# ---- vga_pixel_stream ----
===== src/rtl/vga_pkg.sv =====
// Shared timing constants, pipeline record and address helper for the VGA pixel streamer.
package vga_pkg;

  localparam int H_VISIBLE = 640;
  localparam int H_FRONT   = 16;
  localparam int H_SYNC    = 96;
  localparam int H_BACK    = 48;
  localparam int H_TOTAL   = H_VISIBLE + H_FRONT + H_SYNC + H_BACK;  // 800

  localparam int V_VISIBLE = 480;
  localparam int V_FRONT   = 10;
  localparam int V_SYNC    = 2;
  localparam int V_BACK    = 33;
  localparam int V_TOTAL   = V_VISIBLE + V_FRONT + V_SYNC + V_BACK;  // 525

  localparam int BYTES_PER_LINE = H_VISIBLE / 8;  // 80
  localparam int PIPE_LAT       = 3;

  // Per-pixel attributes carried alongside the memory access latency.
  typedef struct packed {
    logic       vis;
    logic       hs;
    logic       vs;
    logic [2:0] hlo;
  } pipe_t;

  // Syncs idle high while the pipeline is empty.
  localparam pipe_t PIPE_IDLE = '{vis: 1'b0, hs: 1'b1, vs: 1'b1, hlo: 3'd0};

  // Start address of a line: v*80 as two shifts, fits 16 bits for every legal v.
  function automatic logic [15:0] line_base(input logic [9:0] v);
    logic [15:0] vw;
    vw = {6'd0, v};
    return (vw << 6) + (vw << 4);
  endfunction

endpackage


===== src/rtl/vga_timing.sv =====
// Horizontal/vertical raster counters with stage-0 visible/sync decode.
module vga_timing
  import vga_pkg::*;
#(
  parameter int VIS_LINES    = V_VISIBLE,
  parameter int FRONT_LINES  = V_FRONT,
  parameter int SYNC_LINES   = V_SYNC,
  parameter int BACK_LINES   = V_BACK
) (
  input  logic       vga_clk,
  input  logic       reset,
  output logic [9:0] h,
  output logic [9:0] v,
  output logic       vis,
  output logic       hs,
  output logic       vs
);

  localparam int V_TOT = VIS_LINES + FRONT_LINES + SYNC_LINES + BACK_LINES;

  localparam logic [9:0] H_LAST     = 10'(H_TOTAL - 1);
  localparam logic [9:0] V_LAST     = 10'(V_TOT - 1);
  localparam logic [9:0] H_VIS_END  = 10'(H_VISIBLE);
  localparam logic [9:0] V_VIS_END  = 10'(VIS_LINES);
  localparam logic [9:0] HS_FIRST   = 10'(H_VISIBLE + H_FRONT);
  localparam logic [9:0] HS_LAST    = 10'(H_VISIBLE + H_FRONT + H_SYNC - 1);
  localparam logic [9:0] VS_FIRST   = 10'(VIS_LINES + FRONT_LINES);
  localparam logic [9:0] VS_LAST    = 10'(VIS_LINES + FRONT_LINES + SYNC_LINES - 1);

  // Raster scan: h wraps every line, v advances on the h wrap and wraps per frame.
  always_ff @(posedge vga_clk or posedge reset) begin
    if (reset) begin
      h <= '0;
      v <= '0;
    end else if (h == H_LAST) begin
      h <= '0;
      v <= (v == V_LAST) ? '0 : v + 10'd1;
    end else begin
      h <= h + 10'd1;
    end
  end

  // Decode straight off the counters; these form stage 0 of the output pipeline.
  always_comb begin
    vis = (h < H_VIS_END) && (v < V_VIS_END);
    hs  = !((h >= HS_FIRST) && (h <= HS_LAST));
    vs  = !((v >= VS_FIRST) && (v <= VS_LAST));
  end

endmodule


===== src/rtl/vga_pixel_stream.sv =====
// 640x480 VGA pixel streamer: bitmap address generation, 3-cycle aligned
// pipeline, 1-bpp serializer and a free-running blink strobe divider.
module vga_pixel_stream
  import vga_pkg::*;
#(
  parameter int CLK_HZ      = 25_000_000,
  parameter int BLINK_HZ    = 10,
  parameter int VIS_LINES   = V_VISIBLE,
  parameter int FRONT_LINES = V_FRONT,
  parameter int SYNC_LINES  = V_SYNC,
  parameter int BACK_LINES  = V_BACK
) (
  input  logic        vga_clk,
  input  logic        reset,
  output logic [15:0] glyph_addr,
  input  logic [7:0]  glyph_data,
  output logic        display_area,
  output logic        serial_output,
  output logic        hsync,
  output logic        vsync,
  output logic        tenH_clk
);

  localparam int DIV = CLK_HZ / BLINK_HZ;
  localparam int DW  = (DIV > 2) ? $clog2(DIV) : 1;
  localparam logic [DW-1:0] DIV_LAST = DW'(DIV - 1);

  logic [9:0]  h;
  logic [9:0]  v;
  logic        vis;
  logic        hs;
  logic        vs;
  pipe_t       stage0;
  pipe_t       pipe [PIPE_LAT-1];
  logic [7:0]  shreg;
  logic [DW-1:0] div;

  vga_timing #(
    .VIS_LINES   (VIS_LINES),
    .FRONT_LINES (FRONT_LINES),
    .SYNC_LINES  (SYNC_LINES),
    .BACK_LINES  (BACK_LINES)
  ) u_timing (
    .vga_clk (vga_clk),
    .reset   (reset),
    .h       (h),
    .v       (v),
    .vis     (vis),
    .hs      (hs),
    .vs      (vs)
  );

  // Bundle the stage-0 decode with the pixel-within-byte index.
  always_comb begin
    stage0 = '{vis: vis, hs: hs, vs: vs, hlo: h[2:0]};
  end

  // Byte address for the visible pixel; held through blanking so the memory sees no churn.
  always_ff @(posedge vga_clk or posedge reset) begin
    if (reset) begin
      glyph_addr <= '0;
    end else if (vis) begin
      glyph_addr <= line_base(v) + {9'd0, h[9:3]};
    end
  end

  // Delay line matching address register plus memory read, so the last entry meets glyph_data.
  always_ff @(posedge vga_clk or posedge reset) begin
    if (reset) begin
      for (int i = 0; i < PIPE_LAT - 1; i++) pipe[i] <= PIPE_IDLE;
    end else begin
      pipe[0] <= stage0;
      for (int i = 1; i < PIPE_LAT - 1; i++) pipe[i] <= pipe[i-1];
    end
  end

  // Output stage: register syncs/visible flag and serialize the byte MSB first.
  always_ff @(posedge vga_clk or posedge reset) begin
    if (reset) begin
      display_area  <= 1'b0;
      serial_output <= 1'b0;
      hsync         <= 1'b1;
      vsync         <= 1'b1;
      shreg         <= '0;
    end else begin
      display_area <= pipe[PIPE_LAT-2].vis;
      hsync        <= pipe[PIPE_LAT-2].hs;
      vsync        <= pipe[PIPE_LAT-2].vs;
      if (pipe[PIPE_LAT-2].vis && (pipe[PIPE_LAT-2].hlo == 3'd0)) begin
        serial_output <= glyph_data[7];
        shreg         <= {glyph_data[6:0], 1'b0};
      end else if (pipe[PIPE_LAT-2].vis) begin
        serial_output <= shreg[7];
        shreg         <= {shreg[6:0], 1'b0};
      end else begin
        serial_output <= 1'b0;
      end
    end
  end

  // Blink strobe: free-running modulo-DIV counter, one-cycle pulse on its last count.
  always_ff @(posedge vga_clk or posedge reset) begin
    if (reset) begin
      div      <= '0;
      tenH_clk <= 1'b0;
    end else begin
      tenH_clk <= (div == DIV_LAST);
      div      <= (div == DIV_LAST) ? '0 : div + 1'b1;
    end
  end

endmodule


===== config.mk =====
export PLATFORM = sky130hd
export DESIGN_NAME = vga_pixel_stream
export DESIGN_NICKNAME = d
export VERILOG_FILES = /design/src/rtl/vga_pkg.sv /design/src/rtl/vga_timing.sv /design/src/rtl/vga_pixel_stream.sv
export SDC_FILE = /design/constraint.sdc
export NUM_CORES = 1
export LEC_CHECK = 0
export CAP_MARGIN = 0
export CORE_MARGIN = 2
export CORE_UTILIZATION = 35
export CTS_CLUSTER_DIAMETER = 120
export CTS_CLUSTER_SIZE = 25
export DETAILED_ROUTE_END_ITERATION = 10
export MAX_ROUTING_LAYER = met4
export SETUP_SLACK_MARGIN = 0.4
export SYNTH_ARGS = -nofsm -noshare
export SYNTH_HDL_FRONTEND = slang
export SYNTH_SLANG_ARGS = --single-unit

===== constraint.sdc =====
create_clock -name vga_clk -period 4.34 [get_ports vga_clk]
set_clock_uncertainty 0.1 [all_clocks]
set_input_delay 1.302 -clock vga_clk [delete_from_list [all_inputs] [get_ports vga_clk]]
set_output_delay 1.302 -clock vga_clk [all_outputs]
set_load 0.05 [all_outputs]

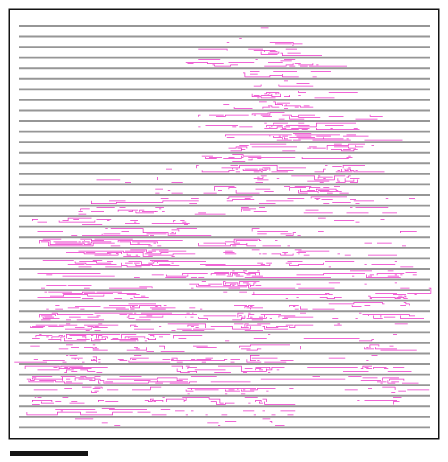
Fig. 1. Met1 routing (vga_pixel_stream).
Scale bar: 20 um. Supply wires on this layer in grey.
nets with wire on the layer: 405
main direction: horizontal
wire length on this layer: 3,420 um
share of all routed wire: 47%
longest straight run: 22.1 um

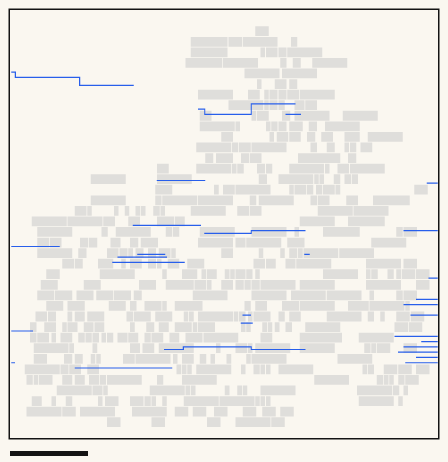
Fig. 2. Metal 3 (vga_pixel_stream).
Scale bar: 20 um.
main direction: horizontal
wire length on this layer: 327 um
share of all routed wire: 4.5%
longest straight run: 24.8 um
nets with wire on the layer: 24

==> flow_metrics.env <==
# yosys + openroad results
export IMPL_n_all_inverters=18
export IMPL_wirelength_um=7230
export IMPL_syn_nets=411
export IMPL_fillers=1051
export IMPL_ys_warn_count=0
export IMPL_insertion_delay_ns=0.34
export IMPL_final_cells=554
export IMPL_flop_cell="dfrtp_1"
export IMPL_pwr_share_seq_pct=47.4
export IMPL_timing_fmax_mhz=330.3
export IMPL_nClkBuffers=9
export IMPL_finalPower_mw=1.616
export IMPL_ys_flops=82
export IMPL_critPathTopFamily="buffers and inverters"
export IMPL_pg_seq_uw=766
export IMPL_startpoint_type="flop"
export IMPL_remaining_drc_errors=0
export IMPL_clk_pin_slew_ns=0.06
export IMPL_rsz0062_at_grt="no"
export IMPL_cp_num_buf_inv=1
export IMPL_comb_share_pct=37.62
export IMPL_clkCellAreaFrac_pct=6.899
export IMPL_status="completed"
export IMPL_core_sq_um=10940
export IMPL_pg_comb_uw=27.2
export IMPL_post_cts_buffers=0
export IMPL_nNonClkBuffers=33
export IMPL_switching_share_pct=20.57
export IMPL_n_antenna_cell=0
export IMPL_endpoint_kind="output port"
export IMPL_syn_area_sq_um=3946
export IMPL_combGateArea_sq_um=1780
export IMPL_worstPathCellList="clkdlybuf4s50_1"
export IMPL_min_path_type="reg -> reg"
export IMPL_synth_xor_xnor_area_share_pct=7.768
export IMPL_fin_crit_ns=3.028
export IMPL_fin_area_sq_um=4733

# ---- rr_output_arbiter ----
Fig. 3: rr_output_arbiter, met1 routing
Scale bar: 20 um. Supply wires on this layer in grey.
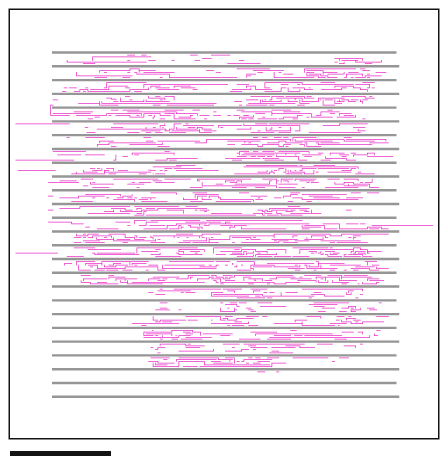
Fig. 4: rr_output_arbiter, layout detail
Scale bar: 10 um. Window x 43 to 83, y 1 to 41 um. Cells in grey, sequential cells in the stronger grey; small squares are vias.
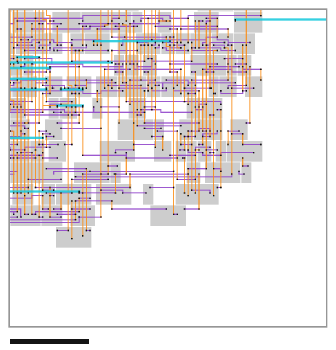
Fig. 5: rr_output_arbiter, metal 3
Scale bar: 20 um.
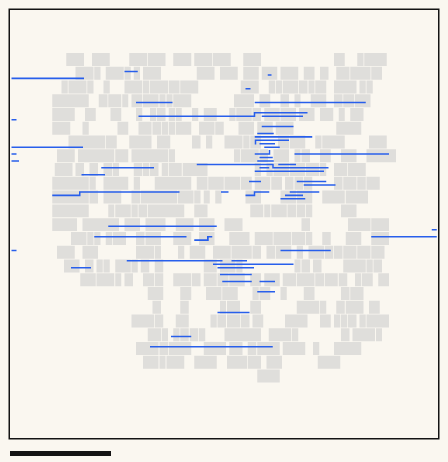
[src/rtl/noc_pkg.sv]
// Shared definitions for the 5-port mesh switch.
// Holds the port count, the port index names and the output-arbiter
// state encoding. Ports: none (package only).
package noc_pkg;

    localparam int NUM_PORTS = 5;

    localparam int LOCAL = 0;
    localparam int NORTH = 1;
    localparam int EAST  = 2;
    localparam int SOUTH = 3;
    localparam int WEST  = 4;

    localparam logic ST_IDLE   = 1'b0;
    localparam logic ST_LOCKED = 1'b1;

    typedef enum logic {
        S_IDLE   = ST_IDLE,
        S_LOCKED = ST_LOCKED
    } arb_state_e;

endpackage : noc_pkg

[src/rtl/rr_priority_pick.sv]
// Rotating priority picker (purely combinational).
// Picks the first set request bit searching from index ptr upward and
// wrapping around, returning the choice both one-hot and as an index.
// Ports:
//   req         - request vector, one bit per input port
//   ptr         - index of the highest-priority input
//   pick_onehot - one-hot winner, zero when req is zero
//   pick_idx    - winner index, zero when req is zero
module rr_priority_pick
    import noc_pkg::*;
#(
    parameter int NUM_PORTS = noc_pkg::NUM_PORTS,
    parameter int PTR_W     = $clog2(NUM_PORTS)
) (
    input  logic [NUM_PORTS-1:0] req,
    input  logic [PTR_W-1:0]     ptr,
    output logic [NUM_PORTS-1:0] pick_onehot,
    output logic [PTR_W-1:0]     pick_idx
);

    logic [NUM_PORTS-1:0] rot;
    logic                 found;

    // rot[0] is the request at ptr, rot[1] the one after it, and so on;
    // a fixed lowest-index-first search over rot is the rotated search.
    always_comb begin
        rot         = '0;
        found       = 1'b0;
        pick_idx    = '0;
        pick_onehot = '0;
        for (int i = 0; i < NUM_PORTS; i++) begin
            rot[i] = req[(i + int'(ptr)) % NUM_PORTS];
        end
        for (int i = 0; i < NUM_PORTS; i++) begin
            if (!found && rot[i]) begin
                found    = 1'b1;
                pick_idx = PTR_W'((i + int'(ptr)) % NUM_PORTS);
            end
        end
        if (found) begin
            pick_onehot = NUM_PORTS'(1) << pick_idx;
        end
    end

endmodule : rr_priority_pick

[src/rtl/rr_output_arbiter.sv]
// Per-output wormhole arbiter with round-robin fairness.
// A winner is chosen in IDLE and locked until its tail flit transfers;
// the pointer then moves just past the released owner.
// Ports:
//   clk, rst   - clock, synchronous active-high reset
//   req        - per-input "has a flit for this output"
//   tail       - per-input "current flit is a tail"
//   out_ready  - downstream can accept a flit this cycle
//   grant      - registered one-hot owner (crossbar select)
//   out_valid  - a flit is driven on the output this cycle
//   pop        - per-input transfer strobe back to the input buffers
//   busy       - registered, high while a packet is locked
module rr_output_arbiter
    import noc_pkg::*;
#(
    parameter int NUM_PORTS = noc_pkg::NUM_PORTS
) (
    input  logic                 clk,
    input  logic                 rst,
    input  logic [NUM_PORTS-1:0] req,
    input  logic [NUM_PORTS-1:0] tail,
    input  logic                 out_ready,
    output logic [NUM_PORTS-1:0] grant,
    output logic                 out_valid,
    output logic [NUM_PORTS-1:0] pop,
    output logic                 busy
);

    localparam int PTR_W = $clog2(NUM_PORTS);

    arb_state_e           state_q, state_d;
    logic [NUM_PORTS-1:0] grant_q, grant_d;
    logic [PTR_W-1:0]     ptr_q, ptr_d;

    logic [NUM_PORTS-1:0] pick_onehot;
    logic [PTR_W-1:0]     pick_idx;
    logic [PTR_W-1:0]     owner;
    logic                 lock_ok;
    logic                 xfer;

    rr_priority_pick #(
        .NUM_PORTS (NUM_PORTS),
        .PTR_W     (PTR_W)
    ) u_pick (
        .req         (req),
        .ptr         (ptr_q),
        .pick_onehot (pick_onehot),
        .pick_idx    (pick_idx)
    );

    always_comb begin
        owner = '0;
        for (int i = 0; i < NUM_PORTS; i++) begin
            if (grant_q[i]) begin
                owner = PTR_W'(i);
            end
        end
    end

    // Outputs are only meaningful with a single legal owner; anything
    // else is treated as corruption and flushed back to IDLE below.
    assign lock_ok = (state_q == S_LOCKED) && $onehot(grant_q);
    assign xfer    = lock_ok && req[owner] && out_ready;

    always_comb begin
        state_d   = state_q;
        grant_d   = grant_q;
        ptr_d     = ptr_q;
        out_valid = 1'b0;
        pop       = '0;
        unique case (state_q)
            S_IDLE: begin
                grant_d = pick_onehot;
                if (|req) begin
                    state_d = S_LOCKED;
                end
            end
            S_LOCKED: begin
                if (!lock_ok) begin
                    state_d = S_IDLE;
                    grant_d = '0;
                end else begin
                    out_valid = xfer;
                    pop       = grant_q & {NUM_PORTS{out_ready}} & req;
                    if (xfer && tail[owner]) begin
                        state_d = S_IDLE;
                        grant_d = '0;
                        ptr_d   = (owner == PTR_W'(NUM_PORTS - 1)) ? '0 : owner + 1'b1;
                    end
                end
            end
            default: begin
                state_d = S_IDLE;
                grant_d = '0;
            end
        endcase
    end

    always_ff @(posedge clk) begin
        if (rst) begin
            state_q <= S_IDLE;
            grant_q <= '0;
            ptr_q   <= '0;
        end else begin
            state_q <= state_d;
            grant_q <= grant_d;
            ptr_q   <= ptr_d;
        end
    end

    assign grant = grant_q;
    assign busy  = (state_q == S_LOCKED);

endmodule : rr_output_arbiter

[config.mk]
export PLATFORM = sky130hd
export DESIGN_NAME = rr_output_arbiter
export DESIGN_NICKNAME = d
export VERILOG_FILES = /design/src/rtl/noc_pkg.sv /design/src/rtl/rr_priority_pick.sv /design/src/rtl/rr_output_arbiter.sv
export SDC_FILE = /design/constraint.sdc
export NUM_CORES = 1
export LEC_CHECK = 0
export CAP_MARGIN = 10
export CORE_MARGIN = 8
export CORE_UTILIZATION = 50
export DETAILED_ROUTE_END_ITERATION = 10
export PLACE_DENSITY = 0.72
export SYNTH_ARGS = -nofsm -noshare
export SYNTH_HDL_FRONTEND = slang
export SYNTH_SLANG_ARGS = --single-unit
[constraint.sdc]
create_clock -name clk -period 8.5 [get_ports clk]
set_input_delay 2.125 -clock clk [delete_from_list [all_inputs] [get_ports clk]]
set_output_delay 2.125 -clock clk [all_outputs]
set_load 0.03 [all_outputs]
==> flow_metrics.env <==
# yosys + openroad results
export IMPL_grt_max_degree=37
export IMPL_nClkBuffers=4
export IMPL_remaining_drc_errors=0
export IMPL_n_all_inverters=23
export IMPL_power_leader="combinational logic"
export IMPL_drtIter0Drc=240
export IMPL_clockBufferDepth=2
export IMPL_cts_resized=0
export IMPL_nNonClkBuffers=25
export IMPL_dieArea_sq_um=7152
export IMPL_ctsRootBufferMaster="clkbuf_8"
export IMPL_seq_area_share_pct=6.847
export IMPL_ys_seq_share_pct=7.664
export IMPL_comb_share_pct=76.18
export IMPL_fin_crit_sh_pct=77.58
export IMPL_simple_gate_share_pct=25.23
export IMPL_placed_area_sq_um=2586
export IMPL_die_w_um=84.57
export IMPL_p_clk_share_pct=28.5
export IMPL_cts_sinks=9
export IMPL_hpwl_um=4978
export IMPL_power_density_nw_per_um2=64.41
export IMPL_ys_flops=9
export IMPL_layout_top_cells="nand2_1 (28), nor2_1 (26), clkdlybuf4s50_1 (24)"
export IMPL_dp_cells=388
export IMPL_num_io_pins=25
export IMPL_status="completed"
export IMPL_max_cap_viol_count=0
export IMPL_cp_num_buf_inv=3
export IMPL_pg_comb_uw=73.5
export IMPL_whs_path_depth=2
export IMPL_rows=25
export IMPL_flop_cell="dfxtp_1"
export IMPL_crit_end="out_valid"
export IMPL_hold_ws_ns=0.5494
export IMPL_tool_warnings=38
Notes on Fig. 3 above:
main direction: horizontal
wire length on this layer: 3,110 um

Notes on Fig. 4 above:
legend:
  met1:
    colour: purple
  met2:
    colour: orange
  met3:
    colour: cyan
cells with their middle in the window: 79
sequential cells in the window: 0
most frequent: ha_1 (10), inv_1 (7), o21ai_0 (6)

Notes on Fig. 5 above:
main direction: horizontal
share of all routed wire: 6.7%
wire length on this layer: 447 um
nets with wire on the layer: 43


# ---- plab5_mcore_mem_bank_responder_sep ----
[config.mk]
export PLATFORM = sky130hd
export DESIGN_NAME = plab5_mcore_mem_bank_responder_sep
export DESIGN_NICKNAME = d
export VERILOG_FILES = /design/src/rtl/plab5_mcore_mem_bank_responder_sep.sv
export SDC_FILE = /design/constraint.sdc
export NUM_CORES = 1
export LEC_CHECK = 0
export CORE_MARGIN = 2
export CORE_UTILIZATION = 45
export DETAILED_ROUTE_END_ITERATION = 16
export GPL_TIMING_DRIVEN = 1
export REMOVE_ABC_BUFFERS = 1
export SLEW_MARGIN = 30
export SYNTH_ARGS = -nofsm -noshare
export SYNTH_HDL_FRONTEND = slang
export SYNTH_SLANG_ARGS = --single-unit
[constraint.sdc]
create_clock -name clk -period 7.6 [get_ports clk]
set_clock_uncertainty 0.05 [all_clocks]
set_input_delay 0.76 -clock clk [delete_from_list [all_inputs] [get_ports clk]]
set_output_delay 0.76 -clock clk [all_outputs]
set_load 0.02 [all_outputs]
[src/rtl/plab5_mcore_mem_bank_responder_sep.sv]
// Memory-bank endpoint for the split control/data memory network: services
// read/write/init requests against a domain-tagged word store, 2-entry response queue.
module plab5_mcore_mem_bank_responder_sep #(
  parameter int p_mem_opaque_nbits = 8,
  parameter int p_mem_addr_nbits   = 32,
  parameter int p_mem_data_nbits   = 32,
  parameter int p_num_words        = 16,
  localparam int RQC = 3 + p_mem_opaque_nbits + p_mem_addr_nbits + 2,
  localparam int RSC = 3 + p_mem_opaque_nbits + 2
) (
  input  logic                        clk,
  input  logic                        reset,
  input  logic [RQC-1:0]              req_msg_control,
  input  logic [p_mem_data_nbits-1:0] req_msg_data,
  input  logic                        req_domain,
  input  logic                        req_val,
  output logic                        req_rdy,
  output logic [RSC-1:0]              resp_msg_control,
  output logic [p_mem_data_nbits-1:0] resp_msg_data,
  output logic                        resp_domain,
  output logic                        resp_val,
  input  logic                        resp_rdy
);

  localparam int O     = p_mem_opaque_nbits;
  localparam int A     = p_mem_addr_nbits;
  localparam int D     = p_mem_data_nbits;
  localparam int IW    = $clog2(p_num_words);
  localparam int ENT_W = RSC + D + 1;

  localparam logic [2:0] TYPE_READ  = 3'd0;
  localparam logic [2:0] TYPE_WRITE = 3'd1;
  localparam logic [2:0] TYPE_INIT  = 3'd2;

  // Request field decode
  logic [2:0]    req_type;
  logic [O-1:0]  req_opaque;
  logic [A-1:0]  req_addr;
  logic [1:0]    req_len;
  logic [IW-1:0] req_idx;

  assign {req_type, req_opaque, req_addr, req_len} = req_msg_control;
  assign req_idx = req_addr[IW+1:2];

  // Byte offset and high address bits only select nothing; fold them away.
  logic unused_addr_bits;
  assign unused_addr_bits = ^{req_addr[A-1:IW+2], req_addr[1:0]};

  // Handshake
  logic [1:0] count_q, count_d;
  logic       head_q, head_d;
  logic       tail_q, tail_d;
  logic       resp_val_q, resp_val_d;
  logic       req_fire;
  logic       resp_pop;

  assign req_rdy  = ~count_q[1];
  assign req_fire = req_val & req_rdy;
  assign resp_pop = resp_val_q & resp_rdy;

  // Storage read side and access permission
  logic [D-1:0]           mem_rd [p_num_words];
  logic [p_num_words-1:0] tag_rd;
  logic [D-1:0]           rd_word;
  logic                   access_ok;

  assign rd_word   = mem_rd[req_idx];
  assign access_ok = ~tag_rd[req_idx] | req_domain;

  logic         store_en;
  logic [D-1:0] rsp_data;

  always_comb begin
    store_en = 1'b0;
    rsp_data = '0;
    case (req_type)
      TYPE_READ:  rsp_data = access_ok ? rd_word : '0;
      TYPE_WRITE: store_en = req_fire & access_ok;
      TYPE_INIT:  store_en = req_fire;
      default:    ;
    endcase
  end

  // One register pair per word; a write claims the word for the writer's domain.
  generate
    for (genvar gi = 0; gi < p_num_words; gi++) begin : g_word
      logic [D-1:0] word_q, word_d;
      logic         tag_bit_q, tag_bit_d;

      always_comb begin
        word_d    = word_q;
        tag_bit_d = tag_bit_q;
        if (store_en && (req_idx == IW'(gi))) begin
          word_d    = req_msg_data;
          tag_bit_d = req_domain;
        end
      end

      always_ff @(posedge clk or negedge reset) begin
        if (!reset) begin
          word_q    <= '0;
          tag_bit_q <= 1'b0;
        end else begin
          word_q    <= word_d;
          tag_bit_q <= tag_bit_d;
        end
      end

      assign mem_rd[gi] = word_q;
      assign tag_rd[gi] = tag_bit_q;
    end
  endgenerate

  // Response queue
  logic [ENT_W-1:0] new_ent;
  logic [ENT_W-1:0] ent_q [2];
  logic [ENT_W-1:0] ent_d [2];
  logic [ENT_W-1:0] out_q, out_d;

  assign new_ent = {req_type, req_opaque, req_len, rsp_data, req_domain};

  always_comb begin
    count_d  = count_q + {1'b0, req_fire} - {1'b0, resp_pop};
    head_d   = head_q ^ resp_pop;
    tail_d   = tail_q ^ req_fire;
    ent_d[0] = ent_q[0];
    ent_d[1] = ent_q[1];
    if (req_fire) begin
      ent_d[tail_q] = new_ent;
    end
    // Output register tracks the head after this edge; holds its value when empty.
    resp_val_d = (count_d != 2'd0);
    out_d      = resp_val_d ? ent_d[head_d] : out_q;
  end

  always_ff @(posedge clk or negedge reset) begin
    if (!reset) begin
      count_q    <= 2'd0;
      head_q     <= 1'b0;
      tail_q     <= 1'b0;
      ent_q[0]   <= '0;
      ent_q[1]   <= '0;
      out_q      <= '0;
      resp_val_q <= 1'b0;
    end else begin
      count_q    <= count_d;
      head_q     <= head_d;
      tail_q     <= tail_d;
      ent_q[0]   <= ent_d[0];
      ent_q[1]   <= ent_d[1];
      out_q      <= out_d;
      resp_val_q <= resp_val_d;
    end
  end

  assign {resp_msg_control, resp_msg_data, resp_domain} = out_q;
  assign resp_val = resp_val_q;

endmodule

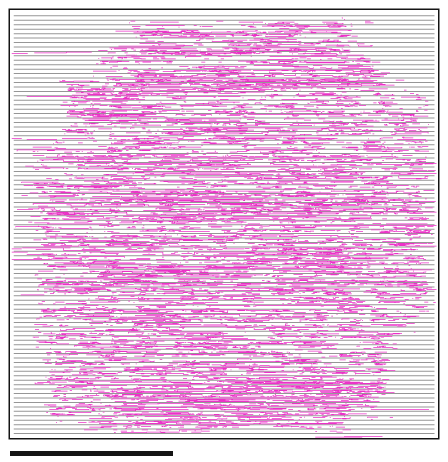
Fig. 6. Met1 routing (plab5_mcore_mem_bank_responder_sep).
Scale bar: 100 um. Supply wires on this layer in grey.
share of all routed wire: 45%
main direction: horizontal
wire length on this layer: 33.7 mm
nets with wire on the layer: 1,839
longest straight run: 75.0 um

==> flow_metrics.env <==
# yosys + openroad results
export IMPL_min_path_type="in -> async"
export IMPL_slew_headroom_pct=32.26
export IMPL_cp_num_buf_inv=7
export IMPL_clkCellAreaFrac_pct=7.105
export IMPL_regMostFlops="g_word.word_q"
export IMPL_nets=1971
export IMPL_grt_busiest_layer="met2"
export IMPL_hpwl_um=40540
export IMPL_h_tree_depth=3
export IMPL_finalPower_mw=10.49
export IMPL_nNonClkBuffers=149
export IMPL_top_cell="dfrtp_1"
export IMPL_status="completed"
export IMPL_max_cap_viol_count=0
export IMPL_adder_share_pct=0.08355
export IMPL_cp_depth=16
export IMPL_lay_top_count="dfrtp_1"
export IMPL_drtIter0Drc=1093
export IMPL_post_place_ws_ns=2.744
export IMPL_ant_nets=0
export IMPL_insertion_delay_ns=0.61
export IMPL_grt_pass1_wl_um=115300
export IMPL_compound_area_share_pct=3.735
export IMPL_r2r_cells=15
export IMPL_flop_cell="dfrtp_1"
export IMPL_final_cells=2808
export IMPL_worstPathCellList="clkdlybuf4s50_1, nor2b_1, inv_1, ha_1, inv_1, ha_1, xnor2_1, xnor2_1, nor2_4, buf_4, inv_1, buf_4, o21ai_4, buf_4, nor2_1, a221o_1"
export IMPL_edf_count=0
export IMPL_simple_gate_share_pct=1.796
export IMPL_largest_reg_flops=512
export IMPL_layout_nonclk_buf_share_pct=4.306
export IMPL_arrival_ns=4.66
export IMPL_die_w_um=262.0
export IMPL_pg_clk_mw=3.57
export IMPL_worst_slack_ns=3.373
export IMPL_remaining_drc_errors=0
export IMPL_rsz0062_at_grt="no"
export IMPL_avgRoutedWirePerCell_um=26.73
export IMPL_largest_class="flip-flops and latches"
export IMPL_critPathTopFamily="buffers and inverters"
export IMPL_use_met1_pct=31.58
export IMPL_ys_top_cells_by_area="dfrtp_1 (56%), mux2_2 (18%), mux4_2 (12%)"
export IMPL_dieArea_sq_um=68640
export IMPL_post_cts_buffers=0
export IMPL_leakage_nw=16.04
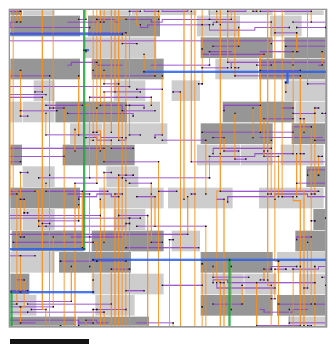
Fig. 7. Layout detail (plab5_mcore_mem_bank_responder_sep).
Scale bar: 10 um. Window x 176 to 216, y 45 to 85 um. Cells in grey, sequential cells in the stronger grey; small squares are vias.
legend:
  met3:
    colour: blue
  met1:
    colour: purple
  met2:
    colour: orange
  met4:
    colour: green
most frequent: dfrtp_1 (18), mux2_2 (14)
netlist names of flops here include: `g_word.word_q` (18)
cells with their middle in the window: 50
sequential cells in the window: 18


# ---- uart_autobaud ----
File: src/rtl/uart_autobaud.sv
// Auto-baud detector: times four falling edges of a 0x55 calibration character and derives the 16x baud divisor.
// Optional define UART_AUTOBAUD_GLITCH_FILTER_EN adds a 3-sample majority filter ahead of edge detection.
module uart_autobaud #(
    parameter int DVSR_WIDTH = 11,
    parameter int CNT_WIDTH  = 20,
    parameter int DVSR_RESET = 650
) (
    input  logic                  clk,
    input  logic                  reset,
    input  logic                  start,
    input  logic                  abort,
    input  logic                  rx,
    output logic [DVSR_WIDTH-1:0] dvsr,
    output logic                  busy,
    output logic                  done,
    output logic                  err
);

    typedef enum logic [2:0] {IDLE, WAIT_IDLE, WAIT_START, MEASURE, COMPUTE} state_t;

    state_t                state_q, state_d;
    logic [CNT_WIDTH-1:0]  cnt_q, cnt_d;
    logic [1:0]            edges_q, edges_d;
    logic [DVSR_WIDTH-1:0] dvsr_q, dvsr_d;
    logic                  done_q, done_d;
    logic                  err_q, err_d;
    logic                  rx_meta_q, rx_s_q, rx_prev_q;
    logic                  rx_f;
    logic                  fall;
    logic [CNT_WIDTH:0]    sum;
    logic [CNT_WIDTH:0]    q;
    logic [CNT_WIDTH:0]    qm1;
    logic                  bad_result;

    always_ff @(posedge clk or negedge reset) begin
        if (!reset) begin
            rx_meta_q <= 1'b1;
            rx_s_q    <= 1'b1;
            rx_prev_q <= 1'b1;
        end else begin
            rx_meta_q <= rx;
            rx_s_q    <= rx_meta_q;
            rx_prev_q <= rx_f;
        end
    end

`ifdef UART_AUTOBAUD_GLITCH_FILTER_EN
    logic rx_h1_q, rx_h2_q;

    always_ff @(posedge clk or negedge reset) begin
        if (!reset) begin
            rx_h1_q <= 1'b1;
            rx_h2_q <= 1'b1;
        end else begin
            rx_h1_q <= rx_s_q;
            rx_h2_q <= rx_h1_q;
        end
    end

    // Majority delays every real edge by one cycle, so edge-to-edge intervals are preserved.
    assign rx_f = (rx_s_q & rx_h1_q) | (rx_s_q & rx_h2_q) | (rx_h1_q & rx_h2_q);
`else
    assign rx_f = rx_s_q;
`endif

    assign fall = rx_prev_q & ~rx_f;

    // Rounded divide by 128: 8 bit periods / (16 samples * 8 bits) = clocks per oversample tick.
    assign sum        = {1'b0, cnt_q} + (CNT_WIDTH + 1)'(64);
    assign q          = sum >> 7;
    assign qm1        = q - (CNT_WIDTH + 1)'(1);
    assign bad_result = (q < (CNT_WIDTH + 1)'(2)) || ((qm1 >> DVSR_WIDTH) != '0);

    always_ff @(posedge clk or negedge reset) begin
        if (!reset) begin
            state_q <= IDLE;
            cnt_q   <= '0;
            edges_q <= '0;
            dvsr_q  <= DVSR_WIDTH'(DVSR_RESET);
            done_q  <= 1'b0;
            err_q   <= 1'b0;
        end else begin
            state_q <= state_d;
            cnt_q   <= cnt_d;
            edges_q <= edges_d;
            dvsr_q  <= dvsr_d;
            done_q  <= done_d;
            err_q   <= err_d;
        end
    end

    always_comb begin
        state_d = state_q;
        cnt_d   = cnt_q;
        edges_d = edges_q;
        dvsr_d  = dvsr_q;
        done_d  = 1'b0;
        err_d   = 1'b0;
        case (state_q)
            IDLE: begin
                if (start) begin
                    state_d = WAIT_IDLE;
                    cnt_d   = '0;
                end
            end
            WAIT_IDLE: begin
                if (!rx_s_q) begin
                    cnt_d = '0;
                end else if (cnt_q == CNT_WIDTH'(15)) begin
                    state_d = WAIT_START;
                    cnt_d   = '0;
                end else begin
                    cnt_d = cnt_q + CNT_WIDTH'(1);
                end
            end
            WAIT_START: begin
                if (fall) begin
                    state_d = MEASURE;
                    cnt_d   = '0;
                    edges_d = '0;
                end
            end
            MEASURE: begin
                if (cnt_q == '1) begin
                    state_d = IDLE;
                    err_d   = 1'b1;
                end else begin
                    cnt_d = cnt_q + CNT_WIDTH'(1);
                    if (fall) begin
                        if (edges_q == 2'd3) begin
                            state_d = COMPUTE;
                        end else begin
                            edges_d = edges_q + 2'd1;
                        end
                    end
                end
            end
            COMPUTE: begin
                state_d = IDLE;
                if (bad_result) begin
                    err_d = 1'b1;
                end else begin
                    dvsr_d = qm1[DVSR_WIDTH-1:0];
                    done_d = 1'b1;
                end
            end
            default: state_d = IDLE;
        endcase
        if (abort) begin
            state_d = IDLE;
            dvsr_d  = dvsr_q;
            done_d  = 1'b0;
            err_d   = 1'b0;
        end
    end

    assign dvsr = dvsr_q;
    assign busy = (state_q != IDLE);
    assign done = done_q;
    assign err  = err_q;

endmodule

File: config.mk
export PLATFORM = sky130hd
export DESIGN_NAME = uart_autobaud
export DESIGN_NICKNAME = d
export VERILOG_FILES = /design/src/rtl/uart_autobaud.sv
export SDC_FILE = /design/constraint.sdc
export NUM_CORES = 1
export LEC_CHECK = 0
export ABC_AREA = 1
export CORE_UTILIZATION = 50
export DETAILED_ROUTE_END_ITERATION = 6
export PLACE_DENSITY = 0.74
export SLEW_MARGIN = 10
export SYNTH_ARGS = -nofsm -noshare
export SYNTH_HDL_FRONTEND = slang
export SYNTH_SLANG_ARGS = --single-unit
File: constraint.sdc
create_clock -name clk -period 3.7 [get_ports clk]
set_input_delay 0.74 -clock clk [delete_from_list [all_inputs] [get_ports clk]]
set_output_delay 0.74 -clock clk [all_outputs]
set_load 0.05 [all_outputs]
==> flow_metrics.env <==
# yosys + openroad results
export IMPL_ant_nets=0
export IMPL_worst_setup_path_type="reg -> reg"
export IMPL_clockBufferDepth=2
export IMPL_p_clk_share_pct=32.0
export IMPL_nNonClkBuffers=18
export IMPL_wl_met3_um=298
export IMPL_cts_sinks=41
export IMPL_comb_share_pct=49.55
export IMPL_arrival_ns=3.06
export IMPL_cp_num_buf_inv=1
export IMPL_m1WireLength_um=2747
export IMPL_clk_pin_slew_ns=0.08
export IMPL_cpMaxStageDelayCell="nand3_2"
export IMPL_worst_r2r_endpoint="dvsr[0]"
export IMPL_fin_area_sq_um=3169
export IMPL_power_switching_uw=383.9
export IMPL_synthDistinctLibCells=34
export IMPL_pwr_share_seq_pct=43.2
export IMPL_placed_area_sq_um=3053
export IMPL_synth_xor_xnor_area_share_pct=4.048
export IMPL_power_leader="registers"
export IMPL_postCtsHoldBufs=0
export IMPL_yosysTopAreaCellShare_pct=30.25
export IMPL_whs_path_depth=0
export IMPL_tap_cells=70
export IMPL_core_sq_um=5270
export IMPL_worst_slack_ns=0.8109
export IMPL_rsz0062_at_grt="no"
export IMPL_antenna_found_initial=0
export IMPL_lay_top_count="nand2_1"
export IMPL_top_cell="nand2_1"
export IMPL_compound_area_share_pct=10.28
export IMPL_drive_above_1_share_pct=19.85
export IMPL_ys_sh_mux_pct=0
export IMPL_cts_resized=0
export IMPL_overflow=0
export IMPL_flop_cell="dfrtp_1"
export IMPL_critPathTopFamily="simple AND/OR/NAND/NOR gates"
export IMPL_crit_end="dvsr[0]"
export IMPL_status="completed"
export IMPL_power_density_nw_per_um2=364.2
export IMPL_met2_usage_pct=36.25
export IMPL_hold_path_end="rx_f"
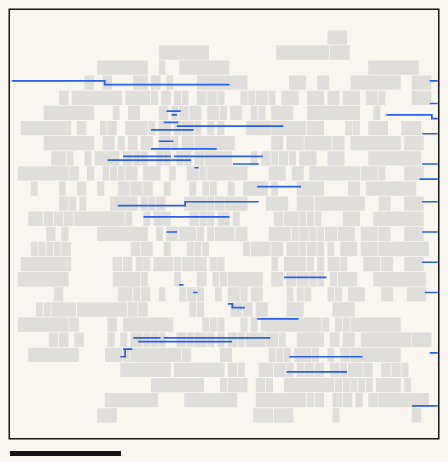
Fig. 8. Metal 3 (uart_autobaud).
Scale bar: 20 um.
main direction: horizontal
nets with wire on the layer: 33

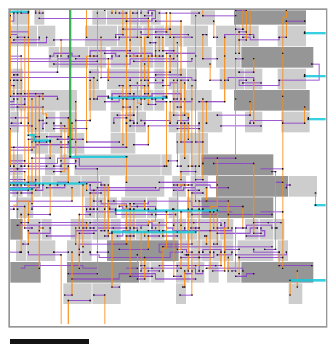
Fig. 9. Layout detail (uart_autobaud).
Scale bar: 10 um. Window x 37 to 77, y 0 to 40 um. Cells in grey, sequential cells in the stronger grey; small squares are vias.
legend:
  met3:
    colour: cyan
  met4:
    colour: green
  met1:
    colour: purple
  met2:
    colour: orange
sequential cells in the window: 9
most frequent: nand2_1 (32), inv_1 (14), nor2_1 (11)
cells with their middle in the window: 137
netlist names of flops here include: `dvsr` (3), `state_q` (3), `edges_q` (2)


# ---- idu_rf_redirect_arb ----
===== src/rtl/idu_rf_redirect_arb.sv =====
// idu_rf_redirect_arb
//   Front-end redirect controller. Resolved branch/jump targets from the EXU
//   are buffered in program order, tagged by ROB id. When the ROB commits the
//   jump at the head of the buffer, its target is released as a PC redirect.
//   A ROB trap takes priority over a jump commit. A redirect that meets a
//   front-end stall is held until the stall drops.
//
//   Handshake: a push is accepted on a rising clk edge where exu_bju_vld and
//   exu_bju_rdy are both high, unless a flush (trap or matching commit) happens
//   on that edge. exu_bju_rdy does not depend on exu_bju_vld.
//
// Ports
//   clk, rst_clk          clock, synchronous active-high reset
//   y_stall_ctrl          front-end stall; blocks redirect issue
//   exu_bju_vld/tag/addr  target push from the branch/jump unit
//   exu_bju_rdy           buffer not full
//   rob_jump_vld/tag      ROB commit of a taken branch/jump
//   rob_trap_vld/addr     ROB trap flush and trap vector
//   redir_vld/addr/src    registered PC load strobe, value and source
//   buf_cnt               number of occupied buffer entries
//   err_tag               one-cycle pulse on a commit that misses the head
//   dbg_state is not a port; the FSM state is the internal signal 'state'.
module idu_rf_redirect_arb #(
   parameter int          DEPTH    = 4,
   parameter int          TAG_W    = 4,
   parameter logic [63:0] PC_RESET = 64'h0000_0000_8000_0000
) (
   input  logic                     clk,
   input  logic                     rst_clk,
   input  logic                     y_stall_ctrl,
   input  logic                     exu_bju_vld,
   input  logic [TAG_W-1:0]         exu_bju_tag,
   input  logic [63:0]              exu_bju_addr,
   output logic                     exu_bju_rdy,
   input  logic                     rob_jump_vld,
   input  logic [TAG_W-1:0]         rob_jump_tag,
   input  logic                     rob_trap_vld,
   input  logic [63:0]              rob_trap_addr,
   output logic                     redir_vld,
   output logic [63:0]              redir_addr,
   output logic [1:0]               redir_src,
   output logic [$clog2(DEPTH):0]   buf_cnt,
   output logic                     err_tag
);

   localparam int PW = $clog2(DEPTH);
   localparam int CW = PW + 1;

   typedef enum logic [1:0] {
      ST_IDLE = 2'd0,
      ST_HOLD = 2'd1,
      ST_FIRE = 2'd2
   } state_t;

   state_t           state, state_n;
   logic [TAG_W-1:0] tag_mem  [DEPTH];
   logic [63:0]      addr_mem [DEPTH];
   logic [PW-1:0]    rd_ptr, wr_ptr;
   logic [63:0]      pend_addr, pend_addr_n;
   logic [1:0]       pend_src, pend_src_n;
   logic [CW-1:0]    cnt_n;

   logic buf_empty, head_hit, jump_cap, jump_err, capture, push_acc;

   assign buf_empty = (buf_cnt == '0);
   assign head_hit  = !buf_empty && (tag_mem[rd_ptr] == rob_jump_tag);
   // A commit arriving while a redirect is already held is not accepted.
   assign jump_cap  = rob_jump_vld && !rob_trap_vld && (state != ST_HOLD) && head_hit;
   assign jump_err  = rob_jump_vld && !rob_trap_vld && !jump_cap;
   assign capture   = rob_trap_vld || jump_cap;
   // Every capture flushes the buffer: all younger entries are wrong-path.
   assign push_acc  = exu_bju_vld && exu_bju_rdy && !capture;
   assign cnt_n     = capture ? '0 : buf_cnt + CW'(push_acc);

   always_comb begin
      state_n     = ST_IDLE;
      pend_addr_n = pend_addr;
      pend_src_n  = pend_src;
      if (capture) begin
         pend_addr_n = rob_trap_vld ? rob_trap_addr : addr_mem[rd_ptr];
         pend_src_n  = rob_trap_vld ? 2'b10 : 2'b01;
         state_n     = y_stall_ctrl ? ST_HOLD : ST_FIRE;
      end else begin
         case (state)
            ST_HOLD: state_n = y_stall_ctrl ? ST_HOLD : ST_FIRE;
            default: state_n = ST_IDLE;
         endcase
      end
   end

   always_ff @(posedge clk) begin
      if (rst_clk) begin
         state       <= ST_IDLE;
         rd_ptr      <= '0;
         wr_ptr      <= '0;
         buf_cnt     <= '0;
         exu_bju_rdy <= 1'b1;
         pend_addr   <= PC_RESET;
         pend_src    <= 2'b00;
         redir_vld   <= 1'b0;
         redir_src   <= 2'b00;
         redir_addr  <= PC_RESET;
         err_tag     <= 1'b0;
      end else begin
         state       <= state_n;
         pend_addr   <= pend_addr_n;
         pend_src    <= pend_src_n;
         redir_vld   <= (state_n == ST_FIRE);
         redir_src   <= (state_n == ST_FIRE) ? pend_src_n : 2'b00;
         if (state_n == ST_FIRE) redir_addr <= pend_addr_n;
         err_tag     <= jump_err;
         buf_cnt     <= cnt_n;
         exu_bju_rdy <= (cnt_n != CW'(DEPTH));
         if (push_acc) wr_ptr <= wr_ptr + PW'(1);
         // Flush by jumping the read pointer to the write pointer.
         if (capture) rd_ptr <= wr_ptr;
      end
   end

   // Entry storage needs no reset; occupancy is tracked by buf_cnt.
   always_ff @(posedge clk) begin
      if (!rst_clk && push_acc) begin
         tag_mem[wr_ptr]  <= exu_bju_tag;
         addr_mem[wr_ptr] <= exu_bju_addr;
      end
   end

endmodule


===== config.mk =====
export PLATFORM = sky130hd
export DESIGN_NAME = idu_rf_redirect_arb
export DESIGN_NICKNAME = d
export VERILOG_FILES = /design/src/rtl/idu_rf_redirect_arb.sv
export SDC_FILE = /design/constraint.sdc
export NUM_CORES = 1
export LEC_CHECK = 0
export CORE_ASPECT_RATIO = 1.2
export CORE_MARGIN = 5
export CORE_UTILIZATION = 35
export DETAILED_ROUTE_END_ITERATION = 10
export PLACE_DENSITY = 0.54
export SYNTH_ARGS = -nofsm -noshare
export SYNTH_HDL_FRONTEND = slang
export SYNTH_SLANG_ARGS = --single-unit

===== constraint.sdc =====
create_clock -name clk -period 5.1 [get_ports clk]
set_input_delay 1.02 -clock clk [delete_from_list [all_inputs] [get_ports clk]]
set_output_delay 1.02 -clock clk [all_outputs]
set_load 0.05 [all_outputs]

==> flow_metrics.env <==
# yosys + openroad results
export IMPL_min_path_type="reg -> reg"
export IMPL_worstPathRequired_ns=5.34
export IMPL_power_leader="registers"
export IMPL_r2r_cells=7
export IMPL_async_reset_ff_share_pct=0
export IMPL_status="completed"
export IMPL_whs_path_depth=2
export IMPL_top_area_cell="edfxtp_1"
export IMPL_power_density_nw_per_um2=369.1
export IMPL_ys_warn_count=0
export IMPL_nNonClkBuffers=234
export IMPL_setup_violations=0
export IMPL_hpwl_um=26370
export IMPL_grt_busiest_layer="met2"
export IMPL_critPathMaxStageDelay_ns=0.64
export IMPL_top_regs="addr_mem x256, pend_addr x64, redir_addr x64"
export IMPL_flop_cell="edfxtp_1"
export IMPL_worst_slack_ns=1.401
export IMPL_clockBufferDepth=3
export IMPL_worstPathCellList="mux4_2, xnor2_1, and3_2, o21a_4, nor3_1, and3_4, buf_12"
export IMPL_cp_depth=7
export IMPL_worst_pin_slew_ns=1.254
export IMPL_hold_ws_ns=0.4592
export IMPL_ys_seq_share_pct=67.62
export IMPL_postCtsHoldBufs=0
export IMPL_timing_fmax_mhz=270.4
export IMPL_clock_skew_final_ns=0.01595
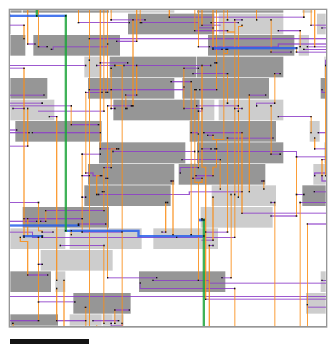
Fig. 10. Layout detail (idu_rf_redirect_arb).
Scale bar: 10 um. Window x 136 to 176, y 42 to 82 um. Cells in grey, sequential cells in the stronger grey; small squares are vias.
legend:
  met2:
    colour: orange
  met4:
    colour: green
  met3:
    colour: blue
  met1:
    colour: purple
most frequent: edfxtp_1 (17), mux4_2 (6), nor2_1 (5)
netlist names of flops here include: `addr_mem` (17), `pend_addr` (2)
sequential cells in the window: 19
cells with their middle in the window: 38

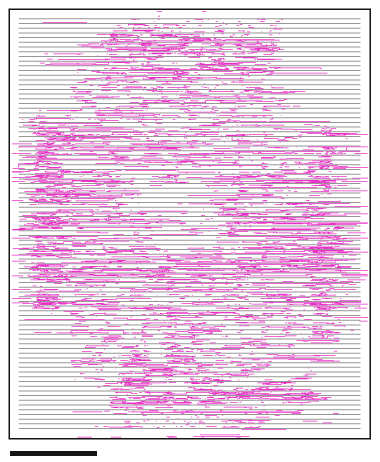
Fig. 11. Met1 routing (idu_rf_redirect_arb).
Scale bar: 50 um. Supply wires on this layer in grey.
main direction: horizontal
share of all routed wire: 43%
longest straight run: 92.9 um
wire length on this layer: 18,300 um


# ---- retardo ----
`src/rtl/retardo.sv`:
```
`default_nettype none
// ============================================================================
// Module   : retardo
// Brief    : DEPTH-stage N-bit enabled delay line with async active-low reset.
//            Optional 'filled' status port enabled by macro RETARDO_FILLED_EN.
// Revision : 1.0 - initial release
// ============================================================================
module retardo #(
    parameter int N     = 8,
    parameter int DEPTH = 1
) (
    input  logic         clk,
    input  logic         rst,
    input  logic         enable,
    input  logic [N-1:0] datain,
    output logic [N-1:0] dataout
`ifdef RETARDO_FILLED_EN
    ,
    output logic         filled
`endif
);

    generate
        if (DEPTH == 0) begin : g_passthru
            // Zero-stage line is a wire; clock, reset and enable are irrelevant.
            logic w_unused;
            assign w_unused = &{1'b0, clk, rst, enable};
            assign dataout  = datain;
`ifdef RETARDO_FILLED_EN
            assign filled   = 1'b1;
`endif
        end else begin : g_chain
            logic [N-1:0] r_stage [DEPTH];

            always_ff @(posedge clk or negedge rst) begin
                if (!rst) begin
                    for (int k = 0; k < DEPTH; k++) begin
                        r_stage[k] <= '0;
                    end
                end else if (enable) begin
                    r_stage[0] <= datain;
                    for (int k = 1; k < DEPTH; k++) begin
                        r_stage[k] <= r_stage[k-1];
                    end
                end
            end

            assign dataout = r_stage[DEPTH-1];

`ifdef RETARDO_FILLED_EN
            // Saturating count of enabled edges since reset; stops at DEPTH.
            localparam int                C_CW   = $clog2(DEPTH + 1);
            localparam logic [C_CW-1:0]   c_full = C_CW'(DEPTH);
            logic [C_CW-1:0]              r_count;

            always_ff @(posedge clk or negedge rst) begin
                if (!rst) begin
                    r_count <= '0;
                end else if (enable && (r_count != c_full)) begin
                    r_count <= r_count + C_CW'(1);
                end
            end

            assign filled = (r_count == c_full);
`endif
        end
    endgenerate

endmodule
`default_nettype wire

```
`config.mk`:
```
export PLATFORM = sky130hd
export DESIGN_NAME = retardo
export DESIGN_NICKNAME = d
export VERILOG_FILES = /design/src/rtl/retardo.sv
export SDC_FILE = /design/constraint.sdc
export NUM_CORES = 1
export LEC_CHECK = 0
export CORE_AREA = 2 2 39 41
export CTS_BUF_LIST = sky130_fd_sc_hd__clkbuf_16
export CTS_CLUSTER_DIAMETER = 40
export DETAILED_ROUTE_END_ITERATION = 8
export DIE_AREA = 0 0 41 43
export PLACE_DENSITY = 0.65
export SLEW_MARGIN = 30
export SYNTH_ARGS = -nofsm -noshare
export SYNTH_HDL_FRONTEND = slang
export SYNTH_SLANG_ARGS = --single-unit
```
`constraint.sdc`:
```
create_clock -name clk -period 1 [get_ports clk]
set_clock_uncertainty 0.2 [all_clocks]
set_input_delay 0.1 -clock clk [delete_from_list [all_inputs] [get_ports clk]]
set_output_delay 0.1 -clock clk [all_outputs]
set_load 0.01 [all_outputs]
```
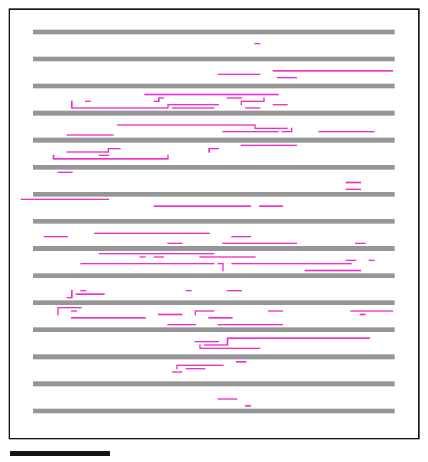
Fig. 12. Met1 routing (retardo).
Scale bar: 10 um. Supply wires on this layer in grey.
share of all routed wire: 39%
main direction: horizontal

==> flow_metrics.env <==
# yosys + openroad results
export IMPL_status="complete, but fails checks"
export IMPL_failed_checks="negative hold slack, negative setup slack"
export IMPL_cts_buffers=3
export IMPL_hold_ws_ns=-0.04668
export IMPL_drtIter0Drc=1
export IMPL_finalPower_mw=1.215
export IMPL_worst_slack_ns=-0.05442
export IMPL_nClkBuffers=3
export IMPL_cpMaxStageDelayCell="dfrtp_1"
export IMPL_cp_depth=2
export IMPL_ys_cells=17
export IMPL_timing_fmax_mhz=948.4
export IMPL_ys_seq_share_pct=60.38
export IMPL_ant_nets=0
export IMPL_hold_violations=8
export IMPL_remaining_drc_errors=0
export IMPL_tool_warnings=30
export IMPL_worstPathRequired_ns=0.91
export IMPL_clkCellAreaFrac_pct=12.61
export IMPL_ys_warn_count=0
export IMPL_syn_nets=28
export IMPL_cts_sinks=8
export IMPL_crit_end="dataout[7]"
export IMPL_cp_startpoint="dataout[7]"
export IMPL_n_all_inverters=0
export IMPL_power_density_nw_per_um2=2040
export IMPL_largest_reg_flops=8
export IMPL_clockBufferDepth=2
export IMPL_nets=54
export IMPL_largest_class="flip-flops and latches"
export IMPL_viasPerCell=4.070
export IMPL_cts_resized=35
export IMPL_crit_fanout=2
export IMPL_setup_violations=9
export IMPL_worst_pin_slew_ns=0.1313
export IMPL_max_cap_viol_count=0
export IMPL_fin_crit_sh_pct=105.4
export IMPL_ys_top_cells_by_area="dfrtp_1 (60%), mux2_4 (36%), buf_6 (3.4%)"
export IMPL_top_layer_used="met3"
export IMPL_power_leader="clock"
export IMPL_flop_area_sq_um=200.2

# ---- dds_voice_bank ----
Fig. 13: dds_voice_bank, met1 routing
Scale bar: 50 um. Supply wires on this layer in grey.
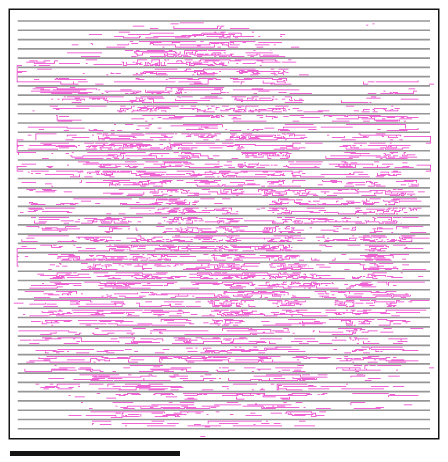
Fig. 14: dds_voice_bank, metal 3
Scale bar: 50 um.
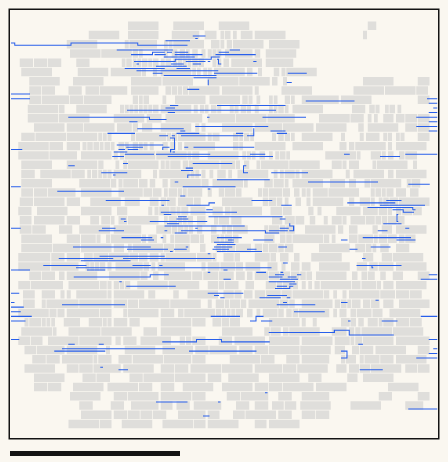
Fig. 15: dds_voice_bank, track usage over the die
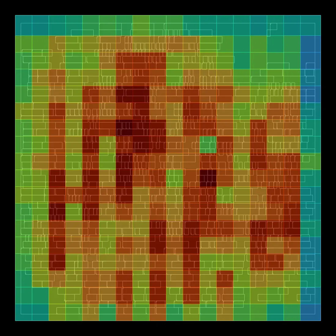
--- src/rtl/dds_pkg.sv ---
`default_nettype none
// +----------------------------------------------------------------------+
// | dds_pkg : shared types and elaboration helpers for the DDS voice bank |
// | Revision: 1.0                                                         |
// +----------------------------------------------------------------------+
package dds_pkg;

    typedef enum logic [1:0] {
        WAVE_SAW  = 2'd0,
        WAVE_SQR  = 2'd1,
        WAVE_TRI  = 2'd2,
        WAVE_MUTE = 2'd3
    } wave_e;

    function automatic int clog2(input int value);
        int r;
        int v;
        r = 0;
        v = value - 1;
        while (v > 0) begin
            r = r + 1;
            v = v >> 1;
        end
        return r;
    endfunction

    function automatic bit params_ok(input int nv, input int n, input int m);
        return (nv >= 2) && (nv <= 16) && (m >= 2) && (m <= n);
    endfunction

endpackage
`default_nettype wire

--- src/rtl/dds_wave_shaper.sv ---
`default_nettype none
// +----------------------------------------------------------------------+
// | dds_wave_shaper : maps the top M phase bits to an unsigned sample     |
// | Revision: 1.0                                                         |
// +----------------------------------------------------------------------+
module dds_wave_shaper
    import dds_pkg::*;
#(
    parameter int M = 12
) (
    input  wave_e          wave_i,
    input  logic [M-1:0]   phase_i,
    output logic [M-1:0]   sample_o
);

    always_comb begin
        sample_o = '0;
        case (wave_i)
            WAVE_SAW: sample_o = phase_i;
            WAVE_SQR: sample_o = {M{phase_i[M-1]}};
            // Triangle folds the second half-cycle back down
            WAVE_TRI: sample_o = phase_i[M-1] ? ~{phase_i[M-2:0], 1'b0}
                                              :  {phase_i[M-2:0], 1'b0};
            default:  sample_o = '0;
        endcase
    end

endmodule
`default_nettype wire

--- src/rtl/dds_voice_bank.sv ---
`default_nettype none
// +----------------------------------------------------------------------+
// | dds_voice_bank : NV time-multiplexed DDS voices summed into one mix   |
// | Revision: 1.0                                                         |
// +----------------------------------------------------------------------+
module dds_voice_bank
    import dds_pkg::*;
#(
    parameter int NV = 4,
    parameter int N  = 16,
    parameter int M  = 12,
    parameter int VW = clog2(NV),
    parameter int MW = M + VW
) (
    input  logic          clk,
    input  logic          rst_n,
    input  logic          run_i,
    input  logic          cfg_valid_i,
    output logic          cfg_ready_o,
    input  logic [VW-1:0] cfg_addr_i,
    input  logic [N-1:0]  cfg_tw_i,
    input  logic [1:0]    cfg_wave_i,
    input  logic          cfg_phase_clr_i,
    output logic          cfg_err_o,
    output logic [MW-1:0] mix_out_o,
    output logic          mix_valid_o,
    output logic [VW-1:0] slot_o
);

    localparam logic [VW:0]   NV_W      = (VW+1)'(NV);
    localparam logic [VW-1:0] SLOT_LAST = VW'(NV-1);

    if (!params_ok(NV, N, M)) begin : g_bad_params
        $error("dds_voice_bank: parameter out of range");
    end

    logic [N-1:0]  phase_q [NV];
    logic [N-1:0]  phase_d [NV];
    logic [N-1:0]  tw_q    [NV];
    logic [N-1:0]  tw_d    [NV];
    wave_e         wave_q  [NV];
    wave_e         wave_d  [NV];

    logic [VW-1:0] slot_q, slot_d;
    logic [M-1:0]  sample_q, sample_d;
    logic          last_q, last_d;
    logic          pvld_q, pvld_d;
    logic [MW-1:0] acc_q, acc_d;
    logic [MW-1:0] mix_q, mix_d;
    logic          mix_valid_q, mix_valid_d;
    logic          cfg_ready_q;
    logic          cfg_err_q, cfg_err_d;

    logic          wr_w;
    logic          addr_ok_w;
    logic          last_w;
    logic [M-1:0]  shaped_w;

    assign wr_w      = cfg_valid_i & cfg_ready_q;
    assign addr_ok_w = ({1'b0, cfg_addr_i} < NV_W);
    assign last_w    = (slot_q == SLOT_LAST);

    dds_wave_shaper #(.M(M)) u_shaper (
        .wave_i   (wave_q[slot_q]),
        .phase_i  (phase_q[slot_q][N-1 -: M]),
        .sample_o (shaped_w)
    );

    // Config writes are applied after the slot increment so a colliding write wins
    always_comb begin
        for (int v = 0; v < NV; v++) begin
            phase_d[v] = phase_q[v];
            tw_d[v]    = tw_q[v];
            wave_d[v]  = wave_q[v];
        end
        cfg_err_d = cfg_err_q;
        if (run_i) begin
            phase_d[slot_q] = phase_q[slot_q] + tw_q[slot_q];
        end
        if (wr_w) begin
            if (addr_ok_w) begin
                tw_d[cfg_addr_i]   = cfg_tw_i;
                wave_d[cfg_addr_i] = wave_e'(cfg_wave_i);
                if (cfg_phase_clr_i) begin
                    phase_d[cfg_addr_i] = '0;
                end
            end else begin
                cfg_err_d = 1'b1;
            end
        end
    end

    always_comb begin
        slot_d      = '0;
        sample_d    = sample_q;
        last_d      = 1'b0;
        pvld_d      = run_i;
        acc_d       = acc_q;
        mix_d       = mix_q;
        mix_valid_d = 1'b0;
        if (run_i) begin
            slot_d   = last_w ? '0 : slot_q + 1'b1;
            sample_d = shaped_w;
            last_d   = last_w;
            if (pvld_q) begin
                if (last_q) begin
                    mix_d       = acc_q + MW'(sample_q);
                    acc_d       = '0;
                    mix_valid_d = 1'b1;
                end else begin
                    acc_d = acc_q + MW'(sample_q);
                end
            end
        end else begin
            acc_d = '0;
        end
    end

    always_ff @(posedge clk or negedge rst_n) begin
        if (!rst_n) begin
            for (int v = 0; v < NV; v++) begin
                phase_q[v] <= '0;
                tw_q[v]    <= '0;
                wave_q[v]  <= WAVE_MUTE;
            end
            slot_q      <= '0;
            sample_q    <= '0;
            last_q      <= 1'b0;
            pvld_q      <= 1'b0;
            acc_q       <= '0;
            mix_q       <= '0;
            mix_valid_q <= 1'b0;
            cfg_ready_q <= 1'b0;
            cfg_err_q   <= 1'b0;
        end else begin
            for (int v = 0; v < NV; v++) begin
                phase_q[v] <= phase_d[v];
                tw_q[v]    <= tw_d[v];
                wave_q[v]  <= wave_d[v];
            end
            slot_q      <= slot_d;
            sample_q    <= sample_d;
            last_q      <= last_d;
            pvld_q      <= pvld_d;
            acc_q       <= acc_d;
            mix_q       <= mix_d;
            mix_valid_q <= mix_valid_d;
            cfg_ready_q <= 1'b1;
            cfg_err_q   <= cfg_err_d;
        end
    end

    assign cfg_ready_o = cfg_ready_q;
    assign cfg_err_o   = cfg_err_q;
    assign mix_out_o   = mix_q;
    assign mix_valid_o = mix_valid_q;
    assign slot_o      = slot_q;

endmodule
`default_nettype wire

--- config.mk ---
export PLATFORM = sky130hd
export DESIGN_NAME = dds_voice_bank
export DESIGN_NICKNAME = d
export VERILOG_FILES = /design/src/rtl/dds_pkg.sv /design/src/rtl/dds_wave_shaper.sv /design/src/rtl/dds_voice_bank.sv
export SDC_FILE = /design/constraint.sdc
export NUM_CORES = 1
export LEC_CHECK = 0
export CAP_MARGIN = 20
export CORE_MARGIN = 2
export CORE_UTILIZATION = 63
export CTS_CLUSTER_DIAMETER = 120
export DETAILED_ROUTE_END_ITERATION = 6
export GPL_ROUTABILITY_DRIVEN = 0
export GPL_TIMING_DRIVEN = 0
export PLACE_DENSITY = 0.83
export SLEW_MARGIN = 20
export SYNTH_ARGS = -nofsm -noshare
export SYNTH_HDL_FRONTEND = slang
export SYNTH_SLANG_ARGS = --single-unit
--- constraint.sdc ---
create_clock -name clk -period 7.5 [get_ports clk]
set_clock_uncertainty 0.1 [all_clocks]
set_input_delay 0.75 -clock clk [delete_from_list [all_inputs] [get_ports clk]]
set_output_delay 0.75 -clock clk [all_outputs]
set_load 0.005 [all_outputs]
==> flow_metrics.env <==
# yosys + openroad results
export IMPL_status="completed"
export IMPL_synth_xor_xnor_area_share_pct=2.336
export IMPL_rr_startpoint="slot_o[1]"
export IMPL_critPathMaxStageDelay_ns=0.62
export IMPL_vias=7129
export IMPL_tool_warnings=31
export IMPL_nets=948
export IMPL_fin_crit_ns=4.940
export IMPL_hold_violations=0
export IMPL_dr_wl_met2_um=11450
export IMPL_rrSetupSlack_ns=2.56
export IMPL_worstPathCellList="buf_2, buf_1, clkbuf_1, mux4_2, ha_1, fa_1, a211oi_1, o21a_1, o211ai_1, a211oi_1, xnor2_1, nand2_1, a21oi_1"
export IMPL_fillers=933
export IMPL_die_w_um=125.6
export IMPL_synthCells=828
export IMPL_ys_top_cells_by_area="dfrtp_1 (47%), mux2_2 (9.9%), mux4_2 (8.0%)"
export IMPL_adder_share_pct=4.591
export IMPL_async_reset_ff_share_pct=100.0
export IMPL_viasPerCell=6.564
export IMPL_lay_top_count="dfrtp_1"
export IMPL_top_cell="dfrtp_1"
export IMPL_worstPathRequired_ns=7.76
export IMPL_pg_comb_mw=1.82
export IMPL_met2_usage_pct=51.07
export IMPL_power_switching_mw=1.614
export IMPL_p_clk_share_pct=21.5
export IMPL_hold_ws_ns=0.1775
export IMPL_placed_area_sq_um=10000
export IMPL_core_sq_um=14480
export IMPL_wl_met3_um=1721
export IMPL_worst_setup_path_type="reg -> reg"
export IMPL_dp_cells=1055
export IMPL_finalSetupTns_ns=0
export IMPL_die_height_um=125.6
export IMPL_pg_clk_uw=907
export IMPL_top_area_cell="dfrtp_1"
export IMPL_ff_count=182
export IMPL_overflow=0
export IMPL_rows=44
export IMPL_crit_fanout=10
export IMPL_r2r_cells=13
## Picture notes: Fig. 13
longest straight run: 28.5 um
wire length on this layer: 8,630 um
share of all routed wire: 37%
nets with wire on the layer: 887

## Picture notes: Fig. 14
longest straight run: 57.0 um
wire length on this layer: 1,720 um
nets with wire on the layer: 159
share of all routed wire: 7.4%

## Picture notes: Fig. 15
met1 Resource Use GR: 36.15%
layer with the highest usage: met2


# ---- div_share_arbiter ----
### config.mk
export PLATFORM = sky130hd
export DESIGN_NAME = div_share_arbiter
export DESIGN_NICKNAME = d
export VERILOG_FILES = /design/src/rtl/div_share_arbiter.sv
export SDC_FILE = /design/constraint.sdc
export NUM_CORES = 1
export LEC_CHECK = 0
export ABC_AREA = 1
export CAP_MARGIN = 20
export CORE_AREA = 4 4 179 181
export CTS_CLUSTER_SIZE = 24
export DETAILED_ROUTE_END_ITERATION = 10
export DIE_AREA = 0 0 183 185
export DONT_BUFFER_PORTS = 1
export GPL_ROUTABILITY_DRIVEN = 1
export SYNTH_ARGS = -nofsm -noshare
export SYNTH_HDL_FRONTEND = slang
export SYNTH_SLANG_ARGS = --single-unit
### constraint.sdc
create_clock -name clk -period 2.2 [get_ports clk]
set_input_delay 0.44 -clock clk [delete_from_list [all_inputs] [get_ports clk]]
set_output_delay 0.44 -clock clk [all_outputs]
set_load 0.02 [all_outputs]
### src/rtl/div_share_arbiter.sv
// Round-robin arbiter that shares one sequential Run/Rdy divider among N_REQ clients.
// Divide-by-zero is answered locally; a watchdog aborts a divider that never answers.
module div_share_arbiter #(
  parameter int N_REQ   = 4,
  parameter int WIDTH   = 32,
  parameter int TIMEOUT = 40
) (
  input  logic                   clk,
  input  logic                   Rst,
  input  logic [N_REQ-1:0]       req,
  input  logic [N_REQ*WIDTH-1:0] dvnd_in,
  input  logic [N_REQ*WIDTH-1:0] dvsr_in,
  output logic [N_REQ-1:0]       gnt,
  output logic [N_REQ-1:0]       done,
  output logic [WIDTH-1:0]       q_out,
  output logic [WIDTH-1:0]       r_out,
  output logic                   dz_err,
  output logic                   to_err,
  output logic                   div_run,
  output logic [WIDTH-1:0]       div_dvnd,
  output logic [WIDTH-1:0]       div_dvsr,
  input  logic                   div_rdy,
  input  logic [WIDTH-1:0]       div_q,
  input  logic [WIDTH-1:0]       div_r
);
  localparam int PW = (N_REQ > 1) ? $clog2(N_REQ) : 1;
  localparam int WW = $clog2(TIMEOUT + 1);
  localparam logic [WW-1:0] WD_LAST = WW'(TIMEOUT - 1);

  typedef enum logic [2:0] {
    S_IDLE, S_GRANT, S_RUN, S_WAIT, S_DONE
  } state_t;

  state_t           state_q, state_d;
  logic [PW-1:0]    win_q, win_d, ptr_q, ptr_d, arb_idx;
  logic             arb_found;
  logic [WW-1:0]    wd_q, wd_d;
  logic [N_REQ-1:0] gnt_q, gnt_d, done_q, done_d;
  logic [WIDTH-1:0] q_q, q_d, r_q, r_d, dvnd_q, dvnd_d, dvsr_q, dvsr_d;
  logic             dz_q, dz_d, to_q, to_d, run_q, run_d;

  logic [WIDTH-1:0] dvnd_arr [N_REQ];
  logic [WIDTH-1:0] dvsr_arr [N_REQ];

  genvar gi;
  generate
    for (gi = 0; gi < N_REQ; gi++) begin : g_slice
      assign dvnd_arr[gi] = dvnd_in[gi*WIDTH +: WIDTH];
      assign dvsr_arr[gi] = dvsr_in[gi*WIDTH +: WIDTH];
    end
  endgenerate

  function automatic logic [PW-1:0] wrap_add(input logic [PW-1:0] base, input int step);
    int sum;
    sum = int'(base) + step;
    if (sum >= N_REQ) sum = sum - N_REQ;
    return PW'(sum);
  endfunction

  function automatic logic [N_REQ-1:0] one_hot(input logic [PW-1:0] idx);
    return {{(N_REQ-1){1'b0}}, 1'b1} << idx;
  endfunction

  // First set request at or after the round-robin pointer wins.
  always_comb begin
    arb_found = 1'b0;
    arb_idx   = '0;
    for (int k = 0; k < N_REQ; k++) begin
      if (!arb_found && req[wrap_add(ptr_q, k)]) begin
        arb_found = 1'b1;
        arb_idx   = wrap_add(ptr_q, k);
      end
    end
  end

  always_comb begin
    state_d = state_q;
    win_d   = win_q;
    ptr_d   = ptr_q;
    wd_d    = wd_q;
    gnt_d   = '0;
    done_d  = '0;
    q_d     = '0;
    r_d     = '0;
    dz_d    = 1'b0;
    to_d    = 1'b0;
    run_d   = 1'b0;
    dvnd_d  = dvnd_q;
    dvsr_d  = dvsr_q;
    case (state_q)
      S_IDLE: begin
        if (arb_found) begin
          state_d = S_GRANT;
          win_d   = arb_idx;
          gnt_d   = one_hot(arb_idx);
          dvnd_d  = dvnd_arr[arb_idx];
          dvsr_d  = dvsr_arr[arb_idx];
        end
      end
      S_GRANT: begin
        if (dvsr_q == '0) begin
          state_d = S_DONE;
          done_d  = one_hot(win_q);
          dz_d    = 1'b1;
          q_d     = '1;
          r_d     = dvnd_q;
        end else begin
          state_d = S_RUN;
          run_d   = 1'b1;
          wd_d    = '0;
        end
      end
      S_RUN: begin
        state_d = S_WAIT;
        wd_d    = '0;
      end
      S_WAIT: begin
        // wd_q == 0 marks the first WAIT cycle, where Rdy may still be left over from the last job.
        if (wd_q != '0 && div_rdy) begin
          state_d = S_DONE;
          done_d  = one_hot(win_q);
          q_d     = div_q;
          r_d     = div_r;
        end else if (wd_q == WD_LAST) begin
          state_d = S_DONE;
          done_d  = one_hot(win_q);
          to_d    = 1'b1;
        end else begin
          wd_d = wd_q + 1'b1;
        end
      end
      S_DONE: begin
        state_d = S_IDLE;
        ptr_d   = wrap_add(win_q, 1);
      end
      default: state_d = S_IDLE;
    endcase
  end

  always_ff @(posedge clk or negedge Rst) begin
    if (!Rst) begin
      state_q <= S_IDLE;
      win_q   <= '0;
      ptr_q   <= '0;
      wd_q    <= '0;
      gnt_q   <= '0;
      done_q  <= '0;
      q_q     <= '0;
      r_q     <= '0;
      dz_q    <= 1'b0;
      to_q    <= 1'b0;
      run_q   <= 1'b0;
      dvnd_q  <= '0;
      dvsr_q  <= '0;
    end else begin
      state_q <= state_d;
      win_q   <= win_d;
      ptr_q   <= ptr_d;
      wd_q    <= wd_d;
      gnt_q   <= gnt_d;
      done_q  <= done_d;
      q_q     <= q_d;
      r_q     <= r_d;
      dz_q    <= dz_d;
      to_q    <= to_d;
      run_q   <= run_d;
      dvnd_q  <= dvnd_d;
      dvsr_q  <= dvsr_d;
    end
  end

  assign gnt      = gnt_q;
  assign done     = done_q;
  assign q_out    = q_q;
  assign r_out    = r_q;
  assign dz_err   = dz_q;
  assign to_err   = to_q;
  assign div_run  = run_q;
  assign div_dvnd = dvnd_q;
  assign div_dvsr = dvsr_q;

endmodule
==> flow_metrics.env <==
# yosys + openroad results
export IMPL_status="complete, but fails checks"
export IMPL_failed_checks="negative hold slack"
export IMPL_cts_resized=0
export IMPL_r2r_cells=13
export IMPL_largest_class="logic gates"
export IMPL_grtUsageMet3_pct=4.379
export IMPL_hold_violations=152
export IMPL_ys_cells=1219
export IMPL_edf_count=0
export IMPL_cp_num_buf_inv=2
export IMPL_pwr_share_seq_pct=31.1
export IMPL_top_cell="nand2_1"
export IMPL_min_path_type="in -> async"
export IMPL_vias=8054
export IMPL_wl_met3_um=2546
export IMPL_clock_skew_final_ns=0.01306
export IMPL_seq_area_share_pct=39.11
export IMPL_post_place_ws_ns=0.06216
export IMPL_synthDistinctLibCells=24
export IMPL_worst_pin_slew_ns=0.4428
export IMPL_power_switching_mw=8.415
export IMPL_hold_ws_ns=-0.2876
export IMPL_ys_area_sq_um=8471
export IMPL_async_reset_ff_share_pct=100.0
export IMPL_avgSynthCellArea_sq_um=6.949
export IMPL_peakVddDrop_mv=0.7403
export IMPL_p_clk_share_pct=18.1
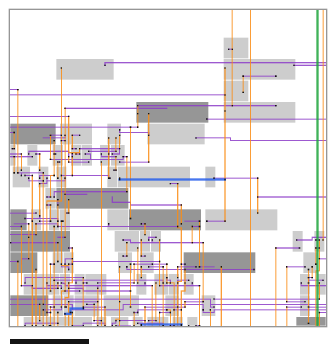
Fig. 16. Layout detail (div_share_arbiter).
Scale bar: 10 um. Window x 117 to 157, y 26 to 66 um. Cells in grey, sequential cells in the stronger grey; small squares are vias.
legend:
  met2:
    colour: orange
  met1:
    colour: purple
  met4:
    colour: green
  met3:
    colour: blue
sequential cells in the window: 7
cells with their middle in the window: 62
netlist names of flops here include: `wd_q` (4), `state_q` (2)
most frequent: nand2_1 (15), nand3_1 (8)


# ---- pll_phase_stepper_flat ----
## src/rtl/pll_phase_stepper_if.sv

```systemverilog
// Request/status and PLL dynamic-phase-shift signals of pll_phase_stepper.
// master = requester / PLL side, slave = the stepper itself.
interface pll_phase_stepper_if #(
   parameter int N_CLOCKS = 3,
   parameter int CNTSEL_W = 5,
   parameter int STEP_W   = 8,
   parameter int POS_W    = 16
);
   localparam int CH_W = (N_CLOCKS > 1) ? $clog2(N_CLOCKS) : 1;

   logic                      req_valid;
   logic                      req_ready;
   logic [CH_W-1:0]           req_chan;
   logic                      req_dir;
   logic [STEP_W-1:0]         req_steps;
   logic                      pll_locked;
   logic                      phase_done;
   logic                      phase_en;
   logic                      updn;
   logic [CNTSEL_W-1:0]       cntsel;
   logic                      busy;
   logic                      done;
   logic                      err_timeout;
   logic                      err_unlock;
   logic [3:0]                state;
   logic [N_CLOCKS*POS_W-1:0] phase_pos;

   modport master (
      output req_valid, req_chan, req_dir, req_steps, pll_locked, phase_done,
      input  req_ready, phase_en, updn, cntsel, busy, done, err_timeout,
             err_unlock, state, phase_pos
   );

   modport slave (
      input  req_valid, req_chan, req_dir, req_steps, pll_locked, phase_done,
      output req_ready, phase_en, updn, cntsel, busy, done, err_timeout,
             err_unlock, state, phase_pos
   );
endinterface

```

## src/rtl/pll_phase_stepper.sv

```systemverilog
// Sequences the PLL dynamic phase-shift handshake K times per request, with
// per-step timeout, loss-of-lock abort and per-counter phase accumulators.
// Define PHASE_TRACK_EN to build the accumulators; otherwise phase_pos is 0.
module pll_phase_stepper #(
   parameter int N_CLOCKS = 3,
   parameter int CNTSEL_W = 5,
   parameter int STEP_W   = 8,
   parameter int WAIT_CYC = 2,
   parameter int TIMEOUT  = 1023,
   parameter int POS_W    = 16
) (
   input logic                clk,
   input logic                reset_n,
   pll_phase_stepper_if.slave bus
);
   localparam int CH_W = (N_CLOCKS > 1) ? $clog2(N_CLOCKS) : 1;
   localparam int TW   = $clog2(TIMEOUT + 1);
   localparam int WW   = $clog2(WAIT_CYC + 1);

   typedef enum logic [3:0] {
      S_IDLE      = 4'b0000,
      S_LOCKING   = 4'b0001,
      S_SETUP     = 4'b0010,
      S_ASSERT_EN = 4'b0011,
      S_WAIT_DONE = 4'b0100,
      S_NEXT      = 4'b0101,
      S_FINISH    = 4'b1000
   } state_t;

   state_t              r_state;
   logic [CH_W-1:0]     r_chan;
   logic                r_dir;
   logic [STEP_W-1:0]   r_left;
   logic [WW-1:0]       r_wcnt;
   logic [TW-1:0]       r_tcnt;
   logic                r_phase_en;
   logic                r_updn;
   logic [CNTSEL_W-1:0] r_cntsel;
   logic                r_err_to;
   logic                r_err_ul;

   logic [CH_W-1:0]     w_chan_clamp;
   logic                w_timeout;
   logic                w_unlock;
   logic                w_wait_met;

   // Out-of-range channel requests land on the highest real counter.
   assign w_chan_clamp = (32'(bus.req_chan) >= N_CLOCKS) ? CH_W'(N_CLOCKS - 1) : bus.req_chan;
   assign w_timeout    = (r_tcnt == TW'(TIMEOUT - 1));
   assign w_unlock     = !bus.pll_locked;
   // Shared by SETUP (setup time) and ASSERT_EN (minimum phase_en width).
   assign w_wait_met   = (r_wcnt >= WW'(WAIT_CYC - 1));

   // Request sequencer: one step = SETUP -> ASSERT_EN -> WAIT_DONE -> NEXT.
   always_ff @(posedge clk or negedge reset_n) begin
      if (!reset_n) begin
         r_state    <= S_IDLE;
         r_chan     <= '0;
         r_dir      <= 1'b0;
         r_left     <= '0;
         r_wcnt     <= '0;
         r_tcnt     <= '0;
         r_phase_en <= 1'b0;
         r_updn     <= 1'b1;
         r_cntsel   <= '0;
         r_err_to   <= 1'b0;
         r_err_ul   <= 1'b0;
      end else begin
         case (r_state)
            S_IDLE: if (bus.req_valid) begin
               r_chan   <= w_chan_clamp;
               r_dir    <= bus.req_dir;
               r_left   <= bus.req_steps;
               r_err_to <= 1'b0;
               r_err_ul <= 1'b0;
               r_state  <= S_LOCKING;
            end
            S_LOCKING: begin
               // A zero-step request finishes without touching the PLL.
               if (r_left == '0) r_state <= S_FINISH;
               else if (bus.pll_locked) begin
                  r_cntsel <= CNTSEL_W'(r_chan);
                  r_updn   <= r_dir;
                  r_wcnt   <= '0;
                  r_state  <= S_SETUP;
               end
            end
            S_SETUP: begin
               if (w_unlock) begin
                  r_err_ul <= 1'b1;
                  r_state  <= S_FINISH;
               end else if (w_wait_met) begin
                  r_wcnt     <= '0;
                  r_tcnt     <= '0;
                  r_phase_en <= 1'b1;
                  r_state    <= S_ASSERT_EN;
               end else r_wcnt <= r_wcnt + 1'b1;
            end
            S_ASSERT_EN: begin
               if (w_timeout || w_unlock) begin
                  r_phase_en <= 1'b0;
                  if (w_timeout) r_err_to <= 1'b1;
                  if (w_unlock)  r_err_ul <= 1'b1;
                  r_state    <= S_FINISH;
               end else begin
                  r_tcnt <= r_tcnt + 1'b1;
                  if (w_wait_met && !bus.phase_done) begin
                     r_phase_en <= 1'b0;
                     r_state    <= S_WAIT_DONE;
                  end else if (!w_wait_met) r_wcnt <= r_wcnt + 1'b1;
               end
            end
            S_WAIT_DONE: begin
               // Timer keeps running from ASSERT_EN: the budget covers the whole step.
               if (w_timeout || w_unlock) begin
                  if (w_timeout) r_err_to <= 1'b1;
                  if (w_unlock)  r_err_ul <= 1'b1;
                  r_state <= S_FINISH;
               end else begin
                  r_tcnt <= r_tcnt + 1'b1;
                  if (bus.phase_done) r_state <= S_NEXT;
               end
            end
            S_NEXT: begin
               // The PLL has completed this step, so it is counted even if lock drops now.
               r_left <= r_left - 1'b1;
               if (w_unlock) begin
                  r_err_ul <= 1'b1;
                  r_state  <= S_FINISH;
               end else if (r_left == STEP_W'(1)) r_state <= S_FINISH;
               else begin
                  r_wcnt  <= '0;
                  r_state <= S_SETUP;
               end
            end
            S_FINISH: r_state <= S_IDLE;
            default:  r_state <= S_IDLE;
         endcase
      end
   end

`ifdef PHASE_TRACK_EN
   logic [N_CLOCKS-1:0][POS_W-1:0] r_pos;

   // Commit one completed step to the selected counter's position (wraps).
   always_ff @(posedge clk or negedge reset_n) begin
      if (!reset_n) r_pos <= '0;
      else if (r_state == S_NEXT)
         r_pos[r_chan] <= r_dir ? r_pos[r_chan] + POS_W'(1) : r_pos[r_chan] - POS_W'(1);
   end

   assign bus.phase_pos = r_pos;
`else
   assign bus.phase_pos = {(N_CLOCKS*POS_W){1'b0}};
`endif

   assign bus.req_ready   = (r_state == S_IDLE);
   assign bus.busy        = (r_state != S_IDLE);
   assign bus.done        = (r_state == S_FINISH);
   assign bus.state       = r_state;
   assign bus.phase_en    = r_phase_en;
   assign bus.updn        = r_updn;
   assign bus.cntsel      = r_cntsel;
   assign bus.err_timeout = r_err_to;
   assign bus.err_unlock  = r_err_ul;
endmodule

```

## src/flat_wrapper.sv

```systemverilog
// flat-port wrapper written by rule: the top's interface ports become plain ports
module pll_phase_stepper_flat 
#(
   parameter int N_CLOCKS = 3,
   parameter int CNTSEL_W = 5,
   parameter int STEP_W   = 8,
   parameter int WAIT_CYC = 2,
   parameter int TIMEOUT  = 1023,
   parameter int POS_W    = 16
)
  (clk, reset_n, bus_req_valid, bus_req_chan, bus_req_dir, bus_req_steps, bus_pll_locked, bus_phase_done, bus_req_ready, bus_phase_en, bus_updn, bus_cntsel, bus_busy, bus_done, bus_err_timeout, bus_err_unlock, bus_state, bus_phase_pos);
  pll_phase_stepper_if #(.N_CLOCKS(N_CLOCKS), .CNTSEL_W(CNTSEL_W), .STEP_W(STEP_W), .POS_W(POS_W)) bus_i ();
  input logic clk;
  input logic reset_n;
  input wire logic [$bits(bus_i.req_valid)-1:0] bus_req_valid;
  input wire logic [$bits(bus_i.req_chan)-1:0] bus_req_chan;
  input wire logic [$bits(bus_i.req_dir)-1:0] bus_req_dir;
  input wire logic [$bits(bus_i.req_steps)-1:0] bus_req_steps;
  input wire logic [$bits(bus_i.pll_locked)-1:0] bus_pll_locked;
  input wire logic [$bits(bus_i.phase_done)-1:0] bus_phase_done;
  output wire logic [$bits(bus_i.req_ready)-1:0] bus_req_ready;
  output wire logic [$bits(bus_i.phase_en)-1:0] bus_phase_en;
  output wire logic [$bits(bus_i.updn)-1:0] bus_updn;
  output wire logic [$bits(bus_i.cntsel)-1:0] bus_cntsel;
  output wire logic [$bits(bus_i.busy)-1:0] bus_busy;
  output wire logic [$bits(bus_i.done)-1:0] bus_done;
  output wire logic [$bits(bus_i.err_timeout)-1:0] bus_err_timeout;
  output wire logic [$bits(bus_i.err_unlock)-1:0] bus_err_unlock;
  output wire logic [$bits(bus_i.state)-1:0] bus_state;
  output wire logic [$bits(bus_i.phase_pos)-1:0] bus_phase_pos;
  assign bus_i.req_valid = bus_req_valid;
  assign bus_i.req_chan = bus_req_chan;
  assign bus_i.req_dir = bus_req_dir;
  assign bus_i.req_steps = bus_req_steps;
  assign bus_i.pll_locked = bus_pll_locked;
  assign bus_i.phase_done = bus_phase_done;
  assign bus_req_ready = bus_i.req_ready;
  assign bus_phase_en = bus_i.phase_en;
  assign bus_updn = bus_i.updn;
  assign bus_cntsel = bus_i.cntsel;
  assign bus_busy = bus_i.busy;
  assign bus_done = bus_i.done;
  assign bus_err_timeout = bus_i.err_timeout;
  assign bus_err_unlock = bus_i.err_unlock;
  assign bus_state = bus_i.state;
  assign bus_phase_pos = bus_i.phase_pos;
  pll_phase_stepper #(.N_CLOCKS(N_CLOCKS), .CNTSEL_W(CNTSEL_W), .STEP_W(STEP_W), .WAIT_CYC(WAIT_CYC), .TIMEOUT(TIMEOUT), .POS_W(POS_W)) u_core (.clk(clk), .reset_n(reset_n), .bus(bus_i));
endmodule
```

## config.mk

```make
export PLATFORM = sky130hd
export DESIGN_NAME = pll_phase_stepper_flat
export DESIGN_NICKNAME = d
export VERILOG_FILES = /design/src/rtl/pll_phase_stepper_if.sv /design/src/rtl/pll_phase_stepper.sv /design/src/flat_wrapper.sv
export SDC_FILE = /design/constraint.sdc
export NUM_CORES = 1
export LEC_CHECK = 0
export CORE_ASPECT_RATIO = 1.1
export CORE_UTILIZATION = 30
export DETAILED_ROUTE_END_ITERATION = 16
export PLACE_DENSITY = 0.6
export SYNTH_ARGS = -nofsm -noshare
export SYNTH_HDL_FRONTEND = slang
export SYNTH_SLANG_ARGS = --single-unit
```

## constraint.sdc

```tcl
create_clock -name clk -period 1.7 [get_ports clk]
set_input_delay 0.34 -clock clk [delete_from_list [all_inputs] [get_ports clk]]
set_output_delay 0.34 -clock clk [all_outputs]
set_load 0.02 [all_outputs]
```

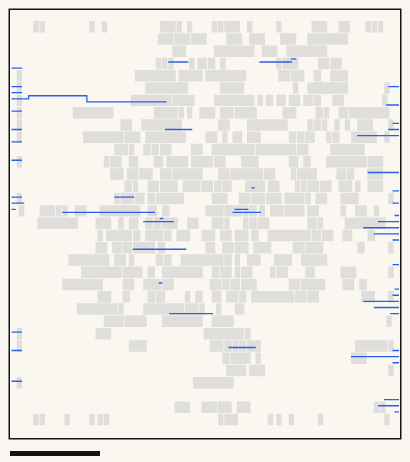
Fig. 17. Metal 3 (pll_phase_stepper_flat).
Scale bar: 20 um.
share of all routed wire: 4.3%
wire length on this layer: 230 um
longest straight run: 20.2 um
nets with wire on the layer: 50
main direction: horizontal

==> flow_metrics.env <==
# yosys + openroad results
export IMPL_status="complete, but fails checks"
export IMPL_failed_checks="negative setup slack"
export IMPL_arrival_ns=1.96
export IMPL_grt_max_degree=34
export IMPL_edf_count=0
export IMPL_worst_slack_ns=-0.08519
export IMPL_nNonClkBuffers=76
export IMPL_syn_area_sq_um=2350
export IMPL_drive_above_1_share_pct=28.32
export IMPL_hold_ws_ns=0.4204
export IMPL_grt_busiest_layer="met2"
export IMPL_ant_nets=0
export IMPL_nMultiInputCombCells=213
export IMPL_ys_top_cells_by_area="dfrtp_1 (34%), buf_4 (17%), nand2_1 (4.6%)"
export IMPL_pg_seq_mw=1.30
export IMPL_remaining_drc_errors=0
export IMPL_simple_gate_share_pct=21.99
export IMPL_setup_violations=8

# ---- ahb_arbiter_flat ----
Fig. 18: ahb_arbiter_flat, logic cells by family
Scale bar: 10 um.
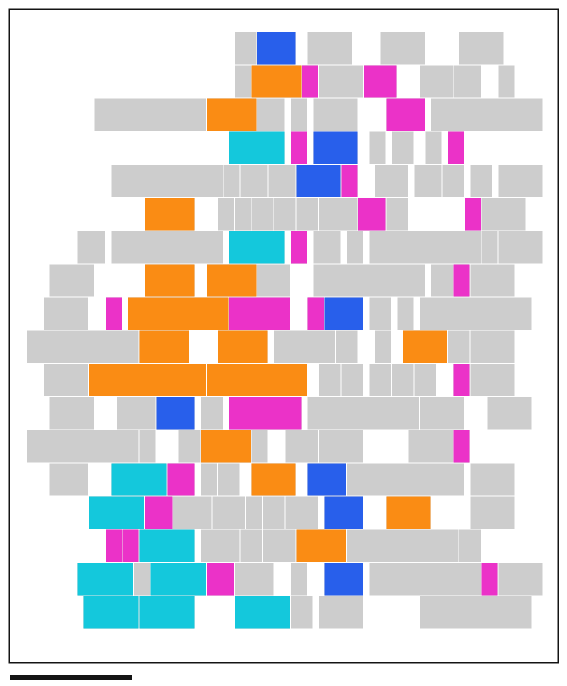
**config.mk**
```make
export PLATFORM = sky130hd
export DESIGN_NAME = ahb_arbiter_flat
export DESIGN_NICKNAME = d
export VERILOG_FILES = /design/src/rtl/ahb_pkg.sv /design/src/rtl/ahb_arbiter_if.sv /design/src/rtl/ahb_rr_select.sv /design/src/rtl/ahb_arbiter.sv /design/src/flat_wrapper.sv
export SDC_FILE = /design/constraint.sdc
export NUM_CORES = 1
export LEC_CHECK = 0
export CAP_MARGIN = 0
export CORE_ASPECT_RATIO = 1.2
export CORE_MARGIN = 1
export CORE_UTILIZATION = 55
export DETAILED_ROUTE_END_ITERATION = 10
export PLACE_DENSITY = 0.92
export SLEW_MARGIN = 20
export SYNTH_ARGS = -nofsm -noshare
export SYNTH_HDL_FRONTEND = slang
export SYNTH_SLANG_ARGS = --single-unit
```
**constraint.sdc**
```tcl
create_clock -name clk -period 6.44 [get_ports clk]
set_clock_uncertainty 0.15 [all_clocks]
set_input_delay 1.288 -clock clk [delete_from_list [all_inputs] [get_ports clk]]
set_output_delay 1.288 -clock clk [all_outputs]
set_load 0.005 [all_outputs]
```
**src/rtl/ahb_pkg.sv**
```systemverilog
// ---------------------------------------------------------------------------
// ahb_pkg
// Shared AHB encodings and helpers for the bus arbiter.
//   htrans_t    : transfer type (IDLE, BUSY, NONSEQ, SEQ)
//   hburst_t    : burst type (SINGLE .. INCR16)
//   hresp_t     : slave response (OKAY, ERROR, RETRY, SPLIT)
//   arb_state_t : arbiter FSM states (ARB, BURST)
//   burstBeatsMinusOne() : beat-counter load value for a burst type
//   isFixedBurst()       : true for the 4/8/16-beat burst types
// ---------------------------------------------------------------------------
package ahb_pkg;

    typedef enum logic [1:0] {
        HTRANS_IDLE   = 2'b00,
        HTRANS_BUSY   = 2'b01,
        HTRANS_NONSEQ = 2'b10,
        HTRANS_SEQ    = 2'b11
    } htrans_t;

    typedef enum logic [2:0] {
        HBURST_SINGLE = 3'b000,
        HBURST_INCR   = 3'b001,
        HBURST_WRAP4  = 3'b010,
        HBURST_INCR4  = 3'b011,
        HBURST_WRAP8  = 3'b100,
        HBURST_INCR8  = 3'b101,
        HBURST_WRAP16 = 3'b110,
        HBURST_INCR16 = 3'b111
    } hburst_t;

    typedef enum logic [1:0] {
        HRESP_OKAY  = 2'b00,
        HRESP_ERROR = 2'b01,
        HRESP_RETRY = 2'b10,
        HRESP_SPLIT = 2'b11
    } hresp_t;

    typedef enum logic {
        ST_ARB   = 1'b0,
        ST_BURST = 1'b1
    } arb_state_t;

    localparam int BEAT_CNT_W = 4;

    // Remaining beats after the NONSEQ of a fixed-length burst. SINGLE and
    // INCR have no fixed length, so they map to zero and never start a
    // counted burst.
    function automatic logic [BEAT_CNT_W-1:0] burstBeatsMinusOne(input hburst_t burst);
        logic [BEAT_CNT_W-1:0] beats;
        beats = '0;
        case (burst)
            HBURST_WRAP4,  HBURST_INCR4:  beats = 4'd3;
            HBURST_WRAP8,  HBURST_INCR8:  beats = 4'd7;
            HBURST_WRAP16, HBURST_INCR16: beats = 4'd15;
            default:                      beats = 4'd0;
        endcase
        return beats;
    endfunction

    // A burst is fixed-length exactly when it has beats left to count.
    function automatic logic isFixedBurst(input hburst_t burst);
        return (burstBeatsMinusOne(burst) != '0);
    endfunction

endpackage

```
**src/rtl/ahb_arbiter_if.sv**
```systemverilog
// ---------------------------------------------------------------------------
// ahb_arbiter_if
// Arbitration-side AHB signals shared by the arbiter and its environment.
//   HBUSREQ/HLOCK   : per-master request and locked-transfer request
//   HTRANS/HBURST   : transfer and burst type of the address-phase owner
//   HREADY/HRESP    : slave ready and response
//   HGRANT          : one-hot grant (arbiter output)
//   HMASTER         : address-phase owner index (arbiter output)
//   HMASTLOCK       : current address phase is locked (arbiter output)
// Modports: slave = arbiter view, master = bus/environment view.
// ---------------------------------------------------------------------------
interface ahb_arbiter_if #(
    parameter int NUM_MASTERS = 4
) ();
    import ahb_pkg::*;

    localparam int MASTER_W = $clog2(NUM_MASTERS);

    logic [NUM_MASTERS-1:0] HBUSREQ;
    logic [NUM_MASTERS-1:0] HLOCK;
    htrans_t                HTRANS;
    hburst_t                HBURST;
    logic                   HREADY;
    hresp_t                 HRESP;
    logic [NUM_MASTERS-1:0] HGRANT;
    logic [MASTER_W-1:0]    HMASTER;
    logic                   HMASTLOCK;

    modport master (
        output HBUSREQ, HLOCK, HTRANS, HBURST, HREADY, HRESP,
        input  HGRANT, HMASTER, HMASTLOCK
    );

    modport slave (
        input  HBUSREQ, HLOCK, HTRANS, HBURST, HREADY, HRESP,
        output HGRANT, HMASTER, HMASTLOCK
    );

endinterface

```
**src/rtl/ahb_rr_select.sv**
```systemverilog
// ---------------------------------------------------------------------------
// ahb_rr_select
// Combinational round-robin selector: finds the first requesting master
// after the last winner, wrapping around, with the last winner itself
// checked last.
//   i_req        : request vector
//   i_lastWinner : index of the most recent requesting winner
//   o_grant      : one-hot selection (all zero when nobody requests)
//   o_index      : index of the selected master
//   o_valid      : at least one master requests
// ---------------------------------------------------------------------------
module ahb_rr_select #(
    parameter int NUM_MASTERS = 4,
    localparam int MASTER_W   = $clog2(NUM_MASTERS)
) (
    input  logic [NUM_MASTERS-1:0] i_req,
    input  logic [MASTER_W-1:0]    i_lastWinner,
    output logic [NUM_MASTERS-1:0] o_grant,
    output logic [MASTER_W-1:0]    o_index,
    output logic                   o_valid
);

    logic [MASTER_W-1:0] w_candidate;

    // Walk the masters in priority order starting just after the last
    // winner; the first requester found wins and later ones are ignored.
    always_comb begin
        o_grant     = '0;
        o_index     = '0;
        o_valid     = 1'b0;
        w_candidate = '0;
        for (int offset = 1; offset <= NUM_MASTERS; offset++) begin
            w_candidate = MASTER_W'((int'(i_lastWinner) + offset) % NUM_MASTERS);
            if (!o_valid && i_req[w_candidate]) begin
                o_grant[w_candidate] = 1'b1;
                o_index              = w_candidate;
                o_valid              = 1'b1;
            end
        end
    end

endmodule

```
**src/rtl/ahb_arbiter.sv**
```systemverilog
// ---------------------------------------------------------------------------
// ahb_arbiter
// AHB bus arbiter with round-robin priority, locked-transfer support and
// fixed-length burst protection.
//   clk    : bus clock, all state on the rising edge
//   HRESET : asynchronous active-high reset
//   bus    : ahb_arbiter_if.slave (requests, transfer info, grant outputs)
// Parameters: NUM_MASTERS (2..16), DEFAULT_MASTER (granted when idle).
// ---------------------------------------------------------------------------
module ahb_arbiter
    import ahb_pkg::*;
#(
    parameter int NUM_MASTERS    = 4,
    parameter int DEFAULT_MASTER = 0
) (
    input  logic         clk,
    input  logic         HRESET,
    ahb_arbiter_if.slave bus
);

    localparam int                     MASTER_W      = $clog2(NUM_MASTERS);
    localparam logic [NUM_MASTERS-1:0] DEFAULT_GRANT = NUM_MASTERS'(1) << DEFAULT_MASTER;
    localparam logic [MASTER_W-1:0]    DEFAULT_IDX   = MASTER_W'(DEFAULT_MASTER);

    arb_state_t              r_state;
    arb_state_t              w_nextState;
    logic [BEAT_CNT_W-1:0]   r_beatCnt;
    logic [BEAT_CNT_W-1:0]   w_nextBeatCnt;
    logic                    w_arbPoint;

    logic [NUM_MASTERS-1:0]  r_grant;
    logic [NUM_MASTERS-1:0]  w_nextGrant;
    logic [MASTER_W-1:0]     r_lastWinner;
    logic [MASTER_W-1:0]     w_nextLastWinner;
    logic [MASTER_W-1:0]     r_master;
    logic                    r_mastLock;
    logic [MASTER_W-1:0]     w_grantIndex;
    logic                    w_lockHold;

    logic [NUM_MASTERS-1:0]  w_selGrant;
    logic [MASTER_W-1:0]     w_selIndex;
    logic                    w_selValid;

    ahb_rr_select #(
        .NUM_MASTERS(NUM_MASTERS)
    ) u_rrSelect (
        .i_req       (bus.HBUSREQ),
        .i_lastWinner(r_lastWinner),
        .o_grant     (w_selGrant),
        .o_index     (w_selIndex),
        .o_valid     (w_selValid)
    );

    // FSM state and beat counter. Reset drops any burst in progress so the
    // first cycle afterwards is an ordinary arbitration cycle.
    always_ff @(posedge clk or posedge HRESET) begin
        if (HRESET) begin
            r_state   <= ST_ARB;
            r_beatCnt <= '0;
        end else begin
            r_state   <= w_nextState;
            r_beatCnt <= w_nextBeatCnt;
        end
    end

    // Next-state logic. In ARB every ready cycle is an arbitration point and
    // a fixed-length NONSEQ starts a counted burst. In BURST the grant is
    // frozen until the last beat's address is accepted; a non-OKAY response
    // ends the burst at once, and a new NONSEQ either restarts the count or
    // drops back to ARB for an unbounded burst. BUSY and wait states leave
    // the counter alone.
    always_comb begin
        w_nextState   = r_state;
        w_nextBeatCnt = r_beatCnt;
        w_arbPoint    = 1'b0;
        case (r_state)
            ST_ARB: begin
                w_arbPoint = bus.HREADY;
                if (bus.HREADY && (bus.HTRANS == HTRANS_NONSEQ) && isFixedBurst(bus.HBURST)) begin
                    w_nextState   = ST_BURST;
                    w_nextBeatCnt = burstBeatsMinusOne(bus.HBURST);
                end
            end
            ST_BURST: begin
                w_arbPoint = bus.HREADY && (bus.HTRANS == HTRANS_SEQ) &&
                             (r_beatCnt == BEAT_CNT_W'(1));
                if (bus.HRESP != HRESP_OKAY) begin
                    w_nextState   = ST_ARB;
                    w_nextBeatCnt = '0;
                end else if (bus.HREADY) begin
                    case (bus.HTRANS)
                        HTRANS_IDLE: begin
                            w_nextState   = ST_ARB;
                            w_nextBeatCnt = '0;
                        end
                        HTRANS_NONSEQ: begin
                            if (isFixedBurst(bus.HBURST)) begin
                                w_nextBeatCnt = burstBeatsMinusOne(bus.HBURST);
                            end else begin
                                w_nextState   = ST_ARB;
                                w_nextBeatCnt = '0;
                            end
                        end
                        HTRANS_SEQ: begin
                            if (r_beatCnt > BEAT_CNT_W'(1)) begin
                                w_nextBeatCnt = r_beatCnt - BEAT_CNT_W'(1);
                            end else begin
                                w_nextState   = ST_ARB;
                                w_nextBeatCnt = '0;
                            end
                        end
                        default: begin
                            w_nextBeatCnt = r_beatCnt;
                        end
                    endcase
                end
            end
            default: begin
                w_nextState   = ST_ARB;
                w_nextBeatCnt = '0;
            end
        endcase
    end

    // Index of the currently granted master, used to load HMASTER and to
    // pick that master's lock bit for HMASTLOCK.
    always_comb begin
        w_grantIndex = '0;
        for (int i = 0; i < NUM_MASTERS; i++) begin
            if (r_grant[i]) begin
                w_grantIndex = MASTER_W'(i);
            end
        end
    end

    // Grant decision. A granted master still holding both HLOCK and HBUSREQ
    // keeps the bus. Otherwise the round-robin winner takes it and becomes
    // the new priority reference; with no requests the default master is
    // parked on the bus without disturbing the round-robin order.
    always_comb begin
        w_lockHold       = |(r_grant & bus.HLOCK & bus.HBUSREQ);
        w_nextGrant      = r_grant;
        w_nextLastWinner = r_lastWinner;
        if (w_arbPoint && !w_lockHold) begin
            if (w_selValid) begin
                w_nextGrant      = w_selGrant;
                w_nextLastWinner = w_selIndex;
            end else begin
                w_nextGrant = DEFAULT_GRANT;
            end
        end
    end

    // Grant, priority pointer and address-phase owner registers. HMASTER and
    // HMASTLOCK follow the grant one ready cycle later, matching the point
    // at which the granted master actually drives the address phase.
    always_ff @(posedge clk or posedge HRESET) begin
        if (HRESET) begin
            r_grant      <= DEFAULT_GRANT;
            r_lastWinner <= DEFAULT_IDX;
            r_master     <= DEFAULT_IDX;
            r_mastLock   <= 1'b0;
        end else begin
            r_grant      <= w_nextGrant;
            r_lastWinner <= w_nextLastWinner;
            if (bus.HREADY) begin
                r_master   <= w_grantIndex;
                r_mastLock <= bus.HLOCK[w_grantIndex];
            end
        end
    end

    assign bus.HGRANT    = r_grant;
    assign bus.HMASTER   = r_master;
    assign bus.HMASTLOCK = r_mastLock;

endmodule

```
**src/flat_wrapper.sv**
```systemverilog
// flat-port wrapper written by rule: the top's interface ports become plain ports
module ahb_arbiter_flat import ahb_pkg::*;
#(
    parameter int NUM_MASTERS    = 4,
    parameter int DEFAULT_MASTER = 0
)
  (clk, HRESET, bus_HBUSREQ, bus_HLOCK, bus_HTRANS, bus_HBURST, bus_HREADY, bus_HRESP, bus_HGRANT, bus_HMASTER, bus_HMASTLOCK);
  ahb_arbiter_if #(.NUM_MASTERS(NUM_MASTERS)) bus_i ();
  input  logic clk;
  input  logic HRESET;
  input wire logic [$bits(bus_i.HBUSREQ)-1:0] bus_HBUSREQ;
  input wire logic [$bits(bus_i.HLOCK)-1:0] bus_HLOCK;
  input wire logic [$bits(bus_i.HTRANS)-1:0] bus_HTRANS;
  input wire logic [$bits(bus_i.HBURST)-1:0] bus_HBURST;
  input wire logic [$bits(bus_i.HREADY)-1:0] bus_HREADY;
  input wire logic [$bits(bus_i.HRESP)-1:0] bus_HRESP;
  output wire logic [$bits(bus_i.HGRANT)-1:0] bus_HGRANT;
  output wire logic [$bits(bus_i.HMASTER)-1:0] bus_HMASTER;
  output wire logic [$bits(bus_i.HMASTLOCK)-1:0] bus_HMASTLOCK;
  assign bus_i.HBUSREQ = bus_HBUSREQ;
  assign bus_i.HLOCK = bus_HLOCK;
  assign bus_i.HTRANS = bus_HTRANS;
  assign bus_i.HBURST = bus_HBURST;
  assign bus_i.HREADY = bus_HREADY;
  assign bus_i.HRESP = bus_HRESP;
  assign bus_HGRANT = bus_i.HGRANT;
  assign bus_HMASTER = bus_i.HMASTER;
  assign bus_HMASTLOCK = bus_i.HMASTLOCK;
  ahb_arbiter #(.NUM_MASTERS(NUM_MASTERS), .DEFAULT_MASTER(DEFAULT_MASTER)) u_core (.clk(clk), .HRESET(HRESET), .bus(bus_i));
endmodule
```
==> flow_metrics.env <==
# yosys + openroad results
export IMPL_status="completed"
export IMPL_fillers=168
export IMPL_synth_xor_xnor_area_share_pct=0.7216
export IMPL_flop_cell="dfrtp_1"
export IMPL_insertion_delay_ns=0.28
export IMPL_crit_fanout=11
export IMPL_drt_pass1_iterations=4
export IMPL_ys_area_sq_um=1214
export IMPL_finalSetupTns_ns=0
export IMPL_met2_usage_pct=41.42
export IMPL_post_place_ws_ns=2.922
export IMPL_crit_end="u_core.bus.HGRANT[1]"
export IMPL_slew_headroom_pct=63.93
export IMPL_endpoint_kind="flop"
export IMPL_vias=1129
export IMPL_critPathTopFamily="multiplexers"
export IMPL_h_tree_depth=1
export IMPL_layout_nonclk_buf_share_pct=15.41
export IMPL_final_cells=185
Notes on Fig. 18 above:
legend:
  multiplexers:
    colour: orange
    cells: 15
  NOR gates:
    colour: magenta
    cells: 22
  AND-OR and OR-AND gates:
    colour: blue
    cells: 8
  adder and majority cells:
    colour: cyan
    cells: 10



==> notes/layouts.md <==
Pictures saved along the way, in no particular order.

Met1 routing.
picture 1
Scale bar: 50 um. Supply wires on this layer in grey.
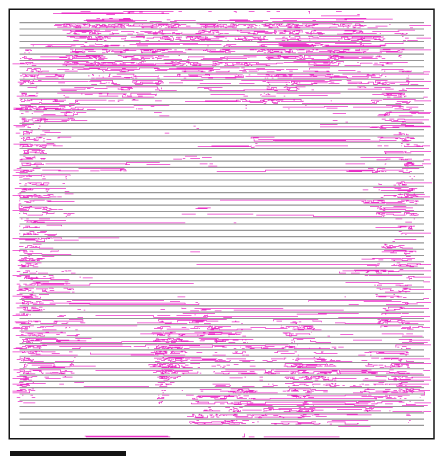
picture 2
Scale bar: 20 um. Supply wires on this layer in grey.
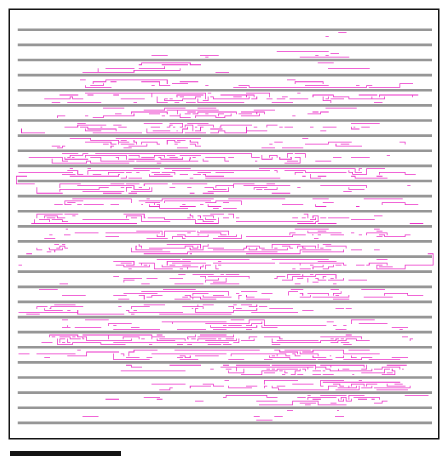
picture 3
Scale bar: 10 um. Supply wires on this layer in grey.
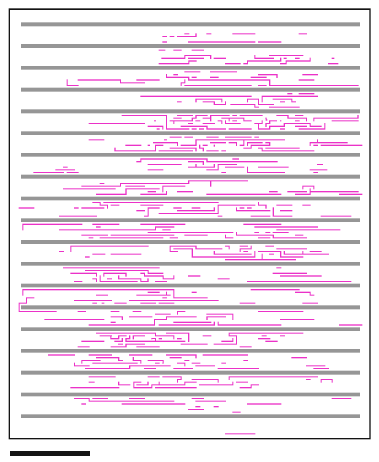
picture 4
Scale bar: 20 um. Supply wires on this layer in grey.
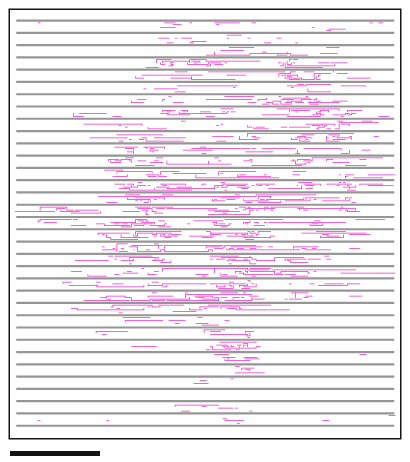
Of these, smallest die: picture 3
Of these, largest die: picture 1
uart_autobaud is picture 2.
div_share_arbiter is picture 1.
pll_phase_stepper_flat is picture 4.
ahb_arbiter_flat is picture 3.

Key to picture 1:
wire length on this layer: 12,600 um
nets with wire on the layer: 1,333
longest straight run: 77.7 um


==> notes/layouts.md <==
Pictures saved along the way, in no particular order.

Metal 3.
Plate I
Scale bar: 10 um.
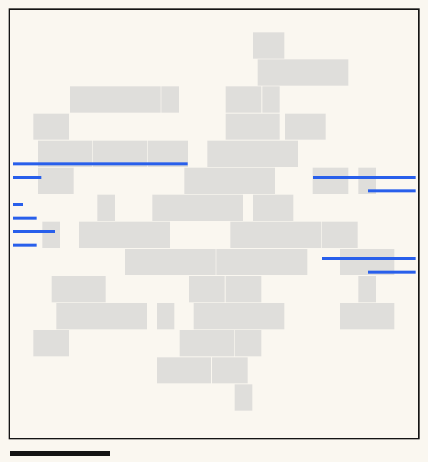
Plate II
Scale bar: 50 um.
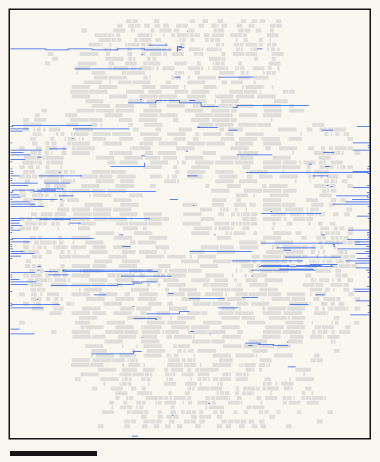
Plate III
Scale bar: 50 um.
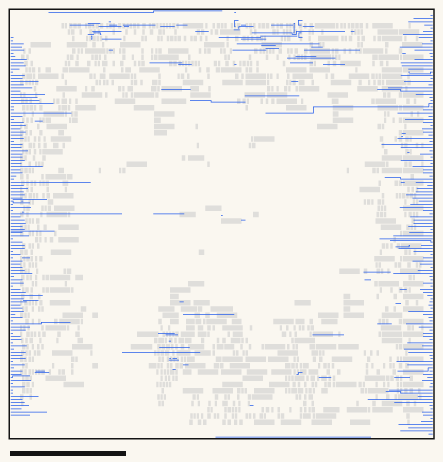
Plate IV
Scale bar: 10 um.
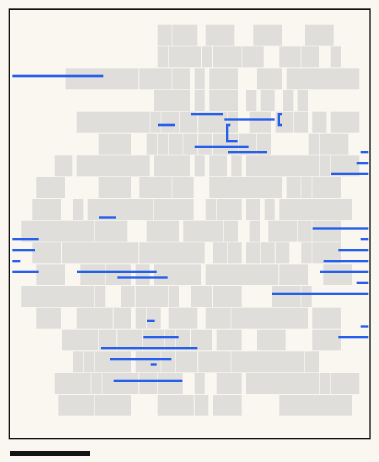
Plate V
Scale bar: 100 um.
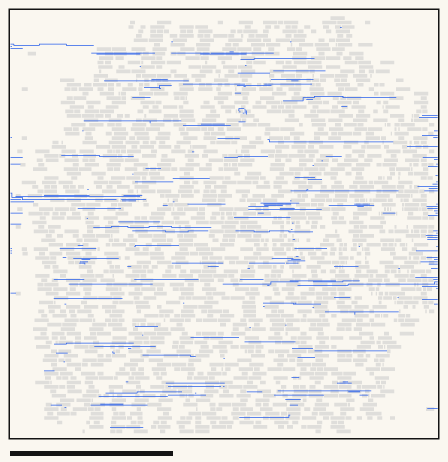
Of these, smallest die: Plate I
Plate I comes from retardo.
Plate IV comes from ahb_arbiter_flat.
Plate II comes from idu_rf_redirect_arb.
Plate III comes from div_share_arbiter.
Plate V comes from plab5_mcore_mem_bank_responder_sep.

Key to Plate V:
wire length on this layer: 3,380 um
nets with wire on the layer: 122
main direction: horizontal

